######## design 1 ########
### Wires at chosen ports, followed through buffers, design 1

Drawn at 4 px/micron.
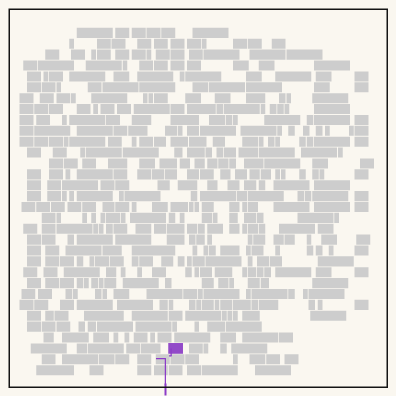

`config.mk`:
```
export PLATFORM = sky130hd
export DESIGN_NAME = addsub_scheduler
export DESIGN_NICKNAME = d
export VERILOG_FILES = /design/src/rtl/addsub_scheduler_pkg.sv /design/src/rtl/addsub_slice8.sv /design/src/rtl/addsub_scheduler.sv
export SDC_FILE = /design/constraint.sdc
export NUM_CORES = 1
export LEC_CHECK = 0
export CORE_MARGIN = 2
export CORE_UTILIZATION = 48
export DETAILED_ROUTE_END_ITERATION = 8
export GPL_TIMING_DRIVEN = 0
export PLACE_DENSITY = 0.78
export SYNTH_ARGS = -nofsm -noshare
export SYNTH_HDL_FRONTEND = slang
export SYNTH_SLANG_ARGS = --single-unit
```
`constraint.sdc`:
```
create_clock -name clk -period 6.45 [get_ports clk]
set_input_delay 1.6125 -clock clk [delete_from_list [all_inputs] [get_ports clk]]
set_output_delay 1.6125 -clock clk [all_outputs]
set_load 0.05 [all_outputs]
```
`src/rtl/addsub_scheduler_pkg.sv`:
```
// Shared types and constants for the add/sub scheduler: FSM states, mode
// encoding, requester id type and the round-robin pick.
package addsub_scheduler_pkg;

  typedef enum logic [1:0] {
    ST_IDLE = 2'd0,
    ST_LO   = 2'd1,
    ST_HI   = 2'd2,
    ST_DONE = 2'd3
  } state_t;

  localparam logic MODE_ADD = 1'b1;
  localparam logic MODE_SUB = 1'b0;

  typedef logic req_id_t;

  localparam req_id_t REQ_ID_0 = 1'b0;
  localparam req_id_t REQ_ID_1 = 1'b1;

  // With both requesting, the one not served last wins; a lone request wins outright.
  function automatic req_id_t next_requester(input logic    req0,
                                             input logic    req1,
                                             input req_id_t last_id);
    req_id_t id;
    if (req0 && req1) begin
      id = ~last_id;
    end else if (req1) begin
      id = REQ_ID_1;
    end else begin
      id = REQ_ID_0;
    end
    return id;
  endfunction

endpackage

```
`src/rtl/addsub_slice8.sv`:
```
// Combinational 8-bit add/subtract slice; subtract is a + ~b + cin with the
// caller supplying cin = 1 on the low pass.
module addsub_slice8 (
  input  logic [7:0] a,
  input  logic [7:0] b,
  input  logic       cin,
  input  logic       sub,
  output logic [7:0] sum,
  output logic       cout,
  output logic       ovf
);

  logic [7:0] b_eff;
  logic [8:0] full;

  assign b_eff = sub ? ~b : b;
  assign full  = {1'b0, a} + {1'b0, b_eff} + {8'd0, cin};
  assign sum   = full[7:0];
  assign cout  = full[8];
  assign ovf   = (a[7] == b_eff[7]) && (sum[7] != a[7]);

endmodule

```
`src/rtl/addsub_scheduler.sv`:
```
// Two-requester add/sub scheduler sharing one 8-bit slice; 16-bit operations
// take a low pass then a high pass with the carry chained through a register.
//
// state   | meaning
// --------+-----------------------------------------------------------
// ST_IDLE | waiting for a request; grants and captures operands here
// ST_LO   | low byte computed through the slice, low carry registered
// ST_HI   | high byte computed with the registered low carry (16-bit)
// ST_DONE | completion registered: result/flags/done_id published
module addsub_scheduler
  import addsub_scheduler_pkg::*;
(
  input  logic        clk,
  input  logic        rst,
  input  logic        req0,
  input  logic        req1,
  input  logic        mode0,
  input  logic        mode1,
  input  logic        wide0,
  input  logic        wide1,
  input  logic [15:0] a0,
  input  logic [15:0] b0,
  input  logic [15:0] a1,
  input  logic [15:0] b1,
  output logic        gnt0,
  output logic        gnt1,
  output logic        done,
  output logic        done_id,
  output logic [15:0] result,
  output logic        carry_out,
  output logic        overflow,
  output logic        busy
);

  state_t      state;
  req_id_t     last_id;
  req_id_t     cur_id;
  req_id_t     grant_id;
  logic        cur_mode;
  logic        cur_wide;
  logic [15:0] op_a;
  logic [15:0] op_b;
  logic [7:0]  res_lo;
  logic [7:0]  res_hi;
  logic        carry_lo;
  logic        fin_carry;
  logic        fin_ovf;

  logic [7:0]  slice_a;
  logic [7:0]  slice_b;
  logic        slice_cin;
  logic        slice_sub;
  logic [7:0]  slice_sum;
  logic        slice_cout;
  logic        slice_ovf;

  assign grant_id = next_requester(req0, req1, last_id);

  // Slice input select: high bytes and chained carry only during ST_HI.
  assign slice_a   = (state == ST_HI) ? op_a[15:8] : op_a[7:0];
  assign slice_b   = (state == ST_HI) ? op_b[15:8] : op_b[7:0];
  assign slice_sub = (cur_mode == MODE_SUB);
  assign slice_cin = (state == ST_HI) ? carry_lo : slice_sub;

  addsub_slice8 u_slice (
    .a    (slice_a),
    .b    (slice_b),
    .cin  (slice_cin),
    .sub  (slice_sub),
    .sum  (slice_sum),
    .cout (slice_cout),
    .ovf  (slice_ovf)
  );

  always_ff @(posedge clk or posedge rst) begin
    if (rst) begin
      state     <= ST_IDLE;
      last_id   <= REQ_ID_1;
      cur_id    <= REQ_ID_0;
      cur_mode  <= MODE_SUB;
      cur_wide  <= 1'b0;
      op_a      <= 16'h0000;
      op_b      <= 16'h0000;
      res_lo    <= 8'h00;
      res_hi    <= 8'h00;
      carry_lo  <= 1'b0;
      fin_carry <= 1'b0;
      fin_ovf   <= 1'b0;
      gnt0      <= 1'b0;
      gnt1      <= 1'b0;
      done      <= 1'b0;
      done_id   <= 1'b0;
      result    <= 16'h0000;
      carry_out <= 1'b0;
      overflow  <= 1'b0;
      busy      <= 1'b0;
    end else begin
      gnt0 <= 1'b0;
      gnt1 <= 1'b0;
      done <= 1'b0;
      case (state)
        ST_IDLE: begin
          if (req0 || req1) begin
            cur_id   <= grant_id;
            last_id  <= grant_id;
            gnt0     <= (grant_id == REQ_ID_0);
            gnt1     <= (grant_id == REQ_ID_1);
            cur_mode <= (grant_id == REQ_ID_1) ? mode1 : mode0;
            cur_wide <= (grant_id == REQ_ID_1) ? wide1 : wide0;
            op_a     <= (grant_id == REQ_ID_1) ? a1 : a0;
            op_b     <= (grant_id == REQ_ID_1) ? b1 : b0;
            state    <= ST_LO;
            busy     <= 1'b1;
          end
        end
        ST_LO: begin
          res_lo    <= slice_sum;
          carry_lo  <= slice_cout;
          fin_carry <= slice_cout;
          fin_ovf   <= slice_ovf;
          state     <= cur_wide ? ST_HI : ST_DONE;
        end
        ST_HI: begin
          res_hi    <= slice_sum;
          fin_carry <= slice_cout;
          fin_ovf   <= slice_ovf;
          state     <= ST_DONE;
        end
        ST_DONE: begin
          done      <= 1'b1;
          done_id   <= cur_id;
          result    <= {(cur_wide ? res_hi : 8'h00), res_lo};
          carry_out <= fin_carry;
          overflow  <= fin_ovf;
          state     <= ST_IDLE;
          busy      <= 1'b0;
        end
        default: begin
          state <= ST_IDLE;
          busy  <= 1'b0;
        end
      endcase
    end
  end

endmodule

```
######## design 2 ########
==> config.mk <==
export PLATFORM = sky130hd
export DESIGN_NAME = contador_mod_jk
export DESIGN_NICKNAME = d
export VERILOG_FILES = /design/src/rtl/contador_mod_jk_pkg.sv /design/src/rtl/contador_mod_jk_ff_jk_r.sv /design/src/rtl/contador_mod_jk.sv
export SDC_FILE = /design/constraint.sdc
export NUM_CORES = 1
export LEC_CHECK = 0
export ABC_CLOCK_PERIOD_IN_PS = 3400
export CORE_MARGIN = 4
export CORE_UTILIZATION = 47
export DETAILED_ROUTE_END_ITERATION = 8
export HOLD_SLACK_MARGIN = 0.08
export PLACE_DENSITY = 0.82
export REMOVE_ABC_BUFFERS = 1
export SLEW_MARGIN = 20
export SYNTH_ARGS = -nofsm -noshare
export SYNTH_HDL_FRONTEND = slang
export SYNTH_SLANG_ARGS = --single-unit
==> constraint.sdc <==
create_clock -name clock -period 3.4 [get_ports clock]
set_clock_uncertainty 0.15 [all_clocks]
set_input_delay 0.68 -clock clock [delete_from_list [all_inputs] [get_ports clock]]
set_output_delay 0.68 -clock clock [all_outputs]
set_load 0.03 [all_outputs]
==> src/rtl/contador_mod_jk_pkg.sv <==
// contador_mod_jk_pkg
// Constants shared by the JK-based modulo counter and its flip-flop cells.
//   DIR_UP / DIR_DOWN : values of the counter's 'up' direction input.
//   JK_*              : {J,K} pair encodings understood by ff_jk_r.
package contador_mod_jk_pkg;

    localparam logic DIR_UP   = 1'b1;
    localparam logic DIR_DOWN = 1'b0;

    localparam logic [1:0] JK_HOLD   = 2'b00;
    localparam logic [1:0] JK_RESET  = 2'b01;
    localparam logic [1:0] JK_SET    = 2'b10;
    localparam logic [1:0] JK_TOGGLE = 2'b11;

endpackage

==> src/rtl/contador_mod_jk_ff_jk_r.sv <==
// ff_jk_r
// Single JK flip-flop cell with asynchronous active-low reset.
// Ports:
//   clock   : rising-edge clock
//   reset_n : asynchronous active-low reset, forces Q=0
//   j, k    : JK control pair (hold / reset / set / toggle)
//   Q, Qn   : true and complemented state outputs
import contador_mod_jk_pkg::*;

module ff_jk_r (
    input  logic clock,
    input  logic reset_n,
    input  logic j,
    input  logic k,
    output logic Q,
    output logic Qn
);

    logic r_q;

    // Classic JK behaviour; the reset drops the cell to 0 without waiting for a clock.
    always_ff @(posedge clock or negedge reset_n) begin
        if (!reset_n) begin
            r_q <= 1'b0;
        end else begin
            case ({j, k})
                JK_HOLD:   r_q <= r_q;
                JK_RESET:  r_q <= 1'b0;
                JK_SET:    r_q <= 1'b1;
                JK_TOGGLE: r_q <= ~r_q;
                default:   r_q <= r_q;
            endcase
        end
    end

    assign Q  = r_q;
    assign Qn = ~r_q;

endmodule

==> src/rtl/contador_mod_jk.sv <==
// contador_mod_jk
// Synchronous modulo-MOD up/down counter built from one JK flip-flop per bit.
// Default configuration is a BCD decade (0..9).
// Ports:
//   clock   : rising-edge clock
//   reset_n : asynchronous active-low reset (count=0, wrapped=0)
//   clear   : synchronous clear to 0, also clears wrapped (highest priority)
//   load    : synchronous parallel load of d, saturated to MOD-1
//   d       : load value
//   enable  : count enable
//   up      : direction, 1 = up, 0 = down
//   count   : current count, taken straight from the cell Q outputs
//   tc      : combinational terminal count, for enabling the next decade
//   wrapped : sticky flag, set on any wrap-around, cleared by clear/reset
import contador_mod_jk_pkg::*;

module contador_mod_jk #(
    parameter int WIDTH = 4,
    parameter int MOD   = 10
) (
    input  logic             clock,
    input  logic             reset_n,
    input  logic             clear,
    input  logic             load,
    input  logic [WIDTH-1:0] d,
    input  logic             enable,
    input  logic             up,
    output logic [WIDTH-1:0] count,
    output logic             tc,
    output logic             wrapped
);

    localparam logic [WIDTH-1:0] MAX_VAL = WIDTH'(MOD - 1);

    logic [WIDTH-1:0] w_q;
    logic [WIDTH-1:0] w_qn;
    logic [WIDTH-1:0] w_next;
    logic [WIDTH-1:0] w_j;
    logic [WIDTH-1:0] w_k;
    logic             w_wrapEvent;
    logic             r_wrapped;

    // Desired next count. Wraps are decoded explicitly so the +/-1 never
    // overflows; an out-of-range state falls back into the legal sequence.
    always_comb begin
        w_next      = w_q;
        w_wrapEvent = 1'b0;
        if (clear) begin
            w_next = '0;
        end else if (load) begin
            w_next = (d > MAX_VAL) ? MAX_VAL : d;
        end else if (enable) begin
            if (up == DIR_UP) begin
                if (w_q == MAX_VAL) begin
                    w_next      = '0;
                    w_wrapEvent = 1'b1;
                end else if (w_q > MAX_VAL) begin
                    w_next = '0;
                end else begin
                    w_next = w_q + WIDTH'(1);
                end
            end else begin
                if (w_q == '0) begin
                    w_next      = MAX_VAL;
                    w_wrapEvent = 1'b1;
                end else if (w_q > MAX_VAL) begin
                    w_next = MAX_VAL;
                end else begin
                    w_next = w_q - WIDTH'(1);
                end
            end
        end
    end

    // JK excitation: set only bits that must rise, reset only bits that must
    // fall. Holding the count therefore yields J=K=0 on every cell.
    assign w_j = w_qn & w_next;
    assign w_k = w_q & ~w_next;

    for (genvar i = 0; i < WIDTH; i++) begin : gCell
        ff_jk_r u_cell (
            .clock   (clock),
            .reset_n (reset_n),
            .j       (w_j[i]),
            .k       (w_k[i]),
            .Q       (w_q[i]),
            .Qn      (w_qn[i])
        );
    end

    // Sticky wrap flag; only clear or reset removes it.
    always_ff @(posedge clock or negedge reset_n) begin
        if (!reset_n) begin
            r_wrapped <= 1'b0;
        end else if (clear) begin
            r_wrapped <= 1'b0;
        end else if (w_wrapEvent) begin
            r_wrapped <= 1'b1;
        end
    end

    assign tc = enable & ~clear & ~load &
                ((up == DIR_UP) ? (w_q == MAX_VAL) : (w_q == '0));

    assign count   = w_q;
    assign wrapped = r_wrapped;

endmodule

######## design 3 ########
## config.mk

```make
export PLATFORM = sky130hd
export DESIGN_NAME = operand_issue_stage
export DESIGN_NICKNAME = d
export VERILOG_FILES = /design/src/rtl/operand_issue_stage.sv
export SDC_FILE = /design/constraint.sdc
export NUM_CORES = 1
export LEC_CHECK = 0
export ABC_AREA = 0
export ABC_CLOCK_PERIOD_IN_PS = 7970
export CORE_UTILIZATION = 40
export CTS_BUF_LIST = sky130_fd_sc_hd__clkbuf_8
export CTS_CLUSTER_SIZE = 14
export DETAILED_ROUTE_END_ITERATION = 12
export PLACE_DENSITY = 0.59
export SYNTH_ARGS = -nofsm -noshare
export SYNTH_HDL_FRONTEND = slang
export SYNTH_SLANG_ARGS = --single-unit
```

## constraint.sdc

```tcl
create_clock -name clk -period 7.97 [get_ports clk]
set_input_delay 0.797 -clock clk [delete_from_list [all_inputs] [get_ports clk]]
set_output_delay 0.797 -clock clk [all_outputs]
set_load 0.005 [all_outputs]
```

## src/rtl/operand_issue_stage.sv

```systemverilog
// operand_issue_stage: fetches operands for one instruction at a time from an
// 8 x DW register file, hands them to an external ALU, captures the ALU result
// and retires it, writing back to rd when allowed.
// Build option: define ILLEGAL_OP_TRAP_EN to make illegal opcodes raise a
// sticky illegal_err that blocks further instructions until reset; otherwise
// illegal opcodes retire as no-ops and illegal_err is tied low.
module operand_issue_stage #(
  parameter int DW = 16
) (
  input  logic          clk,
  input  logic          reset,
  input  logic          instr_valid,
  output logic          instr_ready,
  input  logic [15:0]   instr,
  output logic [2:0]    aluControl,
  output logic [DW-1:0] rs1Value,
  output logic [DW-1:0] rs2Value,
  input  logic          regWriteEnable,
  input  logic [DW-1:0] rdValue,
  output logic          retire_valid,
  output logic [DW-1:0] retire_data,
  output logic          illegal_err
);

  localparam logic [1:0] IDLE = 2'd0;
  localparam logic [1:0] READ = 2'd1;
  localparam logic [1:0] EXEC = 2'd2;
  localparam logic [1:0] WB   = 2'd3;

  logic [1:0]    state_q, state_d;
  logic [15:4]   instr_q;
  logic [DW-1:0] regs_q [8];
  logic [2:0]    aluControl_q;
  logic [DW-1:0] rs1Value_q, rs2Value_q;
  logic [DW-1:0] result_q;
  logic          resultWe_q;

  logic [2:0] opQ, rdQ, rs1Q, rs2Q;
  logic       opIllegal;
  logic       accept;
  logic       doWrite;
  logic       readyRaw;

  assign opQ  = instr_q[15:13];
  assign rdQ  = instr_q[12:10];
  assign rs1Q = instr_q[9:7];
  assign rs2Q = instr_q[6:4];

  assign opIllegal = (opQ > 3'b100);
  assign accept    = instr_valid && instr_ready;
  assign doWrite   = (state_q == WB) && resultWe_q && (rdQ != 3'd0) && !opIllegal;
  assign readyRaw  = (state_q == IDLE) && !reset;

`ifdef ILLEGAL_OP_TRAP_EN
  logic illegal_q;

  // Sticky trap flag, raised when an illegal instruction leaves WB
  always_ff @(posedge clk) begin
    if (reset) begin
      illegal_q <= 1'b0;
    end else if ((state_q == WB) && opIllegal) begin
      illegal_q <= 1'b1;
    end
  end

  assign illegal_err = illegal_q;
  assign instr_ready = readyRaw && !illegal_q;
`else
  assign illegal_err = 1'b0;
  assign instr_ready = readyRaw;
`endif

  // Next-state logic: a fixed four-step walk once an instruction is accepted
  always_comb begin
    state_d = state_q;
    case (state_q)
      IDLE:    if (accept) state_d = READ;
      READ:    state_d = EXEC;
      EXEC:    state_d = WB;
      WB:      state_d = IDLE;
      default: state_d = IDLE;
    endcase
  end

  // State register and instruction latch on acceptance
  always_ff @(posedge clk) begin
    if (reset) begin
      state_q <= IDLE;
      instr_q <= '0;
    end else begin
      state_q <= state_d;
      if (accept) begin
        instr_q <= instr[15:4];
      end
    end
  end

  // Operand fetch at the end of READ; held stable until the next READ
  always_ff @(posedge clk) begin
    if (reset) begin
      aluControl_q <= '0;
      rs1Value_q   <= '0;
      rs2Value_q   <= '0;
    end else if (state_q == READ) begin
      aluControl_q <= opQ;
      rs1Value_q   <= regs_q[rs1Q];
      rs2Value_q   <= regs_q[rs2Q];
    end
  end

  // Capture the ALU result and its write request at the end of EXEC
  always_ff @(posedge clk) begin
    if (reset) begin
      result_q   <= '0;
      resultWe_q <= 1'b0;
    end else if (state_q == EXEC) begin
      result_q   <= rdValue;
      resultWe_q <= regWriteEnable;
    end
  end

  // Register file; r0 is never written so it always reads zero
  always_ff @(posedge clk) begin
    if (reset) begin
      for (int i = 0; i < 8; i++) begin
        regs_q[i] <= '0;
      end
    end else if (doWrite) begin
      regs_q[rdQ] <= result_q;
    end
  end

  // Outputs are forced to zero while reset is held, even before the first edge
  assign aluControl   = reset ? 3'd0 : aluControl_q;
  assign rs1Value     = reset ? '0 : rs1Value_q;
  assign rs2Value     = reset ? '0 : rs2Value_q;
  assign retire_valid = (state_q == WB) && !reset;
  assign retire_data  = reset ? '0 : result_q;

endmodule
```

######## design 4 ########
`src/rtl/p_pkg.sv`:
```
// Shared definitions for the packed arithmetic units: pack-width bit indices,
// multiplier FSM states and the pack-width to lane-width decode.
package p_pkg;

  localparam int unsigned XLEN   = 32;
  localparam int unsigned PW_W   = 5;
  localparam int unsigned CNT_W  = 5;

  localparam int unsigned PW_32 = 0;
  localparam int unsigned PW_16 = 1;
  localparam int unsigned PW_8  = 2;
  localparam int unsigned PW_4  = 3;
  localparam int unsigned PW_2  = 4;

  typedef enum logic [1:0] {
    S_IDLE = 2'd0,
    S_BUSY = 2'd1,
    S_DONE = 2'd2
  } mul_state_t;

  // Lane width W from one-hot pw, lowest set bit wins; zero means 32.
  function automatic logic [5:0] lane_width(input logic [PW_W-1:0] pw);
    logic [5:0] w;
    if (pw[PW_32])      w = 6'd32;
    else if (pw[PW_16]) w = 6'd16;
    else if (pw[PW_8])  w = 6'd8;
    else if (pw[PW_4])  w = 6'd4;
    else if (pw[PW_2])  w = 6'd2;
    else                w = 6'd32;
    return w;
  endfunction

  // W-1: doubles as the in-lane bit-index mask and the final step count.
  function automatic logic [CNT_W-1:0] lane_mask(input logic [PW_W-1:0] pw);
    return CNT_W'(lane_width(pw) - 6'd1);
  endfunction

endpackage

```
`src/rtl/p_addsub.sv`:
```
// Packed add/subtract: independent carry chains per lane, lane width from pw.
module p_addsub
  import p_pkg::*;
(
  input  logic [XLEN-1:0] lhs,
  input  logic [XLEN-1:0] rhs,
  input  logic [PW_W-1:0] pw,
  input  logic            sub,
  output logic [XLEN-1:0] result
);

  logic [CNT_W-1:0] mask;
  logic             carry;
  logic             cin;
  logic             b;

  // Ripple chain; the carry is replaced by the lane carry-in at every lane LSB.
  always_comb begin
    mask   = lane_mask(pw);
    carry  = 1'b0;
    cin    = 1'b0;
    b      = 1'b0;
    result = '0;
    for (int i = 0; i < int'(XLEN); i++) begin
      cin       = ((CNT_W'(i) & mask) == '0) ? sub : carry;
      b         = rhs[i] ^ sub;
      result[i] = lhs[i] ^ b ^ cin;
      carry     = (lhs[i] & b) | (cin & (lhs[i] ^ b));
    end
  end

endmodule

```
`src/rtl/p_mul_seq.sv`:
```
// Sequential packed shift-add multiplier, one step per cycle per lane.
// Optional carry-less mode is built when P_MUL_CLMUL_EN is defined.
module p_mul_seq
  import p_pkg::*;
(
  input  logic            g_clk,
  input  logic            g_rst,
  input  logic            valid,
  input  logic [XLEN-1:0] lhs,
  input  logic [XLEN-1:0] rhs,
  input  logic [PW_W-1:0] pw,
  input  logic            high,
  input  logic            clmul,
  output logic            ready,
  output logic [XLEN-1:0] result
);

  mul_state_t       state;
  logic [CNT_W-1:0] cnt;
  logic [XLEN-1:0]  acc_hi;
  logic [XLEN-1:0]  acc_lo;
  logic [XLEN-1:0]  lhs_q;
  logic [PW_W-1:0]  pw_q;
  logic             high_q;

  logic [CNT_W-1:0] mask;
  logic [XLEN-1:0]  add_b;
  logic [XLEN-1:0]  sum_add;
  logic [XLEN-1:0]  sum;
  logic [XLEN-1:0]  sum_sr;
  logic [XLEN-1:0]  lo_sr;
  logic [XLEN-1:0]  nxt_hi;
  logic [XLEN-1:0]  nxt_lo;
  logic             carry_en;
  logic             lane_c;
  logic [CNT_W-1:0] lsb_idx;

`ifdef P_MUL_CLMUL_EN
  logic clmul_q;
`else
  logic unused_clmul;
  assign unused_clmul = clmul;
`endif

  // Addend is lhs where the lane's multiplier LSB is set, otherwise zero.
  always_comb begin
    mask  = lane_mask(pw_q);
    add_b = '0;
    for (int i = 0; i < int'(XLEN); i++) begin
      add_b[i] = lhs_q[i] & acc_lo[CNT_W'(i) & ~mask];
    end
  end

  p_addsub u_addsub (
    .lhs    (acc_hi),
    .rhs    (add_b),
    .pw     (pw_q),
    .sub    (1'b0),
    .result (sum_add)
  );

  always_comb begin
`ifdef P_MUL_CLMUL_EN
    sum      = clmul_q ? (acc_hi ^ add_b) : sum_add;
    carry_en = ~clmul_q;
`else
    sum      = sum_add;
    carry_en = 1'b1;
`endif
  end

  // Shift {carry, sum, acc_lo} right by one inside each lane.
  always_comb begin
    sum_sr  = {1'b0, sum[XLEN-1:1]};
    lo_sr   = {1'b0, acc_lo[XLEN-1:1]};
    nxt_hi  = '0;
    nxt_lo  = '0;
    lane_c  = 1'b0;
    lsb_idx = '0;
    for (int i = 0; i < int'(XLEN); i++) begin
      lsb_idx = CNT_W'(i) & ~mask;
      if ((CNT_W'(i) & mask) == mask) begin
        lane_c    = carry_en & ((acc_hi[i] & add_b[i]) |
                                ((acc_hi[i] | add_b[i]) & ~sum[i]));
        nxt_hi[i] = lane_c;
        nxt_lo[i] = sum[lsb_idx];
      end else begin
        nxt_hi[i] = sum_sr[i];
        nxt_lo[i] = lo_sr[i];
      end
    end
  end

  always_ff @(posedge g_clk) begin
    if (g_rst) begin
      state   <= S_IDLE;
      cnt     <= '0;
      acc_hi  <= '0;
      acc_lo  <= '0;
      lhs_q   <= '0;
      pw_q    <= '0;
      high_q  <= 1'b0;
      ready   <= 1'b0;
      result  <= '0;
`ifdef P_MUL_CLMUL_EN
      clmul_q <= 1'b0;
`endif
    end else begin
      ready <= 1'b0;
      case (state)
        S_IDLE: begin
          if (valid) begin
            acc_lo  <= rhs;
            acc_hi  <= '0;
            cnt     <= '0;
            lhs_q   <= lhs;
            pw_q    <= pw;
            high_q  <= high;
            result  <= high ? '0 : rhs;
`ifdef P_MUL_CLMUL_EN
            clmul_q <= clmul;
`endif
            state   <= S_BUSY;
          end
        end
        S_BUSY: begin
          // Dropping valid abandons the op; the partial product stays put.
          if (!valid) begin
            state <= S_IDLE;
          end else begin
            acc_hi <= nxt_hi;
            acc_lo <= nxt_lo;
            result <= high_q ? nxt_hi : nxt_lo;
            if (cnt == mask) begin
              state <= S_DONE;
              ready <= 1'b1;
            end else begin
              cnt <= cnt + CNT_W'(1);
            end
          end
        end
        S_DONE:  state <= S_IDLE;
        default: state <= S_IDLE;
      endcase
    end
  end

endmodule

```
`config.mk`:
```
export PLATFORM = sky130hd
export DESIGN_NAME = p_mul_seq
export DESIGN_NICKNAME = d
export VERILOG_FILES = /design/src/rtl/p_pkg.sv /design/src/rtl/p_addsub.sv /design/src/rtl/p_mul_seq.sv
export SDC_FILE = /design/constraint.sdc
export NUM_CORES = 1
export LEC_CHECK = 0
export CORE_MARGIN = 2
export CORE_UTILIZATION = 60
export DETAILED_ROUTE_END_ITERATION = 8
export HOLD_SLACK_MARGIN = 0.06
export PLACE_DENSITY_LB_ADDON = 0.3
export SYNTH_ARGS = -nofsm -noshare
export SYNTH_HDL_FRONTEND = slang
export SYNTH_SLANG_ARGS = --single-unit
```
`constraint.sdc`:
```
create_clock -name g_clk -period 22.3 [get_ports g_clk]
set_clock_uncertainty 0.05 [all_clocks]
set_input_delay 4.46 -clock g_clk [delete_from_list [all_inputs] [get_ports g_clk]]
set_output_delay 4.46 -clock g_clk [all_outputs]
set_load 0.02 [all_outputs]
```
######## design 5 ########
==> config.mk <==
export PLATFORM = sky130hd
export DESIGN_NAME = fft_bin_serializer
export DESIGN_NICKNAME = d
export VERILOG_FILES = /design/src/rtl/fft_bin_serializer.sv
export SDC_FILE = /design/constraint.sdc
export NUM_CORES = 1
export LEC_CHECK = 0
export ABC_AREA = 1
export CORE_AREA = 2 2 417 419
export CTS_CLUSTER_SIZE = 8
export DETAILED_ROUTE_END_ITERATION = 7
export DIE_AREA = 0 0 419 421
export HOLD_SLACK_MARGIN = 0.02
export PLACE_DENSITY = 0.45
export SYNTH_ARGS = -nofsm -noshare
export SYNTH_HDL_FRONTEND = slang
export SYNTH_SLANG_ARGS = --single-unit
==> constraint.sdc <==
create_clock -name clk -period 61.2 [get_ports clk]
set_clock_uncertainty 0.1 [all_clocks]
set_input_delay 12.24 -clock clk [delete_from_list [all_inputs] [get_ports clk]]
set_output_delay 12.24 -clock clk [all_outputs]
set_load 0.03 [all_outputs]
==> src/rtl/fft_bin_serializer.sv <==
// fft_bin_serializer: reorders a bit-reversed 16-bin FFT frame into natural order, narrows 16.16 to saturated 8.8, streams one bin per beat
// Ports: clk/rst (sync, active-high); in_real/in_imag lane k = bin bitrev4(k); in_valid/in_ready frame handshake;
//        out_data {re,im} 8.8, out_index bin number, out_last on bin 15, out_valid/out_ready beat handshake;
//        frame_cnt completed output frames (wraps at 256).
module fft_bin_serializer #(
    parameter int N         = 16,
    parameter int IN_W      = 32,
    parameter int OUT_W     = 16,
    parameter int FRAC_DROP = 8
) (
    input  logic                 clk,
    input  logic                 rst,
    input  logic [N*IN_W-1:0]    in_real,
    input  logic [N*IN_W-1:0]    in_imag,
    input  logic                 in_valid,
    output logic                 in_ready,
    output logic [2*OUT_W-1:0]   out_data,
    output logic [3:0]           out_index,
    output logic                 out_last,
    output logic                 out_valid,
    input  logic                 out_ready,
    output logic [7:0]           frame_cnt
);
    typedef enum logic {IDLE, STREAM} state_t;
    localparam logic signed [IN_W-1:0] SAT_HI = IN_W'(2 ** (OUT_W - 1) - 1);
    localparam logic signed [IN_W-1:0] SAT_LO = -SAT_HI - 1;
    state_t state, state_nx;
    logic [2*OUT_W-1:0] mem [2][N];
    logic [2*OUT_W-1:0] nar [N];
    logic [1:0] full;
    logic wb, rb, accept, hs, last;
    logic [3:0] beat;
    function automatic logic [OUT_W-1:0] narrow(input logic [IN_W-1:0] v);
        logic signed [IN_W-1:0] t;
        t = $signed(v) >>> FRAC_DROP;
        return t > SAT_HI ? SAT_HI[OUT_W-1:0] : t < SAT_LO ? SAT_LO[OUT_W-1:0] : t[OUT_W-1:0];
    endfunction
    // Lane k lands in natural-order slot bitrev4(k).
    for (genvar k = 0; k < N; k++) begin : g_lane
        localparam int R = ((k & 1) << 3) | ((k & 2) << 1) | ((k & 4) >> 1) | ((k & 8) >> 3);
        assign nar[R] = {narrow(in_real[k*IN_W +: IN_W]), narrow(in_imag[k*IN_W +: IN_W])};
    end
    assign in_ready  = !full[wb];
    assign accept    = in_valid && in_ready;
    assign out_valid = state == STREAM;
    assign hs        = out_valid && out_ready;
    assign last      = beat == 4'hF;
    assign out_data  = out_valid ? mem[rb][beat] : '0;
    assign out_index = beat;
    assign out_last  = out_valid && last;
    always_ff @(posedge clk)
        if (accept) mem[wb] <= nar;
    always_ff @(posedge clk)
        state <= rst ? IDLE : state_nx;
    // Back-to-back frames continue without a bubble only if the other bank was already full.
    always_comb begin
        state_nx = state;
        state_nx = state == IDLE ? (full[rb] ? STREAM : IDLE)
                 : (hs && last) ? (full[!rb] ? STREAM : IDLE) : STREAM;
    end
    always_ff @(posedge clk) begin
        if (rst) begin
            full      <= '0;
            wb        <= 1'b0;
            rb        <= 1'b0;
            beat      <= '0;
            frame_cnt <= '0;
        end else begin
            if (accept) begin
                full[wb] <= 1'b1;
                wb       <= !wb;
            end
            if (hs) beat <= beat + 4'd1;
            if (hs && last) begin
                full[rb]  <= 1'b0;
                rb        <= !rb;
                frame_cnt <= frame_cnt + 8'd1;
            end
        end
    end
endmodule

### Clock wiring as the flow saved it, design 3

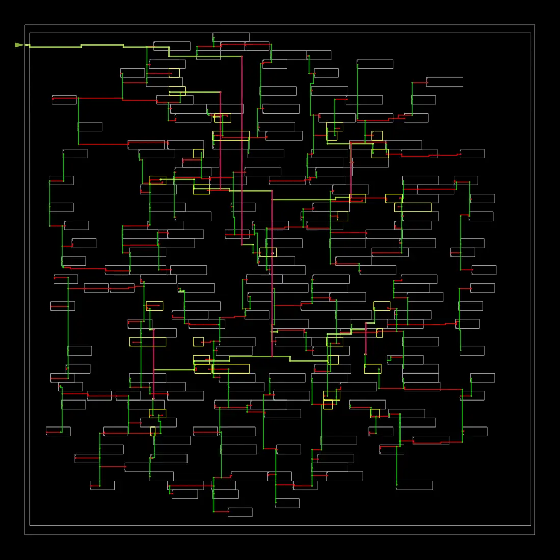
FFs & Latches: 194
# clock sinks: 194
clk pwr: 0.714 mW

==> results_dict.tcl, design 3 <==
# collected from the flow reports
set metrics [dict create \
    clock_power_share_pct 26.8 \
    insertion_delay_ns 0.48 \
    ys_sh_simple_pct 16.1 \
    setup_viol 0 \
    core_area_sq_mm 0.0228 \
    edf_count 128 \
    final.setup_skew_ns 0.0162 \
    combGateArea_sq_mm 0.00391 \
    ys_types 35 \
    clkCellAreaFrac_pct 4.04 \
    hold_violations 0 \
    drive_gt1_share_pct 17.3 \
    nNetsFinal 905 \
    r2r_cells 4 \
    cts_tree "done" \
    irDropWorstVdd_mv 0.143 \
    outcome "finished, final reports clean" \
    finalCoreUtilization_pct 47.7 \
    fin_crit_sh_pct 44.2 \
    lay_top_cells "137 x nor2_1, 128 x edfxtp_1, 89 x nand2_1" \
]
design 3: flip-flops by register name (all words and copies together) (netlist names):
name,flops
resultWe_q,1
result_q,16
rs2Value_q,16
aluControl_q,3
state_q,2
regs_q,128
rs1Value_q,16
instr_q,12
design 3: Yosys cell counts (3+ instances only):
| cell | number |
|---|---|
| nor2_1 | 138 |
| edfxtp_1 | 128 |
| o22ai_1 | 31 |
| o31ai_1 | 33 |
| nand2b_1 | 4 |
| buf_2 | 23 |
| mux2i_1 | 22 |
| o21ai_0 | 16 |
| mux4_2 | 26 |
| clkbuf_1 | 26 |
| mux4_1 | 6 |
| buf_4 | 3 |
| nor2b_1 | 84 |
| dfxtp_1 | 66 |
| ha_1 | 5 |
| nand2_1 | 89 |
| buf_6 | 9 |
| mux2_2 | 63 |
design 3: worst paths after layout:
check                           slack [ns]              to            from
worst max-delay path                  4.45    regs_q[6][8]           reset
worst min-delay path                  0.45  rs2Value_q[12]  rs2Value_q[12]
worst min register to register        0.45  rs2Value_q[12]  rs2Value_q[12]
worst max register to register        4.58    regs_q[6][8]      state_q[1]
design 3: worst max-delay path, stage by stage:
cell and delay, ns:
buf_4 0.26, and3b_1 0.43, nand4_2 0.85, o21ai_2 1.25
### Wires at chosen ports, followed through buffers, design 2

Drawn at 8 px/micron.
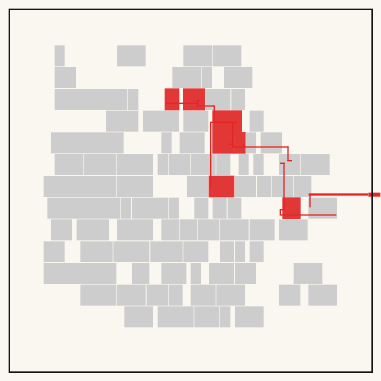
[red] clear | bits: 1 | direction: input | edge: right | end cells: 7 | buffers: 2 | wire: 56.1 microns

### Gate families picked out, design 2

Drawn at 10 px/micron.
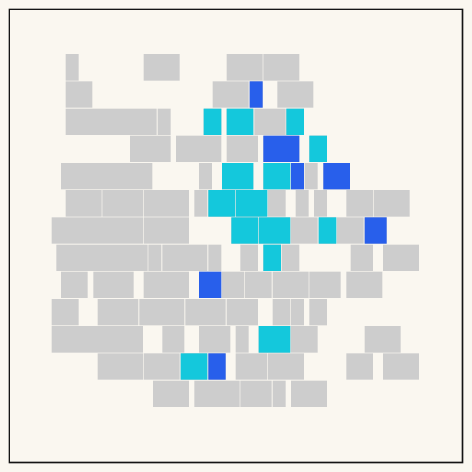
[cyan] aoi and oai cells | cells: 14 | most used: a21oi_1
[blue] nor cells | cells: 7 | most used: nor2_1

==> results_dict.tcl, design 2 <==
# collected from the flow reports
set metrics [dict create \
    drtAntennaViolNets 0 \
    globalplace.congestion 0.880 \
    comb_share_pct 52.8 \
    outcome "finished, final reports clean" \
    yosys-top-cells-area "dfrtp_1 19%, ha_1 15%, mux2_2 8.7%" \
    clock_power_share_pct 11.3 \
    yosys_warnings 0 \
    synth_area_per_cell_sq_um 8.54 \
    clk_root_buffer_cell "clkbuf_4" \
    r2r_cells 8 \
    taps 15 \
    power_density_mw_per_mm2 705 \
    ys_area_sq_um 649 \
    reg2reg_setup_slack_ns 0.52 \
    rsz0062_at_grt "false" \
    seqPwrFrac_pct 23.3 \
    dieArea_sq_mm 0.00204 \
    design.seq.count 5 \
    clockBufferDepth 2 \
    placed_area_sq_um 792 \
    hold_violations 0 \
    core_area_sq_mm 0.00130 \
    cp-end-kind "primary output" \
    syn_area_sq_um 649 \
]
design 2: metal layers:
| metal | vias to the layer above | global-route usage (%) | share of wire [%] |
|---|---|---|---|
| met4 | 0 | 8.19 | 0.72 |
| met3 | 2 | 3.59 | 5.9 |
| met2 | 24 | 26.6 | 53 |
| met1 | 283 | 18.2 | 40 |
| met5 | - | 0 | 0 |
| li1 | 306 | - | - |
design 2: state kept, by name, summed over array words and instances (netlist names):
name	count
gCell.u_cell.Q	4
wrapped	1
design 2: cell families (layout without fill, tap and decap cells):
logic type,after synthesis,in the layout,synth area share (%)
AND/OR/NAND/NOR,21,21,19.1
AND-OR/OR-AND,17,17,19.3
buffers and inverters,17,32,14.3
adder cells (fa/ha/maj),8,8,15.4
multiplexers,5,5,8.67
flip-flops,5,5,19.3
XOR/XNOR,3,3,4.05
design 2: how the worst max path moves through the flow:
stage | start | to | slack [ns]
final | up | tc | 0.27
after global routing | gCell[0].u_cell.Q | tc | 0.22
after CTS | up | tc | 0.26
after detailed placement | up | tc | 0.27
after global placement | up | tc | 0.25
after floorplan | gCell[0].u_cell.Q | tc | 0.52
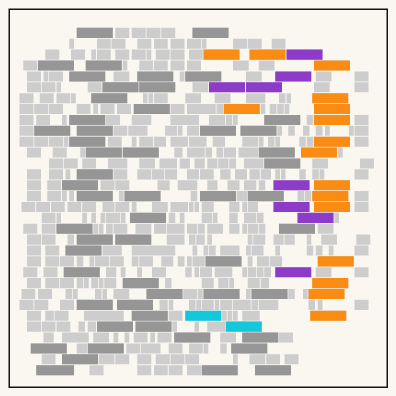
*Register map, names as in the netlist, design 1*
Drawn at 4 px/micron. Other sequential cells in the stronger grey, the rest of the logic in the fainter grey.
[purple] res_lo | sequential cells: 8
[orange] result | sequential cells: 16
[cyan] state | sequential cells: 2

### Clock wiring as the flow saved it, design 1

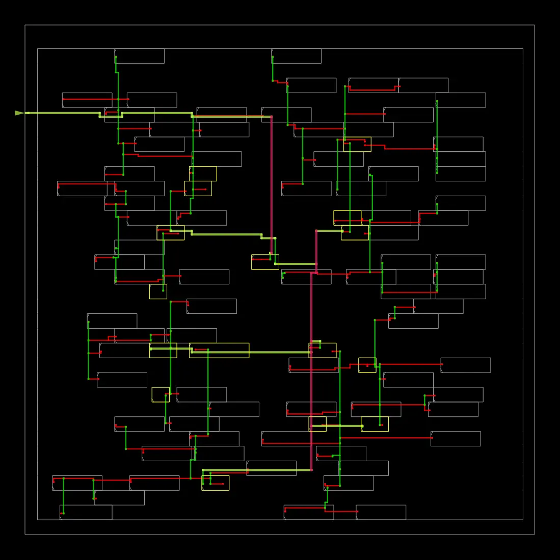
clk pwr: 0.394 mW
Clock Skews: 0.00890 ns
TritonCTS Buffers: 9
Latency at later pin: 0.36 ns
FFs & Latches: 80

Notes on 'Wires at chosen ports, followed through buffers' of design 1 above:
[purple] mode0 | bits: 1 | direction: input | edge: bottom | end cells: 1 | buffers: 1 | wire: 11.2 microns

==> results_dict.tcl, design 1 <==
# collected from the flow reports
set metrics [dict create \
    overflow 0 \
    core_area_sq_mm 0.00781 \
    warning_count 29 \
    lay_top_count "clkdlybuf4s50_1" \
    r2r_end "carry_lo" \
    critPathLaunch "state[0]" \
    max_cap_viol_count 0 \
    edf_count 0 \
    outcome "finished, final reports clean" \
    fin_cells 563 \
    clock_power_share_pct 12.0 \
    ys_types 45 \
    critPathMaxStageDelay_ns 0.44 \
    drtAntennaViolNets 0 \
    drive_gt1_share_pct 10.8 \
    ys_cells 350 \
    setup_viol 0 \
    yosys_warnings 0 \
    placed_area_sq_mm 0.00500 \
    internal-power_mw 1.81 \
    p_seq_mw 0.888 \
    synth_area_per_cell_sq_um 11.1 \
    fmax_ghz 0.269 \
]
-- design 1: area by class of cell --
| cell class | instances | area [sq um] |
|---|---|---|
| Clock buffer | 11 | 151 |
| Timing Repair Buffer | 95 | 968 |
| Multi-Input combinational cell | 202 | 1620 |
| Inverter | 47 | 179 |
| Tap cell | 102 | 128 |
| Buffer | 21 | 101 |
| Clock inverter | 5 | 65.1 |
| Fill cell | 627 | 2590 |
| Sequential cell | 80 | 2000 |
-- design 1: per-layer routing --
metal | routed length [microns] | up-vias | share of wire, %
li1 | - | 1485 | -
met4 | 70 | 0 | 0.78
met5 | 0 | - | 0
met2 | 4260 | 88 | 47
met3 | 524 | 8 | 5.8
met1 | 4110 | 1448 | 46
-- design 1: how the worst max path moves through the flow --
stage                end  cells past startpoint
6_report        carry_lo                     13
5_1_grt        fin_carry                     13
4_1_cts         carry_lo                     13
3_5_place_dp    carry_lo                     13
3_3_place_gp   result[8]                      2
2_1_floorplan       busy                      1
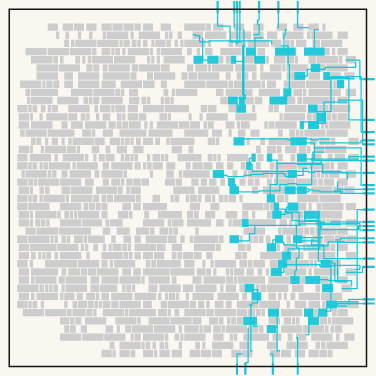
*Wires at chosen ports, followed through buffers, design 4*
Drawn at 3 px/micron.
[cyan] rhs | bits: 32 | direction: input | edge: 21 right, 7 top, 4 bottom | end cells: 65 | buffers: 32 | wire: 1320 microns

==> results_dict.tcl, design 4 <==
# collected from the flow reports
set metrics [dict create \
    max_cap_viol_count 0 \
    dieArea_sq_mm 0.0141 \
    grt-busiest-layer "met2" \
    finalPower_mw 0.687 \
    bufAreaShareNonClock_pct 12.3 \
    hp-class "reg -> reg" \
    outcome "finished, final reports clean" \
    use_met3_pct 12.9 \
    ys_seq_share_pct 36.1 \
    drtAntennaViolNets 0 \
    min_to "lhs_q[9]" \
    final_cell_area_sq_mm 0.00961 \
    critPathRequiredTime_ns 22.53 \
    drive_gt1_share_pct 9.96 \
    clock_power_share_pct 41.9 \
    ys_types 62 \
    yosys-top-cells-area "dfxtp_1 36%, fa_1 7.9%, nand2_1 6.1%" \
    comb.multi_input.count 663 \
    rows 41 \
    ys_area_sq_mm 0.00788 \
    finalCoreUtilization_pct 75.6 \
    combGateArea_sq_mm 0.00466 \
]
[design 4: flip-flops by register name, summed over array words and instances, names as in the netlist]
signal / flops
lhs_q: 32
state: 2
high_q: 1
acc_lo: 32
result: 32
pw_q: 5
acc_hi: 32
ready: 1
cnt: 5
[design 4: worst register-to-register path, delay by kind of cell (launching register included)]
| family | cells | cell delay, ns |
|---|---|---|
| adders and majority gates | 30 | 10.10 |
| buffers and inverters | 10 | 0.65 |
| DFF | 1 | 0.40 |
| and+or+nand+nor | 14 | 2.25 |
| muxes | 1 | 0.32 |
| AOI/OAI and AO/OA | 6 | 0.93 |
[design 4: logic make-up (layout without fill, tap and decap cells)]
group,after synthesis,in the layout,synth area share [%]
buf+inv,107,189,5.18
flops,142,142,36.1
fa+ha+maj,35,35,8.51
simple gates,300,300,17.1
xor+xnor,7,7,0.969
mux,73,73,11.3
compound gates,248,248,20.8
[design 4: per-layer routing]
metal	share of wire [%]	vias up
met3	13	37
li1	-	3371
met1	41	3669
met4	1.4	0
met2	45	471
met5	0	-
### Placement density heat map, design 5

Drawn at 0.5 px/micron. The die is cut into 21 by 21 equal tiles; dark purple is low, yellow is high, 0 to 100% covered.
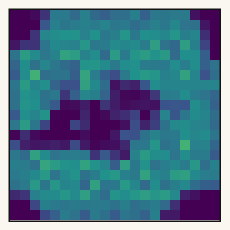
emptiest ninth of the die: centre
nearly empty tiles: 11%
mean over tiles: 33%
fullest tile: 64%

==> results_dict.tcl, design 5 <==
# collected from the flow reports
set metrics [dict create \
    outcome "finished, final reports clean" \
    pg_clk_mw 0.749 \
    grt_util_all_layers_pct 21.0 \
    synthTopLogicFamily "simple AND/OR/NAND/NOR gates" \
    core_area_sq_mm 0.172 \
    io_buffer_count 818 \
    n_all_buffers 873 \
    critPathRequiredTime_ns 48.86 \
    hp-class "reg -> reg" \
    top_area_share_pct 64.8 \
    dieHeight_microns 421 \
    switching_share_pct 24.8 \
    vias_per_cell 4.78 \
    ys.flop_type "edfxtp_1" \
    synthMuxAreaShare_pct 0 \
    grt_pass1_wl_microns 265000 \
    max_cap_viol_count 0 \
    regArea_sq_mm 0.0311 \
]
-- design 5: through the flow --
step	std cells	power, mW	util, %	setup slack (ns)	area, sq um
floorplan	4833	0.994	-	12.41	47400
global placement	7710	1.08	33.3	43.70	57400
detailed placement	7710	1.08	33.3	43.71	57400
CTS	7892	1.84	35.7	42.85	61500
global route	7899	1.88	35.7	42.67	61500
finish	7900	1.82	35.7	42.88	61500
-- design 5: metal layers --
metal,routed length (microns),vias to the layer above
li1,-,17900
met1,87700,18400
met2,87900,1236
met3,10300,232
met4,4870,4
met5,24,-
-- design 5: worst max-delay path: cells and delay by family, from the launching register on --
family                 cells  cell delay, ns
AOI/OAI and AO/OA          1            0.49
buffers and inverters      4            2.98
and+or+nand+nor            5            0.89
DFF                        1            0.67
-- design 5: Yosys cell counts, types with 3 or more instances --
master and n:
a21o_1 32, a21oi_1 17, buf_1 11, buf_2 114, buf_4 58, buf_6 23, clkbuf_1 115, dfxtp_1 18
edfxtp_1 1024, inv_1 17, nand2_1 2227, nand3_1 692, nand4_1 66, nor2_1 213, nor3_1 3, nor4_1 65
o21ai_0 66, o21ai_1 60

######## design 6 ########
### Gate families picked out, design 6

Drawn at 6 px/micron.
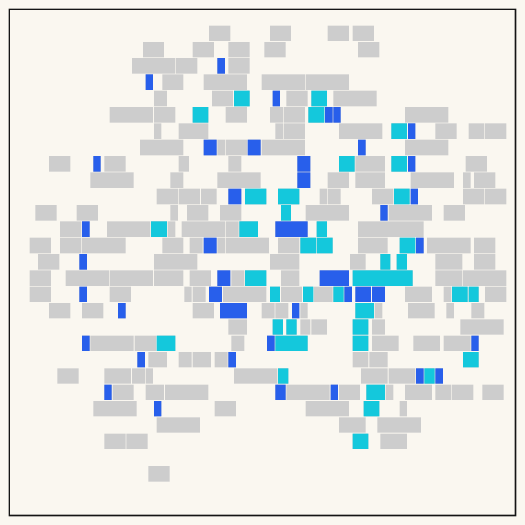

## src/rtl/uart_result_streamer_pkg.sv

```systemverilog
// Shared types for the result-frame streamer.
// Byte selector, FSM encodings and frame constants.
package uart_result_streamer_pkg;

  localparam logic [7:0] SOF_BYTE = 8'hA5;

  typedef enum logic [1:0] {
    ST_IDLE,
    ST_SEND,
    ST_FETCH,
    ST_LATCH
  } fsm_t;

  typedef enum logic [1:0] {
    IS_IDLE,
    IS_ISSUE,
    IS_ACK,
    IS_DRAIN
  } iss_t;

  typedef enum logic [2:0] {
    SEL_SOF,
    SEL_CNT,
    SEL_HI,
    SEL_LO,
    SEL_CSUM
  } sel_t;

  function automatic logic in_csum(sel_t s);
    return (s == SEL_CNT) || (s == SEL_HI) ||
           (s == SEL_LO);
  endfunction

endpackage

```

## src/rtl/uart_result_streamer_tx_byte_issuer.sv

```systemverilog
// One-byte handshake against a uart_tx busy flag.
// Accepts a byte, pulses start, waits busy high then low.
import uart_result_streamer_pkg::*;

module tx_byte_issuer (
  input  logic       clk,
  input  logic       rst,
  input  logic       req,
  input  logic [7:0] req_byte,
  output logic       ack_done,
  output logic       tx_start,
  output logic [7:0] tx_data,
  input  logic       tx_busy
);

  iss_t st;
  iss_t st_nxt;
  logic take;

  // state and held byte; a request may chain off a drain
  always_ff @(posedge clk) begin
    if (rst) begin
      st      <= IS_IDLE;
      tx_data <= 8'h00;
    end else begin
      st <= st_nxt;
      if (take) tx_data <= req_byte;
    end
  end

  // issue / ack / drain sequencing
  always_comb begin
    st_nxt   = st;
    take     = 1'b0;
    tx_start = 1'b0;
    ack_done = 1'b0;
    unique case (st)
      IS_IDLE: begin
        if (req) begin
          take   = 1'b1;
          st_nxt = IS_ISSUE;
        end
      end
      IS_ISSUE: begin
        if (!tx_busy) begin
          tx_start = 1'b1;
          st_nxt   = IS_ACK;
        end
      end
      IS_ACK: begin
        if (tx_busy) st_nxt = IS_DRAIN;
      end
      IS_DRAIN: begin
        if (!tx_busy) begin
          ack_done = 1'b1;
          take     = req;
          st_nxt   = req ? IS_ISSUE : IS_IDLE;
        end
      end
      default: st_nxt = IS_IDLE;
    endcase
  end

endmodule

```

## src/rtl/uart_result_streamer.sv

```systemverilog
// Streams a result matrix as one framed UART packet:
// SOF, count, elements MSB first, XOR checksum.
import uart_result_streamer_pkg::*;

module uart_result_streamer #(
  parameter int N_ELEMS = 16,
  parameter int ADDR_W  = 4
) (
  input  logic              clk,
  input  logic              rst,
  input  logic              go,
  output logic              active,
  output logic              done,
  output logic              rd_en,
  output logic [ADDR_W-1:0] rd_addr,
  input  logic [15:0]       rd_data,
  output logic              tx_start,
  output logic [7:0]        tx_data,
  input  logic              tx_busy
);

  localparam logic [ADDR_W-1:0] LAST_IDX =
    ADDR_W'(N_ELEMS - 1);
  localparam logic [7:0] CNT_BYTE = 8'(N_ELEMS);

  fsm_t              st;
  fsm_t              st_nxt;
  sel_t              sel;
  sel_t              sel_nxt;
  logic [ADDR_W-1:0] idx;
  logic [ADDR_W-1:0] idx_nxt;
  logic [7:0]        csum;
  logic [7:0]        lo_hold;
  logic              req;
  logic [7:0]        req_byte;
  logic              ack_done;

  assign active  = (st != ST_IDLE);
  assign rd_addr = idx;

  tx_byte_issuer u_issuer (
    .clk      (clk),
    .rst      (rst),
    .req      (req),
    .req_byte (req_byte),
    .ack_done (ack_done),
    .tx_start (tx_start),
    .tx_data  (tx_data),
    .tx_busy  (tx_busy)
  );

  // frame state, element index, low byte and checksum
  always_ff @(posedge clk) begin
    if (rst) begin
      st      <= ST_IDLE;
      sel     <= SEL_SOF;
      idx     <= '0;
      csum    <= 8'h00;
      lo_hold <= 8'h00;
    end else begin
      st  <= st_nxt;
      sel <= sel_nxt;
      idx <= idx_nxt;
      if (st == ST_LATCH) lo_hold <= rd_data[7:0];
      if (st == ST_IDLE && go)
        csum <= 8'h00;
      else if (req && in_csum(sel_nxt))
        csum <= csum ^ req_byte;
    end
  end

  // byte sequencing; req always names the byte in sel_nxt
  always_comb begin
    st_nxt   = st;
    sel_nxt  = sel;
    idx_nxt  = idx;
    req      = 1'b0;
    req_byte = 8'h00;
    rd_en    = 1'b0;
    done     = 1'b0;
    unique case (st)
      ST_IDLE: begin
        if (go) begin
          st_nxt   = ST_SEND;
          sel_nxt  = SEL_SOF;
          req      = 1'b1;
          req_byte = SOF_BYTE;
        end
      end
      ST_SEND: begin
        if (ack_done) begin
          unique case (sel)
            SEL_SOF: begin
              sel_nxt  = SEL_CNT;
              req      = 1'b1;
              req_byte = CNT_BYTE;
            end
            SEL_CNT: begin
              sel_nxt = SEL_HI;
              st_nxt  = ST_FETCH;
            end
            SEL_HI: begin
              sel_nxt  = SEL_LO;
              req      = 1'b1;
              req_byte = lo_hold;
            end
            SEL_LO: begin
              if (idx == LAST_IDX) begin
                sel_nxt  = SEL_CSUM;
                idx_nxt  = '0;
                req      = 1'b1;
                req_byte = csum;
              end else begin
                sel_nxt = SEL_HI;
                idx_nxt = idx + ADDR_W'(1);
                st_nxt  = ST_FETCH;
              end
            end
            SEL_CSUM: begin
              done    = 1'b1;
              sel_nxt = SEL_SOF;
              st_nxt  = ST_IDLE;
            end
            default: begin
              sel_nxt = SEL_SOF;
              st_nxt  = ST_IDLE;
            end
          endcase
        end
      end
      ST_FETCH: begin
        rd_en  = 1'b1;
        st_nxt = ST_LATCH;
      end
      ST_LATCH: begin
        req      = 1'b1;
        req_byte = rd_data[15:8];
        st_nxt   = ST_SEND;
      end
      default: st_nxt = ST_IDLE;
    endcase
  end

endmodule

```

## config.mk

```make
export PLATFORM = sky130hd
export DESIGN_NAME = uart_result_streamer
export DESIGN_NICKNAME = d
export VERILOG_FILES = /design/src/rtl/uart_result_streamer_pkg.sv /design/src/rtl/uart_result_streamer_tx_byte_issuer.sv /design/src/rtl/uart_result_streamer.sv
export SDC_FILE = /design/constraint.sdc
export NUM_CORES = 1
export LEC_CHECK = 0
export CAP_MARGIN = 20
export CORE_UTILIZATION = 30
export CTS_CLUSTER_DIAMETER = 80
export CTS_CLUSTER_SIZE = 20
export DETAILED_ROUTE_END_ITERATION = 7
export SLEW_MARGIN = 20
export SYNTH_ARGS = -nofsm -noshare
export SYNTH_HDL_FRONTEND = slang
export SYNTH_SLANG_ARGS = --single-unit
```

## constraint.sdc

```tcl
create_clock -name clk -period 4.5 [get_ports clk]
set_input_delay 0.45 -clock clk [delete_from_list [all_inputs] [get_ports clk]]
set_output_delay 0.45 -clock clk [all_outputs]
set_load 0.01 [all_outputs]
```

######## design 7 ########
<file path="src/rtl/phase_lane_capture.sv">
// phase_lane_capture: deserialises LANES serial lanes into DEPTH-bit fields per
// frame. A rising edge on phase_in (qualified by en) starts a frame. Each
// completed frame is published as a packed word with a one-cycle valid pulse,
// together with a lane-agreement flag. Disagreeing frames are counted, and
// frames cut short by an early frame marker set a sticky overrun flag.
module phase_lane_capture #(
  parameter int LANES = 2,
  parameter int DEPTH = 4,
  parameter int CNT_W = 8
) (
  input  logic                   clk,
  input  logic                   rst_n,
  input  logic                   en,
  input  logic                   phase_in,
  input  logic [LANES-1:0]       lane_in,
  input  logic                   clr_cnt,
  output logic [LANES*DEPTH-1:0] word_out,
  output logic                   word_valid,
  output logic                   agree,
  output logic [CNT_W-1:0]       err_cnt,
  output logic                   overrun,
  output logic                   busy
);

  localparam int W  = LANES * DEPTH;
  localparam int CW = $clog2(DEPTH);
  localparam logic [CW-1:0]    LAST    = CW'(DEPTH - 1);
  localparam logic [CNT_W-1:0] CNT_MAX = {CNT_W{1'b1}};

  typedef enum logic [0:0] {
    IDLE    = 1'b0,
    CAPTURE = 1'b1
  } state_t;

  // True when every lane field of the packed word equals lane 0's field.
  function automatic logic fields_equal(input logic [W-1:0] w);
    logic eq;
    eq = 1'b1;
    for (int l = 1; l < LANES; l++) begin
      if (w[l*DEPTH +: DEPTH] != w[0 +: DEPTH]) begin
        eq = 1'b0;
      end
    end
    return eq;
  endfunction

  state_t           state_q, state_d;
  logic [CW-1:0]    cnt_q, cnt_d;
  logic             phase_q;
  logic [W-1:0]     shift_q, shift_d;
  logic [W-1:0]     word_q, word_d;
  logic             valid_q, valid_d;
  logic             agree_q, agree_d;
  logic [CNT_W-1:0] err_q, err_d;
  logic             ovr_q, ovr_d;

  logic          start_s;
  logic          in_cap_s;
  logic          sample_s;
  logic          last_s;
  logic          abort_s;
  logic          eq_s;
  logic [CW-1:0] idx_s;

  // A new frame's first bit always lands at index 0, even when aborting.
  assign start_s  = phase_in & ~phase_q & en;
  assign in_cap_s = (state_q == CAPTURE);
  assign sample_s = en & (start_s | in_cap_s);
  assign abort_s  = start_s & in_cap_s;
  assign last_s   = sample_s & ~start_s & (cnt_q == LAST);
  assign idx_s    = start_s ? {CW{1'b0}} : cnt_q;
  assign eq_s     = fields_equal(shift_d);

  // Write the current lane bits into the shift field at the sample index.
  always_comb begin
    shift_d = shift_q;
    for (int l = 0; l < LANES; l++) begin
      for (int i = 0; i < DEPTH; i++) begin
        if (sample_s && (CW'(i) == idx_s)) begin
          shift_d[l*DEPTH+i] = lane_in[l];
        end else begin
          shift_d[l*DEPTH+i] = shift_q[l*DEPTH+i];
        end
      end
    end
  end

  // Frame FSM: next state and bit counter.
  always_comb begin
    state_d = state_q;
    cnt_d   = cnt_q;
    case (state_q)
      IDLE: begin
        if (start_s) begin
          state_d = CAPTURE;
          cnt_d   = CW'(1);
        end else begin
          state_d = IDLE;
          cnt_d   = cnt_q;
        end
      end
      CAPTURE: begin
        if (!en) begin
          state_d = CAPTURE;
          cnt_d   = cnt_q;
        end else if (start_s) begin
          state_d = CAPTURE;
          cnt_d   = CW'(1);
        end else if (cnt_q == LAST) begin
          state_d = IDLE;
          cnt_d   = {CW{1'b0}};
        end else begin
          state_d = CAPTURE;
          cnt_d   = cnt_q + CW'(1);
        end
      end
      default: begin
        state_d = IDLE;
        cnt_d   = {CW{1'b0}};
      end
    endcase
  end

  // Completion outputs, error counter and sticky overrun flag.
  always_comb begin
    word_d  = word_q;
    valid_d = last_s;
    agree_d = agree_q;
    err_d   = err_q;
    ovr_d   = ovr_q;
    if (last_s) begin
      word_d  = shift_d;
      agree_d = eq_s;
    end else begin
      word_d  = word_q;
      agree_d = agree_q;
    end
    if (clr_cnt) begin
      err_d = {CNT_W{1'b0}};
      ovr_d = 1'b0;
    end else begin
      if (last_s && !eq_s && (err_q != CNT_MAX)) begin
        err_d = err_q + CNT_W'(1);
      end else begin
        err_d = err_q;
      end
      if (abort_s) begin
        ovr_d = 1'b1;
      end else begin
        ovr_d = ovr_q;
      end
    end
  end

  // State and output registers with asynchronous reset.
  always_ff @(posedge clk or negedge rst_n) begin
    if (!rst_n) begin
      state_q <= IDLE;
      cnt_q   <= {CW{1'b0}};
      phase_q <= 1'b0;
      shift_q <= {W{1'b0}};
      word_q  <= {W{1'b0}};
      valid_q <= 1'b0;
      agree_q <= 1'b1;
      err_q   <= {CNT_W{1'b0}};
      ovr_q   <= 1'b0;
    end else begin
      state_q <= state_d;
      cnt_q   <= cnt_d;
      phase_q <= phase_in;
      shift_q <= shift_d;
      word_q  <= word_d;
      valid_q <= valid_d;
      agree_q <= agree_d;
      err_q   <= err_d;
      ovr_q   <= ovr_d;
    end
  end

  assign word_out   = word_q;
  assign word_valid = valid_q;
  assign agree      = agree_q;
  assign err_cnt    = err_q;
  assign overrun    = ovr_q;
  assign busy       = (state_q == CAPTURE);

endmodule

</file>
<file path="config.mk">
export PLATFORM = sky130hd
export DESIGN_NAME = phase_lane_capture
export DESIGN_NICKNAME = d
export VERILOG_FILES = /design/src/rtl/phase_lane_capture.sv
export SDC_FILE = /design/constraint.sdc
export NUM_CORES = 1
export LEC_CHECK = 0
export CAP_MARGIN = 20
export CORE_ASPECT_RATIO = 0.75
export CORE_UTILIZATION = 39
export CTS_CLUSTER_DIAMETER = 120
export DETAILED_ROUTE_END_ITERATION = 8
export SYNTH_ARGS = -nofsm -noshare
export SYNTH_HDL_FRONTEND = slang
export SYNTH_SLANG_ARGS = --single-unit
export TNS_END_PERCENT = 10
</file>
<file path="constraint.sdc">
create_clock -name clk -period 5 [get_ports clk]
set_input_delay 1.25 -clock clk [delete_from_list [all_inputs] [get_ports clk]]
set_output_delay 1.25 -clock clk [all_outputs]
set_load 0.005 [all_outputs]
</file>
### Register map, names as in the netlist, design 6

Drawn at 4 px/micron. Other sequential cells in the stronger grey, the rest of the logic in the fainter grey.
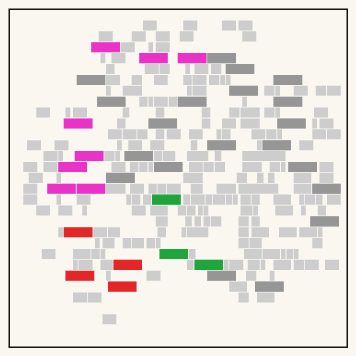
[red] rd_addr | sequential cells: 4 | where: lower left
[green] sel | sequential cells: 3
[magenta] lo_hold | sequential cells: 8
not coloured: 20

### Placement density heat map, design 6

Drawn at 3 px/micron. The die is cut into 8 by 8 equal tiles; dark purple is low, yellow is high, 0 to 100% covered.
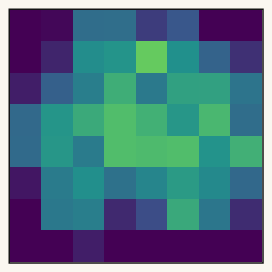
nearly empty tiles: 20%
tiles over 75% full: 1.6%
mean over tiles: 34%
fullest tile: 76%
densest ninth of the die: centre

## Picture notes: 'Gate families picked out' of design 6
[blue] nor cells | cells: 42 | most used: nor2_1
[cyan] aoi and oai cells | cells: 39 | most used: a21oi_1

==> results_dict.tcl, design 6 <==
# collected from the flow reports
set metrics [dict create \
    nClkBuffers 6 \
    top_layer "met4" \
    crit_family "AND-OR/OR-AND gates" \
    drc 5 \
    power_density_mw_per_mm2 377 \
    worst_hold_slack_ns 0.475 \
    nNetsFinal 278 \
    critPathSlowestCell "a2111oi_4" \
    violations "DRC" \
    outcome "complete, but fails checks" \
    ys_seq_share_pct 34.6 \
    critPathLaunch "st[1]" \
    cts.clk_slew.worst_paths_ns 0.07 \
    grt_pass1_wl_microns 8200 \
    post_drt_wl_per_cell_microns 15.2 \
    drt_wl_total_microns 4920 \
    inverters_excl_clock 7 \
    grtUsageMet2_pct 21.8 \
    max_cap_viol_count 0 \
    synth.cellmix.compoundShare_pct 20.9 \
    comb_share_pct 47.8 \
    r2r_cells 5 \
]
design 6: state kept, by name (all words and copies together) (netlist names):
register          cells
u_issuer.st           2
u_issuer.tx_data      8
rd_addr               4
lo_hold               8
sel                   3
st                    2
csum                  8
design 6: Yosys cell counts, types with 4 or more instances:
master | count | area [sq um]
a211oi_1 | 9 | 67.6
clkbuf_1 | 7 | 26.3
nor4_1 | 7 | 43.8
a21oi_1 | 10 | 50.1
buf_2 | 4 | 20.0
nand2b_1 | 11 | 68.8
buf_6 | 4 | 45.0
mux2i_1 | 20 | 200
inv_1 | 7 | 26.3
a22oi_1 | 5 | 37.5
nand2_1 | 9 | 33.8
dfxtp_1 | 35 | 701
a32o_1 | 8 | 80.1
ha_1 | 12 | 150
nor2_1 | 28 | 105
design 6: metrics by stage:
stage | worst slack [ns] | instance area (sq um) | power [mW] | util [%] | instances
global placement | 1.83 | 2390 | 0.650 | 37.2 | 316
finish | 1.85 | 2500 | 0.945 | 39.0 | 324
floorplan | 2.35 | 2020 | 0.557 | - | 218
global route | 1.67 | 2500 | 0.994 | 39.0 | 324
detailed placement | 1.78 | 2390 | 0.654 | 37.2 | 316
CTS | 1.86 | 2500 | 0.953 | 39.0 | 324
### Register map, names as in the netlist, design 7

Drawn at 4 px/micron. Other sequential cells in the stronger grey, the rest of the logic in the fainter grey.
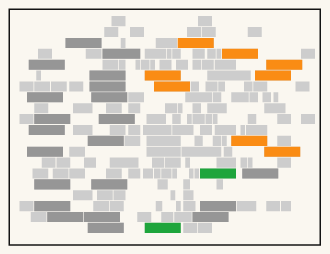
[orange] err_cnt | sequential cells: 8
[green] cnt_q | sequential cells: 2

### Gate families picked out, design 7

Drawn at 6 px/micron.
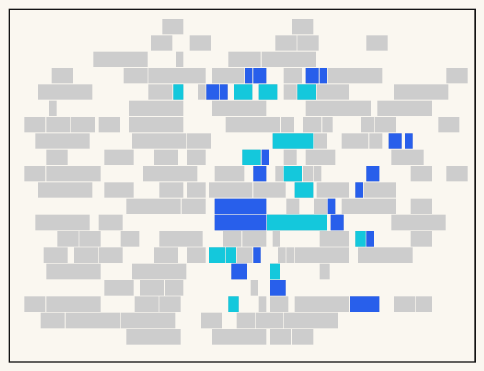
[blue] nor cells | cells: 21 | most used: nor2_1
[cyan] aoi and oai cells | cells: 14 | most used: a21oi_2

==> results_dict.tcl, design 7 <==
# collected from the flow reports
set metrics [dict create \
    outcome "finished, final reports clean" \
    cts.clk_slew.worst_paths_ns 0.06 \
    htree_levels 2 \
    drtIter0Drc 54 \
    grt_pass1_vias 1030 \
    nNetsFinal 169 \
    rows 20 \
    worst_slew_pin_slew_ns 0.541 \
    yosysTopAreaCell "dfrtp_1" \
    post_drt_wl_per_cell_microns 13.4 \
    dieHeight_microns 58.6 \
    cp-end-kind "register" \
    grt_max_degree 32 \
    vias_per_cell 4.88 \
    netlist_top_cells_count "30 x dfrtp_1, 16 x mux2_2, 9 x nor2_1, 8 x nand2_1" \
    edf_count 0 \
    warning_count 26 \
    switching_share_pct 31.6 \
]
## design 7: layout make-up
cell class,instances,area share (%)
flip-flops and latches,31,37.3
clock buffers,6,3.97
inverters,2,0.361
repair buffers,27,12.9
multi-input cells,93,40.5
clock inverters,2,1.68
well taps,55,3.31
## design 7: worst paths after layout
check                                start          to  slack [ns]  cells after the start
worst min-delay path                 agree       agree        0.47                      2
worst min register to register       agree       agree        0.47                      2
min in group asynchronous            rst_n     phase_q        1.37                      2
worst max register to register  err_cnt[0]  err_cnt[6]        2.81                      6
max in group asynchronous            rst_n       agree        3.31                      2
worst max-delay path              phase_in  err_cnt[0]        2.04                      6
## design 7: metal layers
layer / up-vias / routed length, microns
li1: 526 / -
met1: 506 / 1390
met2: 21 / 1330
met3: 2 / 157
met4: 0 / 16
met5: - / 0
## design 7: through the flow
stage	util, %	power, mW	cell area [sq um]
floorplan	-	0.685	1660
global placement	48.1	0.801	1960
detailed placement	48.1	0.810	1960
CTS	51.0	1.06	2080
global route	51.0	1.12	2080
finish	51.0	1.05	2080
## design 7: state kept, by name, indices dropped and copies added, names as in the netlist
name        cells
phase_q         1
busy            1
shift_q         8
overrun         1
word_out        8
agree           1
cnt_q           2
err_cnt         8
word_valid      1

==> screenshots <==
Wires at chosen ports, followed through buffers.
Drawn at 4 px/micron.
shot_01.png
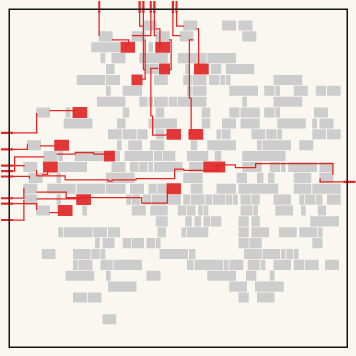
shot_02.png
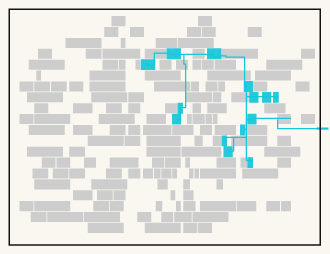
- shot_02.png = design 7
- shot_01.png = design 6


######## design 8 ########
### Clock wiring as the flow saved it, design 8

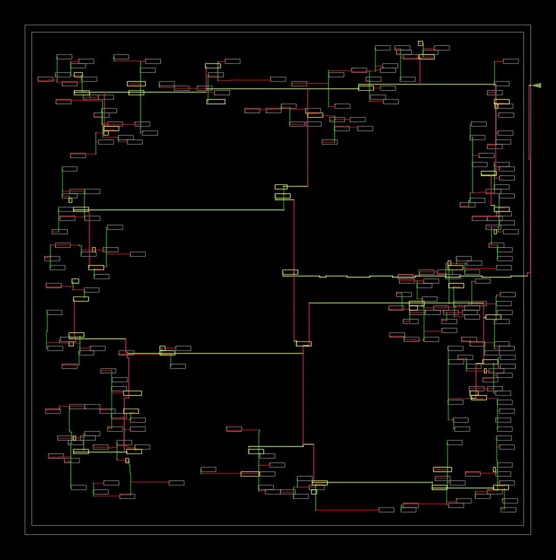

**src/rtl/mod_mult_arb.sv**
```systemverilog
// rtl/mod_mult_arb.sv - round-robin arbiter sharing one pipelined modular multiplier
module mod_mult_arb #(
    parameter int                   NB_REQ     = 4,
    parameter int                   MOD_NTT_W  = 64,
    parameter logic [MOD_NTT_W-1:0] MOD_NTT    = 64'hFFFF_FFFF_0000_0001,
    parameter int                   MULT_LAT   = 5,
    parameter int                   INFL_DEPTH = MULT_LAT + 2
) (
    input  logic                          clk,
    input  logic                          s_rst_n,
    input  logic [NB_REQ-1:0]             req_vld,
    input  logic [NB_REQ*MOD_NTT_W-1:0]   req_a,
    input  logic [NB_REQ*MOD_NTT_W-1:0]   req_b,
    output logic [NB_REQ-1:0]             req_rdy,
    output logic [MOD_NTT_W-1:0]          mult_a,
    output logic [MOD_NTT_W-1:0]          mult_b,
    output logic                          mult_avail,
    input  logic [MOD_NTT_W-1:0]          mult_z,
    input  logic                          mult_z_avail,
    output logic [MOD_NTT_W-1:0]          rsp_z,
    output logic [NB_REQ-1:0]             rsp_avail,
    output logic [1:0]                    error,
    output logic                          busy
);

    localparam int ID_W  = (NB_REQ > 1) ? $clog2(NB_REQ) : 1;
    localparam int PTR_W = (INFL_DEPTH > 1) ? $clog2(INFL_DEPTH) : 1;
    localparam int CNT_W = $clog2(INFL_DEPTH + 1);

    logic                  rst_done_q, rst_done_d;
    logic [ID_W-1:0]       prio_ptr_q, prio_ptr_d;
    logic [MOD_NTT_W-1:0]  mult_a_q, mult_a_d;
    logic [MOD_NTT_W-1:0]  mult_b_q, mult_b_d;
    logic                  mult_avail_q, mult_avail_d;
    logic [MOD_NTT_W-1:0]  rsp_z_q, rsp_z_d;
    logic [NB_REQ-1:0]     rsp_avail_q, rsp_avail_d;
    logic [1:0]            error_q, error_d;
    logic [ID_W-1:0]       id_mem_q [INFL_DEPTH];
    logic [ID_W-1:0]       id_mem_d [INFL_DEPTH];
    logic [PTR_W-1:0]      rd_ptr_q, rd_ptr_d;
    logic [PTR_W-1:0]      wr_ptr_q, wr_ptr_d;
    logic [CNT_W-1:0]      cnt_q, cnt_d;

    int                    scan_idx;
    logic [ID_W-1:0]       scan_id;
    logic                  grant_vld;
    logic [ID_W-1:0]       grant_id;
    logic [MOD_NTT_W-1:0]  grant_a, grant_b;
    logic                  fifo_full, pop, push;

    assign pop       = mult_z_avail && (cnt_q != '0);
    assign fifo_full = (cnt_q == CNT_W'(INFL_DEPTH));
    assign push      = grant_vld;
    assign grant_a   = req_a[grant_id*MOD_NTT_W +: MOD_NTT_W];
    assign grant_b   = req_b[grant_id*MOD_NTT_W +: MOD_NTT_W];

    // Round-robin scan from prio_ptr; a pop in the same cycle frees a slot in a full FIFO
    always_comb begin
        grant_vld = 1'b0;
        grant_id  = '0;
        scan_idx  = 0;
        scan_id   = '0;
        req_rdy   = '0;
        for (int i = 0; i < NB_REQ; i++) begin
            scan_idx = int'(prio_ptr_q) + i;
            if (scan_idx >= NB_REQ) begin
                scan_idx = scan_idx - NB_REQ;
            end
            scan_id = ID_W'(scan_idx);
            if (!grant_vld && req_vld[scan_id]) begin
                grant_vld = 1'b1;
                grant_id  = scan_id;
            end
        end
        if (!rst_done_q || (fifo_full && !pop)) begin
            grant_vld = 1'b0;
        end
        if (grant_vld) begin
            req_rdy[grant_id] = 1'b1;
        end
    end

    // Issue path, response path, sticky errors and in-flight ID FIFO next state
    always_comb begin
        rst_done_d   = 1'b1;
        mult_avail_d = push;
        mult_a_d     = push ? grant_a : mult_a_q;
        mult_b_d     = push ? grant_b : mult_b_q;
        prio_ptr_d   = prio_ptr_q;
        if (push) begin
            prio_ptr_d = (grant_id == ID_W'(NB_REQ - 1)) ? '0 : grant_id + 1'b1;
        end

        error_d = error_q;
        if (push && ((grant_a >= MOD_NTT) || (grant_b >= MOD_NTT))) begin
            error_d[0] = 1'b1;
        end
        if (mult_z_avail && (cnt_q == '0)) begin
            error_d[1] = 1'b1;
        end

        rsp_avail_d = '0;
        rsp_z_d     = rsp_z_q;
        if (pop) begin
            rsp_z_d                         = mult_z;
            rsp_avail_d[id_mem_q[rd_ptr_q]] = 1'b1;
        end

        id_mem_d = id_mem_q;
        wr_ptr_d = wr_ptr_q;
        rd_ptr_d = rd_ptr_q;
        if (push) begin
            id_mem_d[wr_ptr_q] = grant_id;
            wr_ptr_d = (wr_ptr_q == PTR_W'(INFL_DEPTH - 1)) ? '0 : wr_ptr_q + 1'b1;
        end
        if (pop) begin
            rd_ptr_d = (rd_ptr_q == PTR_W'(INFL_DEPTH - 1)) ? '0 : rd_ptr_q + 1'b1;
        end
        unique case ({push, pop})
            2'b10:   cnt_d = cnt_q + 1'b1;
            2'b01:   cnt_d = cnt_q - 1'b1;
            default: cnt_d = cnt_q;
        endcase
    end

    // State registers; reset discards every in-flight ID
    always_ff @(posedge clk or negedge s_rst_n) begin
        if (!s_rst_n) begin
            rst_done_q   <= 1'b0;
            prio_ptr_q   <= '0;
            mult_a_q     <= '0;
            mult_b_q     <= '0;
            mult_avail_q <= 1'b0;
            rsp_z_q      <= '0;
            rsp_avail_q  <= '0;
            error_q      <= '0;
            rd_ptr_q     <= '0;
            wr_ptr_q     <= '0;
            cnt_q        <= '0;
            for (int i = 0; i < INFL_DEPTH; i++) begin
                id_mem_q[i] <= '0;
            end
        end else begin
            rst_done_q   <= rst_done_d;
            prio_ptr_q   <= prio_ptr_d;
            mult_a_q     <= mult_a_d;
            mult_b_q     <= mult_b_d;
            mult_avail_q <= mult_avail_d;
            rsp_z_q      <= rsp_z_d;
            rsp_avail_q  <= rsp_avail_d;
            error_q      <= error_d;
            rd_ptr_q     <= rd_ptr_d;
            wr_ptr_q     <= wr_ptr_d;
            cnt_q        <= cnt_d;
            id_mem_q     <= id_mem_d;
        end
    end

    assign mult_a     = mult_a_q;
    assign mult_b     = mult_b_q;
    assign mult_avail = mult_avail_q;
    assign rsp_z      = rsp_z_q;
    assign rsp_avail  = rsp_avail_q;
    assign error      = error_q;
    assign busy       = mult_avail_q | (cnt_q != '0);

endmodule

```
**config.mk**
```make
export PLATFORM = sky130hd
export DESIGN_NAME = mod_mult_arb
export DESIGN_NICKNAME = d
export VERILOG_FILES = /design/src/rtl/mod_mult_arb.sv
export SDC_FILE = /design/constraint.sdc
export NUM_CORES = 1
export LEC_CHECK = 0
export CAP_MARGIN = 20
export CORE_AREA = 4 4 303 305
export CTS_CLUSTER_DIAMETER = 80
export DETAILED_ROUTE_END_ITERATION = 7
export DIE_AREA = 0 0 307 309
export RECOVER_POWER = 100
export SLEW_MARGIN = 15
export SYNTH_ARGS = -nofsm -noshare
export SYNTH_HDL_FRONTEND = slang
export SYNTH_SLANG_ARGS = --single-unit
```
**constraint.sdc**
```tcl
create_clock -name clk -period 4.2 [get_ports clk]
set_clock_uncertainty 0.1 [all_clocks]
set_input_delay 0.84 -clock clk [delete_from_list [all_inputs] [get_ports clk]]
set_output_delay 0.84 -clock clk [all_outputs]
set_load 0.005 [all_outputs]
```
######## design 9 ########
==> src/rtl/fc_pkg.sv <==
// Shared constants, one-hot state encoding and the score saturation helper for the FC3 classifier.
package fc_pkg;
  localparam int DATA_WIDTH = 16;
  localparam int FRAC_BITS  = 8;
  localparam int ACC_WIDTH  = 32;
  localparam int INPUT_MAP  = 84;
  localparam int OUTPUT_MAP = 10;

  localparam logic [5:0] ST_IDLE  = 6'b000001;
  localparam logic [5:0] ST_BIAS  = 6'b000010;
  localparam logic [5:0] ST_MAC   = 6'b000100;
  localparam logic [5:0] ST_DRAIN = 6'b001000;
  localparam logic [5:0] ST_WRITE = 6'b010000;
  localparam logic [5:0] ST_DONE  = 6'b100000;

  typedef enum logic [5:0] {
    S_IDLE  = ST_IDLE,
    S_BIAS  = ST_BIAS,
    S_MAC   = ST_MAC,
    S_DRAIN = ST_DRAIN,
    S_WRITE = ST_WRITE,
    S_DONE  = ST_DONE
  } state_t;

  function automatic logic signed [DATA_WIDTH-1:0] sat16(input logic signed [ACC_WIDTH-1:0] v);
    if (v > 32767)
      return 16'sh7FFF;
    else if (v < -32768)
      return 16'sh8000;
    else
      return v[DATA_WIDTH-1:0];
  endfunction
endpackage

==> src/rtl/fc3_classifier_argmax.sv <==
// Running argmax over the class scores; index 0 always seeds, later scores must be strictly greater.
module argmax_tracker
  import fc_pkg::*;
(
  input  logic                         clk,
  input  logic                         rst,
  input  logic                         clr,
  input  logic                         valid,
  input  logic [3:0]                   idx,
  input  logic signed [DATA_WIDTH-1:0] score,
  output logic [3:0]                   max_idx,
  output logic signed [DATA_WIDTH-1:0] max_val
);
  logic [3:0]                   max_idx_q, max_idx_d;
  logic signed [DATA_WIDTH-1:0] max_val_q, max_val_d;

  always_comb begin
    max_idx_d = max_idx_q;
    max_val_d = max_val_q;
    if (clr) begin
      max_idx_d = '0;
      max_val_d = '0;
    end else if (valid && (idx == 4'd0 || score > max_val_q)) begin
      max_idx_d = idx;
      max_val_d = score;
    end
  end

  always_ff @(posedge clk) begin
    if (rst) begin
      max_idx_q <= '0;
      max_val_q <= '0;
    end else begin
      max_idx_q <= max_idx_d;
      max_val_q <= max_val_d;
    end
  end

  assign max_idx = max_idx_q;
  assign max_val = max_val_q;
endmodule

==> src/rtl/fc3_classifier.sv <==
// LeNet-5 output layer: 84x10 dot products plus bias into a score RAM, argmax reported with done.
// Define FC3_SCORE_SAT_EN to clamp scores to 16 bits; otherwise the low 16 accumulator bits are kept.
module fc3_classifier
  import fc_pkg::*;
(
  input  logic                         clk,
  input  logic                         rst,
  input  logic                         en,
  output logic [6:0]                   in_read_addr,
  input  logic signed [DATA_WIDTH-1:0] in_read_data,
  output logic [9:0]                   weight_addr,
  input  logic signed [DATA_WIDTH-1:0] weight_data,
  output logic [3:0]                   bias_addr,
  input  logic signed [DATA_WIDTH-1:0] bias_data,
  output logic                         score_write_ena,
  output logic [3:0]                   score_write_addr,
  output logic signed [DATA_WIDTH-1:0] score_write_data,
  output logic [3:0]                   class_idx,
  output logic                         class_valid,
  output logic                         done
);
  state_t                       state_q, state_d;
  logic [3:0]                   j_q, j_d;
  logic [6:0]                   in_read_addr_q, in_read_addr_d;
  logic [9:0]                   weight_addr_q, weight_addr_d;
  logic [3:0]                   bias_addr_q, bias_addr_d;
  logic                         drain_q, drain_d;
  logic                         dat_vld_q, dat_vld_d;
  logic                         bias_vld_q, bias_vld_d;
  logic                         prod_vld_q, prod_vld_d;
  logic signed [ACC_WIDTH-1:0]  prod_q, prod_d;
  logic signed [ACC_WIDTH-1:0]  acc_q, acc_d;
  logic                         score_write_ena_q, score_write_ena_d;
  logic [3:0]                   score_write_addr_q, score_write_addr_d;
  logic signed [DATA_WIDTH-1:0] score_write_data_q, score_write_data_d;
  logic [3:0]                   class_idx_q, class_idx_d;
  logic                         class_valid_q, class_valid_d;
  logic                         done_q, done_d;
  logic                         trk_clr;
  logic [3:0]                   max_idx;
  logic signed [DATA_WIDTH-1:0] max_val_unused;
  logic signed [DATA_WIDTH-1:0] score_w;

`ifdef FC3_SCORE_SAT_EN
  assign score_w = sat16(acc_d);
`else
  assign score_w = acc_d[DATA_WIDTH-1:0];
`endif

  always_comb begin
    state_d            = state_q;
    j_d                = j_q;
    in_read_addr_d     = '0;
    weight_addr_d      = '0;
    bias_addr_d        = '0;
    drain_d            = drain_q;
    score_write_ena_d  = 1'b0;
    score_write_addr_d = '0;
    score_write_data_d = '0;
    class_idx_d        = class_idx_q;
    class_valid_d      = class_valid_q;
    done_d             = done_q;
    trk_clr            = 1'b0;

    // Read data lands one cycle after the address, the product one cycle later.
    dat_vld_d  = (state_q == S_MAC);
    bias_vld_d = (state_q == S_BIAS);
    prod_vld_d = dat_vld_q;
    prod_d     = dat_vld_q ? ACC_WIDTH'(in_read_data) * ACC_WIDTH'(weight_data) : prod_q;
    if (bias_vld_q)
      acc_d = ACC_WIDTH'(bias_data);
    else if (prod_vld_q)
      acc_d = acc_q + (prod_q >>> FRAC_BITS);
    else
      acc_d = acc_q;

    unique case (state_q)
      S_IDLE: begin
        if (en) begin
          state_d = S_BIAS;
          trk_clr = 1'b1;
        end
      end
      S_BIAS: begin
        state_d       = S_MAC;
        weight_addr_d = 10'(j_q) * 10'(INPUT_MAP);
      end
      S_MAC: begin
        if (in_read_addr_q == 7'(INPUT_MAP - 1)) begin
          state_d = S_DRAIN;
          drain_d = 1'b0;
        end else begin
          in_read_addr_d = in_read_addr_q + 7'd1;
          weight_addr_d  = weight_addr_q + 10'd1;
        end
      end
      S_DRAIN: begin
        // Score is registered from acc_d so it includes the final product.
        if (drain_q) begin
          state_d            = S_WRITE;
          score_write_ena_d  = 1'b1;
          score_write_addr_d = j_q;
          score_write_data_d = score_w;
        end else begin
          drain_d = 1'b1;
        end
      end
      S_WRITE: begin
        acc_d = '0;
        if (j_q == 4'(OUTPUT_MAP - 1)) begin
          state_d       = S_DONE;
          done_d        = 1'b1;
          class_valid_d = 1'b1;
          class_idx_d   = max_idx;
        end else begin
          state_d     = S_BIAS;
          j_d         = j_q + 4'd1;
          bias_addr_d = j_q + 4'd1;
        end
      end
      S_DONE: begin
        state_d = S_DONE;
      end
      default: state_d = S_IDLE;
    endcase

    if (!en) begin
      state_d            = S_IDLE;
      j_d                = '0;
      in_read_addr_d     = '0;
      weight_addr_d      = '0;
      bias_addr_d        = '0;
      drain_d            = 1'b0;
      dat_vld_d          = 1'b0;
      bias_vld_d         = 1'b0;
      prod_vld_d         = 1'b0;
      acc_d              = '0;
      score_write_ena_d  = 1'b0;
      score_write_addr_d = '0;
      score_write_data_d = '0;
      class_idx_d        = '0;
      class_valid_d      = 1'b0;
      done_d             = 1'b0;
      trk_clr            = 1'b1;
    end
  end

  always_ff @(posedge clk) begin
    if (rst) begin
      state_q            <= S_IDLE;
      j_q                <= '0;
      in_read_addr_q     <= '0;
      weight_addr_q      <= '0;
      bias_addr_q        <= '0;
      drain_q            <= 1'b0;
      dat_vld_q          <= 1'b0;
      bias_vld_q         <= 1'b0;
      prod_vld_q         <= 1'b0;
      prod_q             <= '0;
      acc_q              <= '0;
      score_write_ena_q  <= 1'b0;
      score_write_addr_q <= '0;
      score_write_data_q <= '0;
      class_idx_q        <= '0;
      class_valid_q      <= 1'b0;
      done_q             <= 1'b0;
    end else begin
      state_q            <= state_d;
      j_q                <= j_d;
      in_read_addr_q     <= in_read_addr_d;
      weight_addr_q      <= weight_addr_d;
      bias_addr_q        <= bias_addr_d;
      drain_q            <= drain_d;
      dat_vld_q          <= dat_vld_d;
      bias_vld_q         <= bias_vld_d;
      prod_vld_q         <= prod_vld_d;
      prod_q             <= prod_d;
      acc_q              <= acc_d;
      score_write_ena_q  <= score_write_ena_d;
      score_write_addr_q <= score_write_addr_d;
      score_write_data_q <= score_write_data_d;
      class_idx_q        <= class_idx_d;
      class_valid_q      <= class_valid_d;
      done_q             <= done_d;
    end
  end

  // Fed with the next-cycle write so the argmax is settled by the time WRITE decides DONE.
  argmax_tracker u_argmax (
    .clk     (clk),
    .rst     (rst),
    .clr     (trk_clr),
    .valid   (score_write_ena_d),
    .idx     (score_write_addr_d),
    .score   (score_write_data_d),
    .max_idx (max_idx),
    .max_val (max_val_unused)
  );

  assign in_read_addr     = in_read_addr_q;
  assign weight_addr      = weight_addr_q;
  assign bias_addr        = bias_addr_q;
  assign score_write_ena  = score_write_ena_q;
  assign score_write_addr = score_write_addr_q;
  assign score_write_data = score_write_data_q;
  assign class_idx        = class_idx_q;
  assign class_valid      = class_valid_q;
  assign done             = done_q;
endmodule

==> config.mk <==
export PLATFORM = sky130hd
export DESIGN_NAME = fc3_classifier
export DESIGN_NICKNAME = d
export VERILOG_FILES = /design/src/rtl/fc_pkg.sv /design/src/rtl/fc3_classifier_argmax.sv /design/src/rtl/fc3_classifier.sv
export SDC_FILE = /design/constraint.sdc
export NUM_CORES = 1
export LEC_CHECK = 0
export CORE_UTILIZATION = 43
export CTS_BUF_LIST = sky130_fd_sc_hd__clkbuf_2
export CTS_CLUSTER_SIZE = 12
export DETAILED_ROUTE_END_ITERATION = 8
export SLEW_MARGIN = 20
export SYNTH_ARGS = -nofsm -noshare
export SYNTH_HDL_FRONTEND = slang
export SYNTH_SLANG_ARGS = --single-unit
==> constraint.sdc <==
create_clock -name clk -period 6.5 [get_ports clk]
set_clock_uncertainty 0.1 [all_clocks]
set_input_delay 0.975 -clock clk [delete_from_list [all_inputs] [get_ports clk]]
set_output_delay 0.975 -clock clk [all_outputs]
set_load 0.005 [all_outputs]

==> gallery <==
Register map, names as in the netlist.
(a)
Drawn at 2 px/micron. Other sequential cells in the stronger grey, the rest of the logic in the fainter grey.
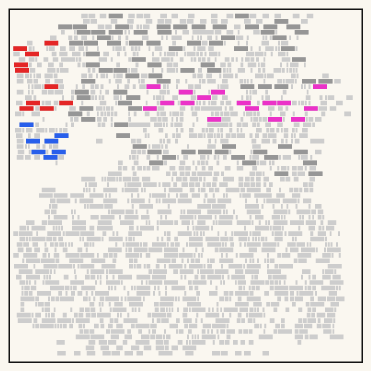
(b)
Drawn at 1 px/micron. Other sequential cells in the stronger grey, the rest of the logic in the fainter grey.
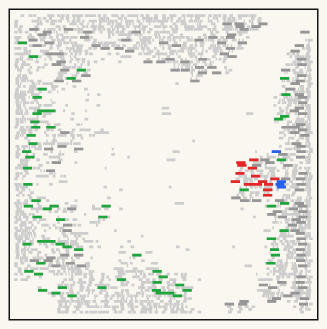
(b): design 8
(a): design 9
Of these, largest die: (b)
Of these, most sequential cells: (b)

Key to (a):
[magenta] acc_q | sequential cells: 16
[red] weight_addr | sequential cells: 10 | where: upper left
[blue] in_read_addr | sequential cells: 7

### Placement density heat map, design 8

Drawn at 1 px/micron. The die is cut into 31 by 31 equal tiles; dark purple is low, yellow is high, 0 to 100% covered.
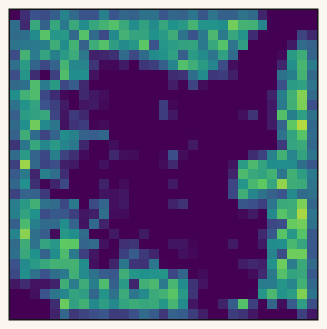
mean over tiles: 24%
fullest tile: 88%
tiles over 75% full: 1.9%
emptiest ninth of the die: centre

Notes on 'Clock wiring as the flow saved it' of design 8 above:
clock buf count: 38
clk pwr: 2.85 mW

==> results_dict.tcl, design 8 <==
# collected from the flow reports
set metrics [dict create \
    rows 110 \
    htree_levels 1 \
    cts_tree "done" \
    min_to "error[1]" \
    outcome "complete, but fails checks" \
    regArea_sq_mm 0.00563 \
    io_buffer_count 786 \
    hold-path-cell-count 1 \
    ys_cells 1578 \
    worstReg2RegStart "prio_ptr_q[0]" \
    violations "capacitance limit, slew limit" \
    yosysTopAreaCell "dfrtp_1" \
    slew_viol_final 339 \
    grt_antenna_before_repair 15 \
    min_period_ns 4.10 \
    max_cap_viol_count 5 \
    seqAreaFraction_pct 23.1 \
    xor_area_share_pct 0.202 \
    synth_cells 1578 \
    power_density_mw_per_mm2 635 \
    bufAreaShareNonClock_pct 38.7 \
    cts_buffers 31 \
    adder_share_pct 0.634 \
    comb_share_pct 27.6 \
    power_leader "combinational cells" \
]
==> design 8: logic make-up after synthesis <==
group                      Yosys count
and+or+nand+nor                    793
AOI/OAI and AO/OA                  307
DFF                                225
buffers and inverters              146
muxes                               97
adders and majority gates            6
xor gates and xnor gates             3
other                                1
==> design 8: state kept, by name (all words and copies together) (netlist names), 2 cells and up <==
| signal | cells |
|---|---|
| rsp_z | 64 |
| wr_ptr_q | 3 |
| error | 2 |
| id_mem_q | 14 |
| rsp_avail | 4 |
| prio_ptr_q | 2 |
| mult_b | 64 |
| mult_a | 64 |
| cnt_q | 3 |
| rd_ptr_q | 3 |
==> design 8: metal layers <==
| metal | track usage [%] | vias up | wire length (microns) |
|---|---|---|---|
| li1 | - | 7228 | - |
| met4 | 3.28 | 8 | 1910 |
| met5 | 0 | - | 47 |
| met2 | 29.5 | 684 | 40900 |
| met1 | 20.1 | 7288 | 34100 |
| met3 | 4.65 | 112 | 6720 |
==> design 8: worst max path at each step <==
stage	end	depth (start not counted)
global route	req_rdy[0]	9
CTS	req_rdy[0]	9
finish	req_rdy[0]	9
global placement	error[0]	14
detailed placement	error[0]	14
floorplan	req_rdy[0]	10
### Clock wiring as the flow saved it, design 9

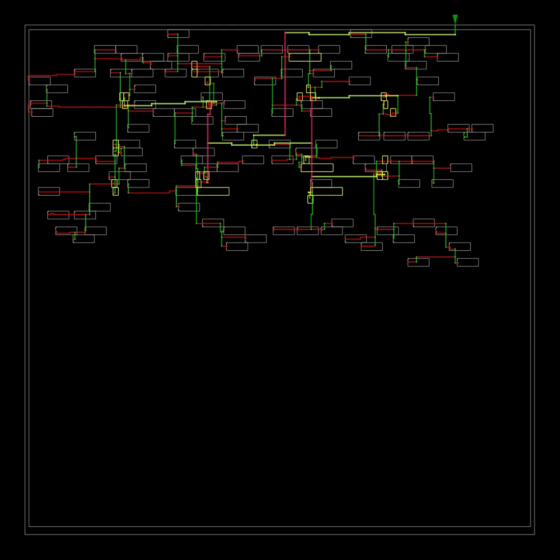
clk pwr: 0.506 mW
# clock sinks: 113
TritonCTS Buffers: 17
Latency at later pin: 0.65 ns
clock buf count: 21

==> results_dict.tcl, design 9 <==
# collected from the flow reports
set metrics [dict create \
    leakage_nw 7.24 \
    outcome "finished, final reports clean" \
    synth_flops 113 \
    regArea_sq_mm 0.00226 \
    min_to "done" \
    r2r_cells 18 \
    core_area_sq_mm 0.0296 \
    min_period_ns 6.36 \
    dpl.hpwl_microns 24800 \
    fin_crit_sh_pct 97.8 \
    critPathLaunch "in_read_data[5]" \
    seqAreaFraction_pct 14.7 \
    p_seq_mw 0.696 \
    crit_path_max_fanout 6 \
    place_ws_ns -0.665 \
    cp-end-kind "register" \
    cts-resized-gates 0 \
]
-- design 9: routing by layer --
| metal | part of all wire, % | vias up | track usage [%] |
|---|---|---|---|
| li1 | - | 4981 | - |
| met1 | 47 | 5010 | 27.3 |
| met4 | 1.6 | 0 | 4.42 |
| met3 | 2.3 | 33 | 2.47 |
| met5 | 0 | - | 0 |
| met2 | 49 | 117 | 36.2 |
-- design 9: worst max-delay path, stage by stage --
cell	delay, ns
clkdlybuf4s50_1	0.50
buf_6	0.13
nand2_1	0.07
fa_1	0.54
inv_1	0.05
fa_1	0.47
fa_1	0.55
fa_1	0.54
fa_1	0.55
inv_1	0.05
fa_1	0.53
inv_1	0.04
ha_1	0.30
a21boi_1	0.14
o311a_1	0.32
o21ai_2	0.18
a31oi_4	0.06
o41a_1	0.34
or3_1	0.35
o2111a_1	0.11
-- design 9: registers in the layout (all words and copies together), names as in the netlist --
signal,count
score_write_addr,4
u_argmax.max_val,16
weight_addr,10
j_q,4
prod_q,16
score_write_ena,1
bias_addr,4
bias_vld_q,1
done,1
class_idx,4
score_write_data,16
drain_q,1
prod_vld_q,1
in_read_addr,7
acc_q,16
state_q,6
dat_vld_q,1
u_argmax.max_idx,4

######## design 10 ########
### src/rtl/inbuf_mcast.sv
// Per-input-port router flit buffer with multicast replication: the head flit
// stays until every output in its mask has been granted, then frees one credit.
module inbuf_mcast #(
    parameter int FLIT_W = 64,
    parameter int DEPTH  = 4,
    parameter int CNT_W  = $clog2(DEPTH + 1)
) (
    input  logic              clk,
    input  logic              rst_,
    input  logic              in_valid,
    input  logic [FLIT_W-1:0] in_flit,
    input  logic [4:0]        in_mask,
    output logic [4:0]        req,
    input  logic [4:0]        grt,
    output logic [FLIT_W-1:0] out_flit,
    output logic              credit_ret,
    output logic [CNT_W-1:0]  count,
    output logic              ovf_err
);

    localparam int PTR_W = $clog2(DEPTH);

    logic [4:0]        r_mask_mem [DEPTH];
    logic [FLIT_W-1:0] r_flit_mem [DEPTH];
    logic [PTR_W-1:0]  r_wr_ptr;
    logic [PTR_W-1:0]  r_rd_ptr;
    logic [CNT_W-1:0]  r_count;
    logic [4:0]        r_served;
    logic              r_credit;
    logic              r_ovf;

    logic              w_nonempty;
    logic              w_full;
    logic [4:0]        w_pending;
    logic [4:0]        w_req;
    logic [4:0]        w_hit;
    logic              w_pop;
    logic              w_in_ok;
    logic              w_discard;
    logic              w_push;
    logic              w_drop;

    // Head request/grant bookkeeping and push/pop decisions for this cycle
    always_comb begin
        w_nonempty = (r_count != {CNT_W{1'b0}});
        w_full     = (r_count == CNT_W'(DEPTH));
        w_pending  = r_mask_mem[r_rd_ptr] & ~r_served;
        if (w_nonempty) begin
            w_req = w_pending;
        end else begin
            w_req = 5'b00000;
        end
        // Grants on outputs we are not requesting are ignored
        w_hit     = grt & w_req;
        w_pop     = (w_hit != 5'b00000) && ((w_pending & ~w_hit) == 5'b00000);
        w_in_ok   = in_valid && (in_mask != 5'b00000);
        w_discard = in_valid && (in_mask == 5'b00000);
        w_push    = w_in_ok && (!w_full || w_pop);
        w_drop    = w_in_ok && w_full && !w_pop;
    end

    // Flit storage; contents are don't-care after reset so no reset is applied
    always_ff @(posedge clk) begin
        if (w_push) begin
            r_mask_mem[r_wr_ptr] <= in_mask;
            r_flit_mem[r_wr_ptr] <= in_flit;
        end
    end

    // Pointers, occupancy, partial-grant tracking, credit and overflow flag
    always_ff @(posedge clk or negedge rst_) begin
        if (!rst_) begin
            r_wr_ptr <= {PTR_W{1'b0}};
            r_rd_ptr <= {PTR_W{1'b0}};
            r_count  <= {CNT_W{1'b0}};
            r_served <= 5'b00000;
            r_credit <= 1'b0;
            r_ovf    <= 1'b0;
        end else begin
            if (w_push) begin
                r_wr_ptr <= r_wr_ptr + PTR_W'(1);
            end
            if (w_pop) begin
                r_rd_ptr <= r_rd_ptr + PTR_W'(1);
                r_served <= 5'b00000;
            end else begin
                r_served <= r_served | w_hit;
            end
            case ({w_push, w_pop})
                2'b10:   r_count <= r_count + CNT_W'(1);
                2'b01:   r_count <= r_count - CNT_W'(1);
                default: r_count <= r_count;
            endcase
            // A pop and a zero-mask discard in one cycle share a single pulse
            r_credit <= w_pop | w_discard;
            if (w_drop) begin
                r_ovf <= 1'b1;
            end
        end
    end

    // Head outputs derive from registered state so reset clears them at once
    always_comb begin
        req = w_req;
        if (w_nonempty) begin
            out_flit = r_flit_mem[r_rd_ptr];
        end else begin
            out_flit = {FLIT_W{1'b0}};
        end
    end

    assign credit_ret = r_credit;
    assign count      = r_count;
    assign ovf_err    = r_ovf;

endmodule

### config.mk
export PLATFORM = sky130hd
export DESIGN_NAME = inbuf_mcast
export DESIGN_NICKNAME = d
export VERILOG_FILES = /design/src/rtl/inbuf_mcast.sv
export SDC_FILE = /design/constraint.sdc
export NUM_CORES = 1
export LEC_CHECK = 0
export CAP_MARGIN = 10
export CORE_ASPECT_RATIO = 0.8
export CORE_UTILIZATION = 26
export CTS_CLUSTER_DIAMETER = 100
export DETAILED_ROUTE_END_ITERATION = 16
export SKIP_CTS_REPAIR_TIMING = 1
export SYNTH_ARGS = -nofsm -noshare
export SYNTH_HDL_FRONTEND = slang
export SYNTH_SLANG_ARGS = --single-unit
### constraint.sdc
create_clock -name clk -period 6.74 [get_ports clk]
set_input_delay 1.348 -clock clk [delete_from_list [all_inputs] [get_ports clk]]
set_output_delay 1.348 -clock clk [all_outputs]
set_load 0.03 [all_outputs]
######## design 11 ########
`src/rtl/ysyx_23060229_pkg.sv`:
```
// ---------------------------------------------------------------------------
// ysyx_23060229_pkg
// Shared definitions for the NPC core write-back path:
//   - write-back requester indices (EXU, LSU, CSR)
//   - default register-file geometry and scoreboard counter width
//   - reg_idx_t, the architectural register index type
//   - idx_width(), index width helper for N-way arbiters
// ---------------------------------------------------------------------------
package ysyx_23060229_pkg;

  // Write-back requester indices
  localparam int WB_EXU = 0;
  localparam int WB_LSU = 1;
  localparam int WB_CSR = 2;

  // Default geometry
  localparam int WB_NREQ       = 3;
  localparam int WB_ADDR_WIDTH = 5;
  localparam int WB_DATA_WIDTH = 32;
  localparam int WB_CNT_WIDTH  = 2;

  typedef logic [WB_ADDR_WIDTH-1:0] reg_idx_t;

  // Width of an index selecting one of n items (at least one bit)
  function automatic int idx_width(input int n);
    return (n > 1) ? $clog2(n) : 1;
  endfunction

endpackage

```
`src/rtl/ysyx_23060229_rr_arbiter.sv`:
```
// ---------------------------------------------------------------------------
// ysyx_23060229_rr_arbiter
// N-way round-robin arbiter. The search for a winner starts just after the
// most recently granted index (last) and wraps; the first requester found
// wins. last only moves when a grant is issued. Shared with the memory-bus
// arbiter.
//
// Ports:
//   clk         in   clock
//   rst         in   asynchronous active-low reset (last <= N-1)
//   en          in   grant enable; when low no grant is issued
//   req         in   N   request vector
//   grant       out  N   one-hot grant (never set without the matching req)
//   grant_valid out  1   a grant is issued this cycle
//   grant_idx   out  IW  index of the granted requester
// ---------------------------------------------------------------------------
module ysyx_23060229_rr_arbiter
  import ysyx_23060229_pkg::*;
#(
  parameter  int N  = 3,
  localparam int IW = idx_width(N)
) (
  input  logic          clk,
  input  logic          rst,
  input  logic          en,
  input  logic [N-1:0]  req,
  output logic [N-1:0]  grant,
  output logic          grant_valid,
  output logic [IW-1:0] grant_idx
);

  logic [IW-1:0] last;
  logic [IW-1:0] cand;

  // NOTE: every variable written in always_comb gets a default first so that
  // no path leaves it unassigned, which would infer a latch.
  always_comb begin
    grant       = '0;
    grant_valid = 1'b0;
    grant_idx   = last;
    cand        = '0;
    for (int k = 1; k <= N; k++) begin
      cand = IW'((int'(last) + k) % N);
      if (en && !grant_valid && req[cand]) begin
        grant[cand] = 1'b1;
        grant_valid = 1'b1;
        grant_idx   = cand;
      end
    end
  end

  // NOTE: sequential state uses non-blocking assignments so every flop samples
  // the pre-edge values, independent of block evaluation order.
  always_ff @(posedge clk or negedge rst) begin
    if (!rst) begin
      last <= IW'(N - 1);
    end else if (grant_valid) begin
      last <= grant_idx;
    end
  end

endmodule

```
`src/rtl/ysyx_23060229_wb_arbiter.sv`:
```
// ---------------------------------------------------------------------------
// ysyx_23060229_wb_arbiter
// Shares the register file's single write port among NREQ result producers
// (EXU, LSU, CSR) with round-robin arbitration and a registered output stage,
// and keeps a per-register outstanding-write count so decode can stall on
// read-after-write hazards.
//
// Ports:
//   clk, rst          clock, asynchronous active-low reset
//   flush             discard all outstanding state (counters, pending wen)
//   req_valid/ready   NREQ handshake bits, one per requester
//   req_addr/data     packed per-requester destination index / result data
//   iss_valid/rd      decode issues an instruction writing iss_rd
//   iss_ready         issue accepted (destination counter not saturated)
//   rs1/rs2           source indices; rs1_busy/rs2_busy flag pending writes
//   wen/waddr/wdata   registered register-file write port
// ---------------------------------------------------------------------------
module ysyx_23060229_wb_arbiter
  import ysyx_23060229_pkg::*;
#(
  parameter int NREQ       = WB_NREQ,
  parameter int ADDR_WIDTH = WB_ADDR_WIDTH,
  parameter int DATA_WIDTH = WB_DATA_WIDTH,
  parameter int CNT_WIDTH  = WB_CNT_WIDTH
) (
  input  logic                       clk,
  input  logic                       rst,
  input  logic                       flush,
  input  logic [NREQ-1:0]            req_valid,
  output logic [NREQ-1:0]            req_ready,
  input  logic [NREQ*ADDR_WIDTH-1:0] req_addr,
  input  logic [NREQ*DATA_WIDTH-1:0] req_data,
  input  logic                       iss_valid,
  input  logic [ADDR_WIDTH-1:0]      iss_rd,
  output logic                       iss_ready,
  input  logic [ADDR_WIDTH-1:0]      rs1,
  input  logic [ADDR_WIDTH-1:0]      rs2,
  output logic                       rs1_busy,
  output logic                       rs2_busy,
  output logic                       wen,
  output logic [ADDR_WIDTH-1:0]      waddr,
  output logic [DATA_WIDTH-1:0]      wdata
);

  localparam int NREGS = 1 << ADDR_WIDTH;
  localparam int IW    = idx_width(NREQ);

  logic                  grant_valid;
  logic [IW-1:0]         grant_idx;
  logic [ADDR_WIDTH-1:0] sel_addr;
  logic [DATA_WIDTH-1:0] sel_data;

  logic [CNT_WIDTH-1:0]  cnt [NREGS];
  logic [NREGS-1:0]      inc_vec;
  logic [NREGS-1:0]      dec_vec;
  logic                  iss_fire;

  // -------------------------------------------------------------------------
  // Arbitration: no grant at all during a flush cycle
  // -------------------------------------------------------------------------
  ysyx_23060229_rr_arbiter #(
    .N (NREQ)
  ) u_rr_arbiter (
    .clk         (clk),
    .rst         (rst),
    .en          (!flush),
    .req         (req_valid),
    .grant       (req_ready),
    .grant_valid (grant_valid),
    .grant_idx   (grant_idx)
  );

  assign sel_addr = req_addr[int'(grant_idx)*ADDR_WIDTH +: ADDR_WIDTH];
  assign sel_data = req_data[int'(grant_idx)*DATA_WIDTH +: DATA_WIDTH];

  // -------------------------------------------------------------------------
  // Registered write port. A grant to x0 is consumed but never writes.
  // -------------------------------------------------------------------------
  always_ff @(posedge clk or negedge rst) begin
    if (!rst) begin
      wen   <= 1'b0;
      waddr <= '0;
      wdata <= '0;
    end else if (flush) begin
      wen <= 1'b0;
    end else if (grant_valid) begin
      wen   <= (sel_addr != '0);
      waddr <= sel_addr;
      wdata <= sel_data;
    end else begin
      wen <= 1'b0;
    end
  end

  // -------------------------------------------------------------------------
  // Scoreboard
  // -------------------------------------------------------------------------
  assign iss_ready = (iss_rd == '0) || (cnt[iss_rd] != {CNT_WIDTH{1'b1}});
  assign iss_fire  = iss_valid && iss_ready && (iss_rd != '0);
  assign rs1_busy  = (rs1 != '0) && (cnt[rs1] != '0);
  assign rs2_busy  = (rs2 != '0) && (cnt[rs2] != '0);

  // A commit to a register whose count is already 0 is a legal untracked
  // write; it simply does not decrement.
  always_comb begin
    inc_vec = '0;
    dec_vec = '0;
    if (iss_fire) begin
      inc_vec[iss_rd] = 1'b1;
    end
    if (wen && (cnt[waddr] != '0)) begin
      dec_vec[waddr] = 1'b1;
    end
  end

  // NOTE: the counter array is state that busy/iss_ready read directly, so
  // unlike a data RAM it must be cleared by reset and by flush.
  always_ff @(posedge clk or negedge rst) begin
    if (!rst) begin
      for (int r = 0; r < NREGS; r++) begin
        cnt[r] <= '0;
      end
    end else if (flush) begin
      for (int r = 0; r < NREGS; r++) begin
        cnt[r] <= '0;
      end
    end else begin
      for (int r = 0; r < NREGS; r++) begin
        if (inc_vec[r] && !dec_vec[r]) begin
          cnt[r] <= cnt[r] + 1'b1;
        end else if (dec_vec[r] && !inc_vec[r]) begin
          cnt[r] <= cnt[r] - 1'b1;
        end
      end
    end
  end

endmodule

```
`config.mk`:
```
export PLATFORM = sky130hd
export DESIGN_NAME = ysyx_23060229_wb_arbiter
export DESIGN_NICKNAME = d
export VERILOG_FILES = /design/src/rtl/ysyx_23060229_pkg.sv /design/src/rtl/ysyx_23060229_rr_arbiter.sv /design/src/rtl/ysyx_23060229_wb_arbiter.sv
export SDC_FILE = /design/constraint.sdc
export NUM_CORES = 1
export LEC_CHECK = 0
export CORE_ASPECT_RATIO = 0.9
export CORE_MARGIN = 3
export CORE_UTILIZATION = 40
export DETAILED_ROUTE_END_ITERATION = 8
export PLACE_DENSITY = 0.62
export SETUP_SLACK_MARGIN = 0.4
export SLEW_MARGIN = 40
export SYNTH_ARGS = -nofsm -noshare
export SYNTH_HDL_FRONTEND = slang
export SYNTH_HIERARCHICAL = 1
export SYNTH_SLANG_ARGS = --single-unit
export TNS_END_PERCENT = 1
```
`constraint.sdc`:
```
create_clock -name clk -period 6.5 [get_ports clk]
set_clock_uncertainty 0.15 [all_clocks]
set_input_delay 1.3 -clock clk [delete_from_list [all_inputs] [get_ports clk]]
set_output_delay 1.3 -clock clk [all_outputs]
set_load 0.01 [all_outputs]
```
######## design 12 ########
===== config.mk =====
export PLATFORM = sky130hd
export DESIGN_NAME = alu_issue_queue
export DESIGN_NICKNAME = d
export VERILOG_FILES = /design/src/rtl/alu_pkg.sv /design/src/rtl/alu_issue_fifo.sv /design/src/rtl/alu_issue_queue.sv
export SDC_FILE = /design/constraint.sdc
export NUM_CORES = 1
export LEC_CHECK = 0
export CORE_UTILIZATION = 35
export CTS_CLUSTER_DIAMETER = 40
export DETAILED_ROUTE_END_ITERATION = 6
export PLACE_DENSITY_LB_ADDON = 0.05
export SYNTH_ARGS = -nofsm -noshare
export SYNTH_HDL_FRONTEND = slang
export SYNTH_SLANG_ARGS = --single-unit

===== constraint.sdc =====
create_clock -name clk -period 2.8 [get_ports clk]
set_input_delay 0.28 -clock clk [delete_from_list [all_inputs] [get_ports clk]]
set_output_delay 0.28 -clock clk [all_outputs]
set_load 0.1 [all_outputs]

===== src/rtl/alu_pkg.sv =====
// Shared ALU issue definitions: opcode encoding, default operand width and opcode legality check.
package alu_pkg;

    localparam int ALU_WIDTH = 32;

    typedef enum logic [2:0] {
        OP_SUB = 3'b001,
        OP_LT  = 3'b011
    } alu_op_e;

    function automatic logic is_legal_op(input logic [2:0] op);
        return (op == OP_SUB) || (op == OP_LT);
    endfunction

endpackage


===== src/rtl/alu_issue_fifo.sv =====
// Storage and pointer logic for the issue queue; head visible one cycle after a push into empty.
// A push is refused when full and a pop is ignored when empty, so nothing is overwritten.
module alu_issue_fifo #(
    parameter  int W     = 35,
    parameter  int DEPTH = 4,
    localparam int AW    = $clog2(DEPTH),
    localparam int CW    = AW + 1
) (
    input  logic          clk,
    input  logic          rst,
    input  logic          push,
    input  logic [W-1:0]  push_dat,
    input  logic          pop,
    output logic [W-1:0]  head_dat,
    output logic [CW-1:0] count,
    output logic          full,
    output logic          empty
);

    logic [W-1:0]  r_mem [DEPTH];
    logic [AW-1:0] r_wr_ptr;
    logic [AW-1:0] r_rd_ptr;
    logic [CW-1:0] r_count;
    logic          w_do_push;
    logic          w_do_pop;

    assign full      = (r_count == CW'(DEPTH));
    assign empty     = (r_count == '0);
    assign w_do_push = push && !full;
    assign w_do_pop  = pop && !empty;
    assign head_dat  = r_mem[r_rd_ptr];
    assign count     = r_count;

    // Storage is deliberately left out of reset; the head is only meaningful while non-empty.
    always_ff @(posedge clk) begin
        if (w_do_push) begin
            r_mem[r_wr_ptr] <= push_dat;
        end
    end

    // Pointers wrap naturally because DEPTH is a power of two; the count resolves full vs empty.
    always_ff @(posedge clk or posedge rst) begin
        if (rst) begin
            r_wr_ptr <= '0;
            r_rd_ptr <= '0;
            r_count  <= '0;
        end else begin
            if (w_do_push) begin
                r_wr_ptr <= r_wr_ptr + 1'b1;
            end
            if (w_do_pop) begin
                r_rd_ptr <= r_rd_ptr + 1'b1;
            end
            case ({w_do_push, w_do_pop})
                2'b10:   r_count <= r_count + 1'b1;
                2'b01:   r_count <= r_count - 1'b1;
                default: r_count <= r_count;
            endcase
        end
    end

endmodule


===== src/rtl/alu_issue_queue.sv =====
// ALU issue queue: drops illegal opcodes (one-cycle pulse + saturating count), queues the rest in order.
// One cycle from push to head visibility; in_ready depends only on occupancy, never on out_ready.
module alu_issue_queue
    import alu_pkg::*;
#(
    parameter  int WIDTH = ALU_WIDTH,
    parameter  int DEPTH = 4,
    localparam int CW    = $clog2(DEPTH) + 1
) (
    input  logic             clk,
    input  logic             rst,
    input  logic             in_valid,
    output logic             in_ready,
    input  logic [WIDTH-1:0] in_a,
    input  logic [WIDTH-1:0] in_b,
    input  logic [2:0]       in_opcode,
    output logic             out_valid,
    input  logic             out_ready,
    output logic [WIDTH-1:0] out_a,
    output logic [WIDTH-1:0] out_b,
    output logic [2:0]       out_opcode,
    output logic [CW-1:0]    count,
    output logic             illegal_op,
    output logic [7:0]       illegal_cnt
);

    typedef struct packed {
        logic [2:0]       op;
        logic [WIDTH-1:0] b;
        logic [WIDTH-1:0] a;
    } entry_t;

    entry_t     w_in_entry;
    entry_t     w_head;
    logic       w_full;
    logic       w_empty;
    logic       w_accept;
    logic       w_legal;
    logic       w_store;
    logic       w_pop;
    logic       r_illegal_op;
    logic [7:0] r_illegal_cnt;

    assign in_ready   = !w_full;
    assign out_valid  = !w_empty;
    assign w_accept   = in_valid && in_ready;
    assign w_legal    = is_legal_op(in_opcode);
    // Illegal requests still complete the handshake; they simply never reach storage.
    assign w_store    = w_accept && w_legal;
    assign w_pop      = out_valid && out_ready;
    assign w_in_entry = '{op: in_opcode, b: in_b, a: in_a};

    alu_issue_fifo #(
        .W     ($bits(entry_t)),
        .DEPTH (DEPTH)
    ) u_fifo (
        .clk      (clk),
        .rst      (rst),
        .push     (w_store),
        .push_dat (w_in_entry),
        .pop      (w_pop),
        .head_dat (w_head),
        .count    (count),
        .full     (w_full),
        .empty    (w_empty)
    );

    assign out_a      = w_head.a;
    assign out_b      = w_head.b;
    assign out_opcode = w_head.op;

    always_ff @(posedge clk or posedge rst) begin
        if (rst) begin
            r_illegal_op  <= 1'b0;
            r_illegal_cnt <= '0;
        end else begin
            r_illegal_op <= w_accept && !w_legal;
            if (w_accept && !w_legal && (r_illegal_cnt != 8'hFF)) begin
                r_illegal_cnt <= r_illegal_cnt + 1'b1;
            end
        end
    end

    assign illegal_op  = r_illegal_op;
    assign illegal_cnt = r_illegal_cnt;

endmodule


### Placement density heat map, design 12

Drawn at 1.5 px/micron. The die is cut into 18 by 18 equal tiles; dark purple is low, yellow is high, 0 to 100% covered.
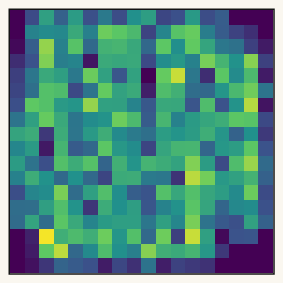
fullest tile: 99%
emptiest ninth of the die: lower right
mean over tiles: 46%
nearly empty tiles: 5.6%
tiles over 75% full: 9.0%

### Register map, names as in the netlist, design 12

Drawn at 2 px/micron. Other sequential cells in the stronger grey, the rest of the logic in the fainter grey.
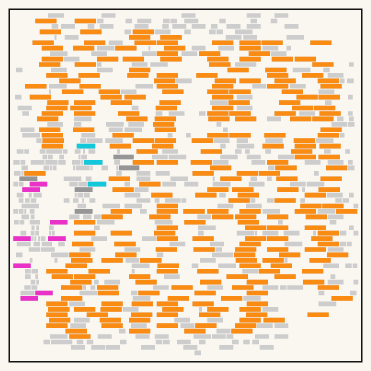
[cyan] u_fifo.count | sequential cells: 3
[orange] u_fifo.r_mem | sequential cells: 268 | where: widely spread
[magenta] illegal_cnt | sequential cells: 8
not coloured: 5

==> results_dict.tcl, design 12 <==
# collected from the flow reports
set metrics [dict create \
    outcome "finished, final reports clean" \
    worstReg2RegStart "u_fifo.count[0]" \
    top_area_share_pct 76.4 \
    critPathSlowestCell "dfrtp_4" \
    critical_path_class "reg -> out" \
    crit_cells 3 \
    ys_types 30 \
    reg2reg_setup_slack_ns 0.59 \
    taps 390 \
    clkCellAreaFrac_pct 9.24 \
    grt_antenna_before_repair 1 \
    pin_count 152 \
    critPathRequiredTime_ns 2.52 \
    ys_area_sq_mm 0.0105 \
    warning_count 30 \
    final.setup_skew_ns 0.0140 \
    crit_path_max_fanout 24 \
    grt_max_degree 69 \
    edf_count 268 \
    comb_share_pct 13.7 \
]
==> design 12: cell families (layout without fill, tap and decap cells) <==
| logic type | count (synthesis) | in the layout | share of synthesized area [%] |
|---|---|---|---|
| compound gates | 2 | 2 | 0.143 |
| buf+inv | 24 | 252 | 1.12 |
| fa+ha+maj | 7 | 7 | 0.903 |
| flops | 284 | 284 | 80.2 |
| xor+xnor | 11 | 11 | 0.915 |
| simple gates | 30 | 30 | 1.89 |
| mux | 71 | 71 | 14.8 |
| other cells | 0 | 1 | 0 |
==> design 12: per-stage QoR <==
stage / instances / TNS, ns / area (sq um) / utilization (%)
2_1_floorplan: 429 / -4.58 / 10500 / -
3_3_place_gp: 974 / 0 / 13200 / 44.4
4_1_cts: 1047 / 0 / 14500 / 48.9
5_1_grt: 1047 / 0 / 14500 / 48.9
6_report: 1048 / 0 / 14500 / 48.9
3_5_place_dp: 974 / 0 / 13200 / 44.4
==> design 12: layer usage <==
metal  global-route usage (%)  share of wire, %  up-vias
li1                         -                 -     2208
met1                     18.6                41     2584
met2                     24.1                51      136
met3                     3.40               5.4       38
met4                     4.75               2.2        0
met5                        0                 0        -
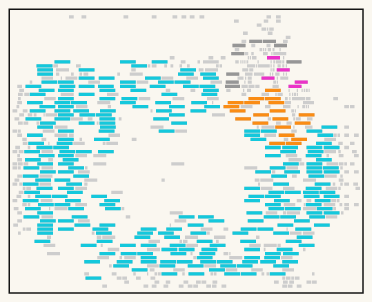
*Register map, names as in the netlist, design 10*
Drawn at 1.5 px/micron. Other sequential cells in the stronger grey, the rest of the logic in the fainter grey.
[magenta] r_served | sequential cells: 5 | where: upper right
[cyan] r_flit_mem | sequential cells: 256 | where: widely spread
[orange] r_mask_mem | sequential cells: 20
not coloured: 9

==> results_dict.tcl, design 10 <==
# collected from the flow reports
set metrics [dict create \
    outcome "finished, final reports clean" \
    synth_flops 290 \
    critPathRequiredTime_ns 5.39 \
    bufAreaShareNonClock_pct 10.8 \
    max_cap_viol_count 0 \
    min_period_ns 4.95 \
    yosysTopAreaCell "edfxtp_1" \
    critPathSlowestCell "dfrtp_4" \
    clkCellAreaFrac_pct 6.38 \
    core_area_sq_mm 0.0423 \
    netlist_top_cells_count "276 x edfxtp_1, 68 x and2_1, 65 x mux4_2, 23 x nor2_1" \
    grt-busiest-layer "met2" \
    cts.clk_slew.worst_paths_ns 0.06 \
    combGateArea_sq_mm 0.00251 \
    cp.buffers_inverters 2 \
    critPathMaxStageDelay_ns 0.95 \
    grt_max_degree 59 \
    vias 5381 \
]
[design 10: flip-flops by register name, summed over array words and instances (netlist names)]
| name | count |
|---|---|
| count | 3 |
| credit_ret | 1 |
| ovf_err | 1 |
| r_flit_mem | 256 |
| r_mask_mem | 20 |
| r_rd_ptr | 2 |
| r_served | 5 |
| r_wr_ptr | 2 |
[design 10: final timing paths]
kind,startpoint,endpoint,slack (ns),cells past startpoint
worst max-delay path,r_rd_ptr[0],out_flit[52],1.79,4
worst min-delay path,ovf_err,ovf_err,0.49,1
worst max register to register,r_rd_ptr[1],r_mask_mem[1][2],2.40,9
worst min register to register,ovf_err,ovf_err,0.49,1
max in group asynchronous,rst_,r_rd_ptr[1],5.04,1
min in group asynchronous,rst_,count[2],1.21,1
[design 10: cell families after synthesis]
logic type | count (synthesis) | synth area share, %
DFF | 290 | 76.6
and+or+nand+nor | 113 | 5.54
muxes | 77 | 14.4
buffers and inverters | 30 | 1.20
AOI/OAI and AO/OA | 15 | 1.21
xor gates and xnor gates | 5 | 0.389
adders and majority gates | 5 | 0.622
### Wires at chosen ports, followed through buffers, design 11

Drawn at 2 px/micron.
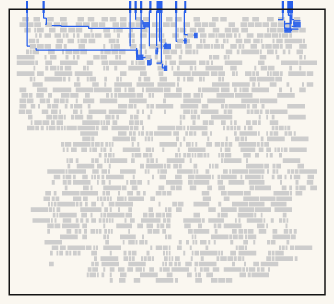
[blue] req_addr | bits: 15 | direction: input | edge: top | end cells: 10 | buffers: 15 | wire: 370 microns

==> results_dict.tcl, design 11 <==
# collected from the flow reports
set metrics [dict create \
    outcome "finished, final reports clean" \
    hp-class "reg -> reg" \
    synth_area_per_cell_sq_um 8.40 \
    nFillCells 1899 \
    bufAreaShareNonClock_pct 17.6 \
    yosys_warnings 6 \
    ys_sh_simple_pct 22.2 \
    postCtsSetupBuffers 0 \
    warning_count 29 \
    synth_cells 978 \
    fin_ws_ns 1.01 \
    yosys-top-cells-area "dfrtp_1 31%, mux2i_1 8.9%, mux4_2 8.2%" \
    use_met3_pct 4.99 \
    regArea_sq_mm 0.00260 \
    synth_nets 1115 \
    yosysTopAreaCell "dfrtp_1" \
    taps 255 \
    post_drt_wl_per_cell_microns 21.0 \
]
==> design 11: per-stage QoR <==
step | instances | hold WS [ns]
after floorplan | 978 | 0.350
after CTS | 1375 | 0.335
after global placement | 1358 | 0.312
after global routing | 1375 | 0.354
final | 1375 | 0.329
after detailed placement | 1359 | 0.319
==> design 11: flip-flops by register name, indices dropped and copies added, names as in the netlist <==
name and flops:
cnt 64, u_rr_arbiter/last 2, waddr 5, wdata 32
wen 1
==> design 11: layer usage <==
layer / vias to the layer above / share of wire [%]
li1: 3845 / -
met1: 3945 / 45
met2: 305 / 46
met3: 31 / 7.2
met4: 0 / 1.5
met5: - / 0
==> design 11: tightest hold or removal path: stages (launching register included) <==
cell and delay (ns):
dfrtp_1 0.34, nand2_1 0.04, o21ai_0 0.06

## Gallery

Clock wiring as the flow saved it.
image #1
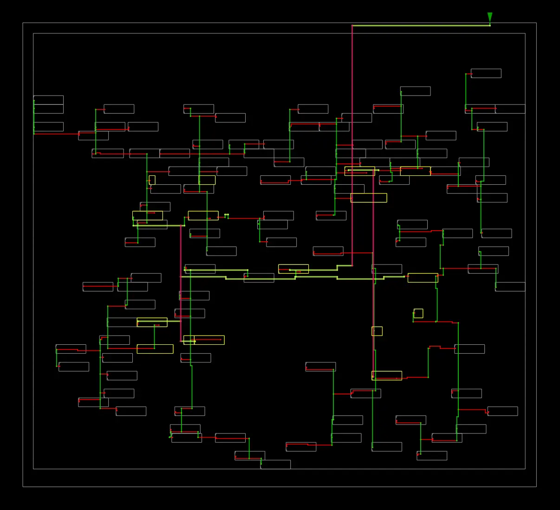
image #2
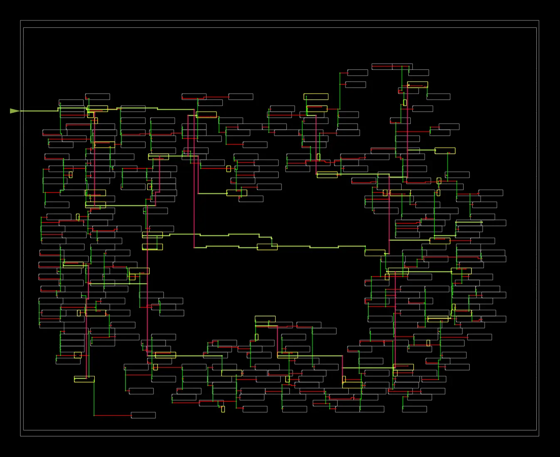
image #3
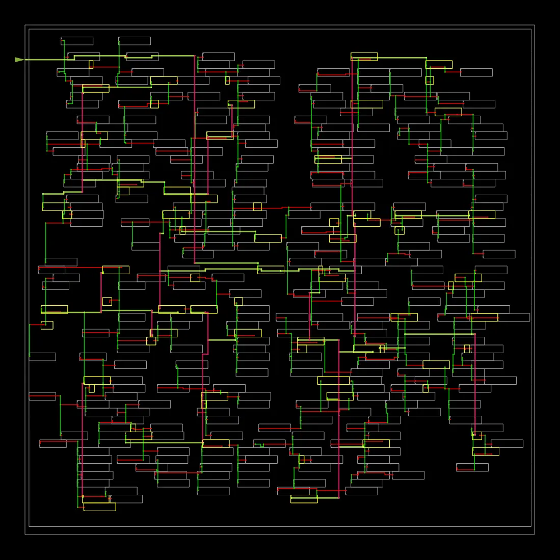
For design 11, see image #1.
For design 12, see image #3.
For design 10, see image #2.
- fewest sequential cells: image #1
- fewest clock buffers: image #1



==> notes/layouts.md <==
Pictures saved along the way, in no particular order.

Register map, names as in the netlist.
panel A
Drawn at 3 px/micron. Other sequential cells in the stronger grey, the rest of the logic in the fainter grey.
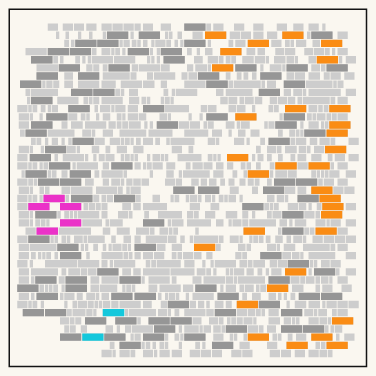
panel B
Drawn at 2 px/micron. Other sequential cells in the stronger grey, the rest of the logic in the fainter grey.
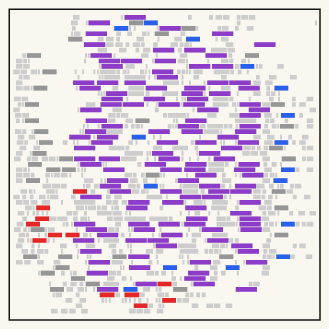
panel C
Drawn at 1 px/micron. Other sequential cells in the stronger grey, the rest of the logic in the fainter grey.
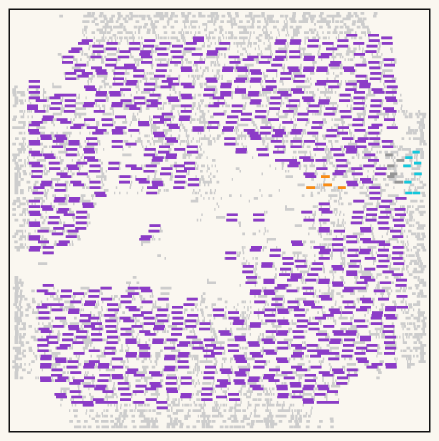
panel D
Drawn at 2 px/micron. Other sequential cells in the stronger grey, the rest of the logic in the fainter grey.
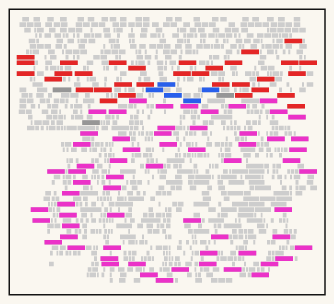
| picture | from |
|---|---|
| panel A | design 4 |
| panel C | design 5 |
| panel D | design 11 |
| panel B | design 3 |
Of these, smallest die: panel A
Of these, most cells: panel C


==> screenshots <==
Placement density heat map.
Plate I
Drawn at 3 px/micron. The die is cut into 9 by 9 equal tiles; dark purple is low, yellow is high, 0 to 100% covered.
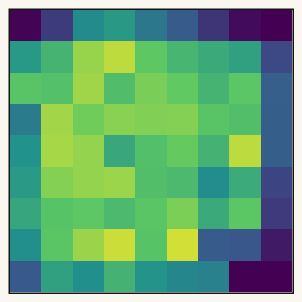
Plate II
Drawn at 2 px/micron. The die is cut into 15 by 15 equal tiles; dark purple is low, yellow is high, 0 to 100% covered.
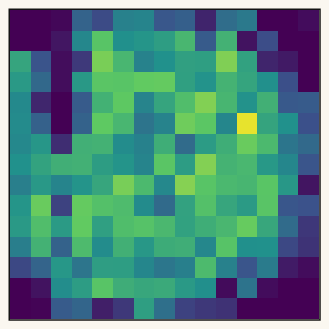
Plate III
Drawn at 1.5 px/micron. The die is cut into 18 by 18 equal tiles; dark purple is low, yellow is high, 0 to 100% covered.
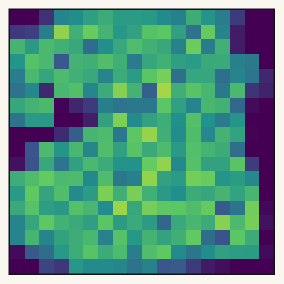
Plate IV
Drawn at 2 px/micron. The die is cut into 16 by 14 equal tiles; dark purple is low, yellow is high, 0 to 100% covered.
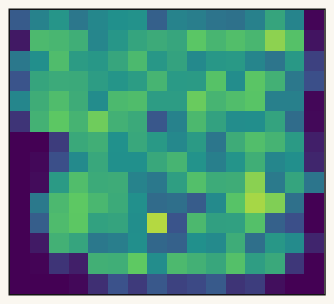
Plate V
Drawn at 2 px/micron. The die is cut into 12 by 12 equal tiles; dark purple is low, yellow is high, 0 to 100% covered.
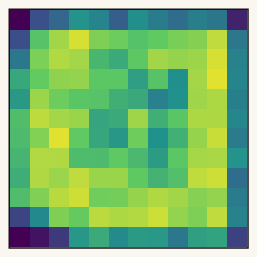
Plate VI
Drawn at 6 px/micron. The die is cut into 9 by 9 equal tiles; dark purple is low, yellow is high, 0 to 100% covered.
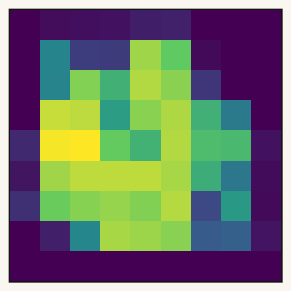
design 2: Plate VI
design 4: Plate V
design 11: Plate IV
design 1: Plate I
design 9: Plate III
design 3: Plate II
- smallest die: Plate VI
- largest die: Plate III

Key to Plate I:
tiles over 75% full: 26%
mean over tiles: 57%
emptiest ninth of the die: lower right
fullest tile: 93%
nearly empty tiles: 4.9%

Power and IR drop assume default switching activity.
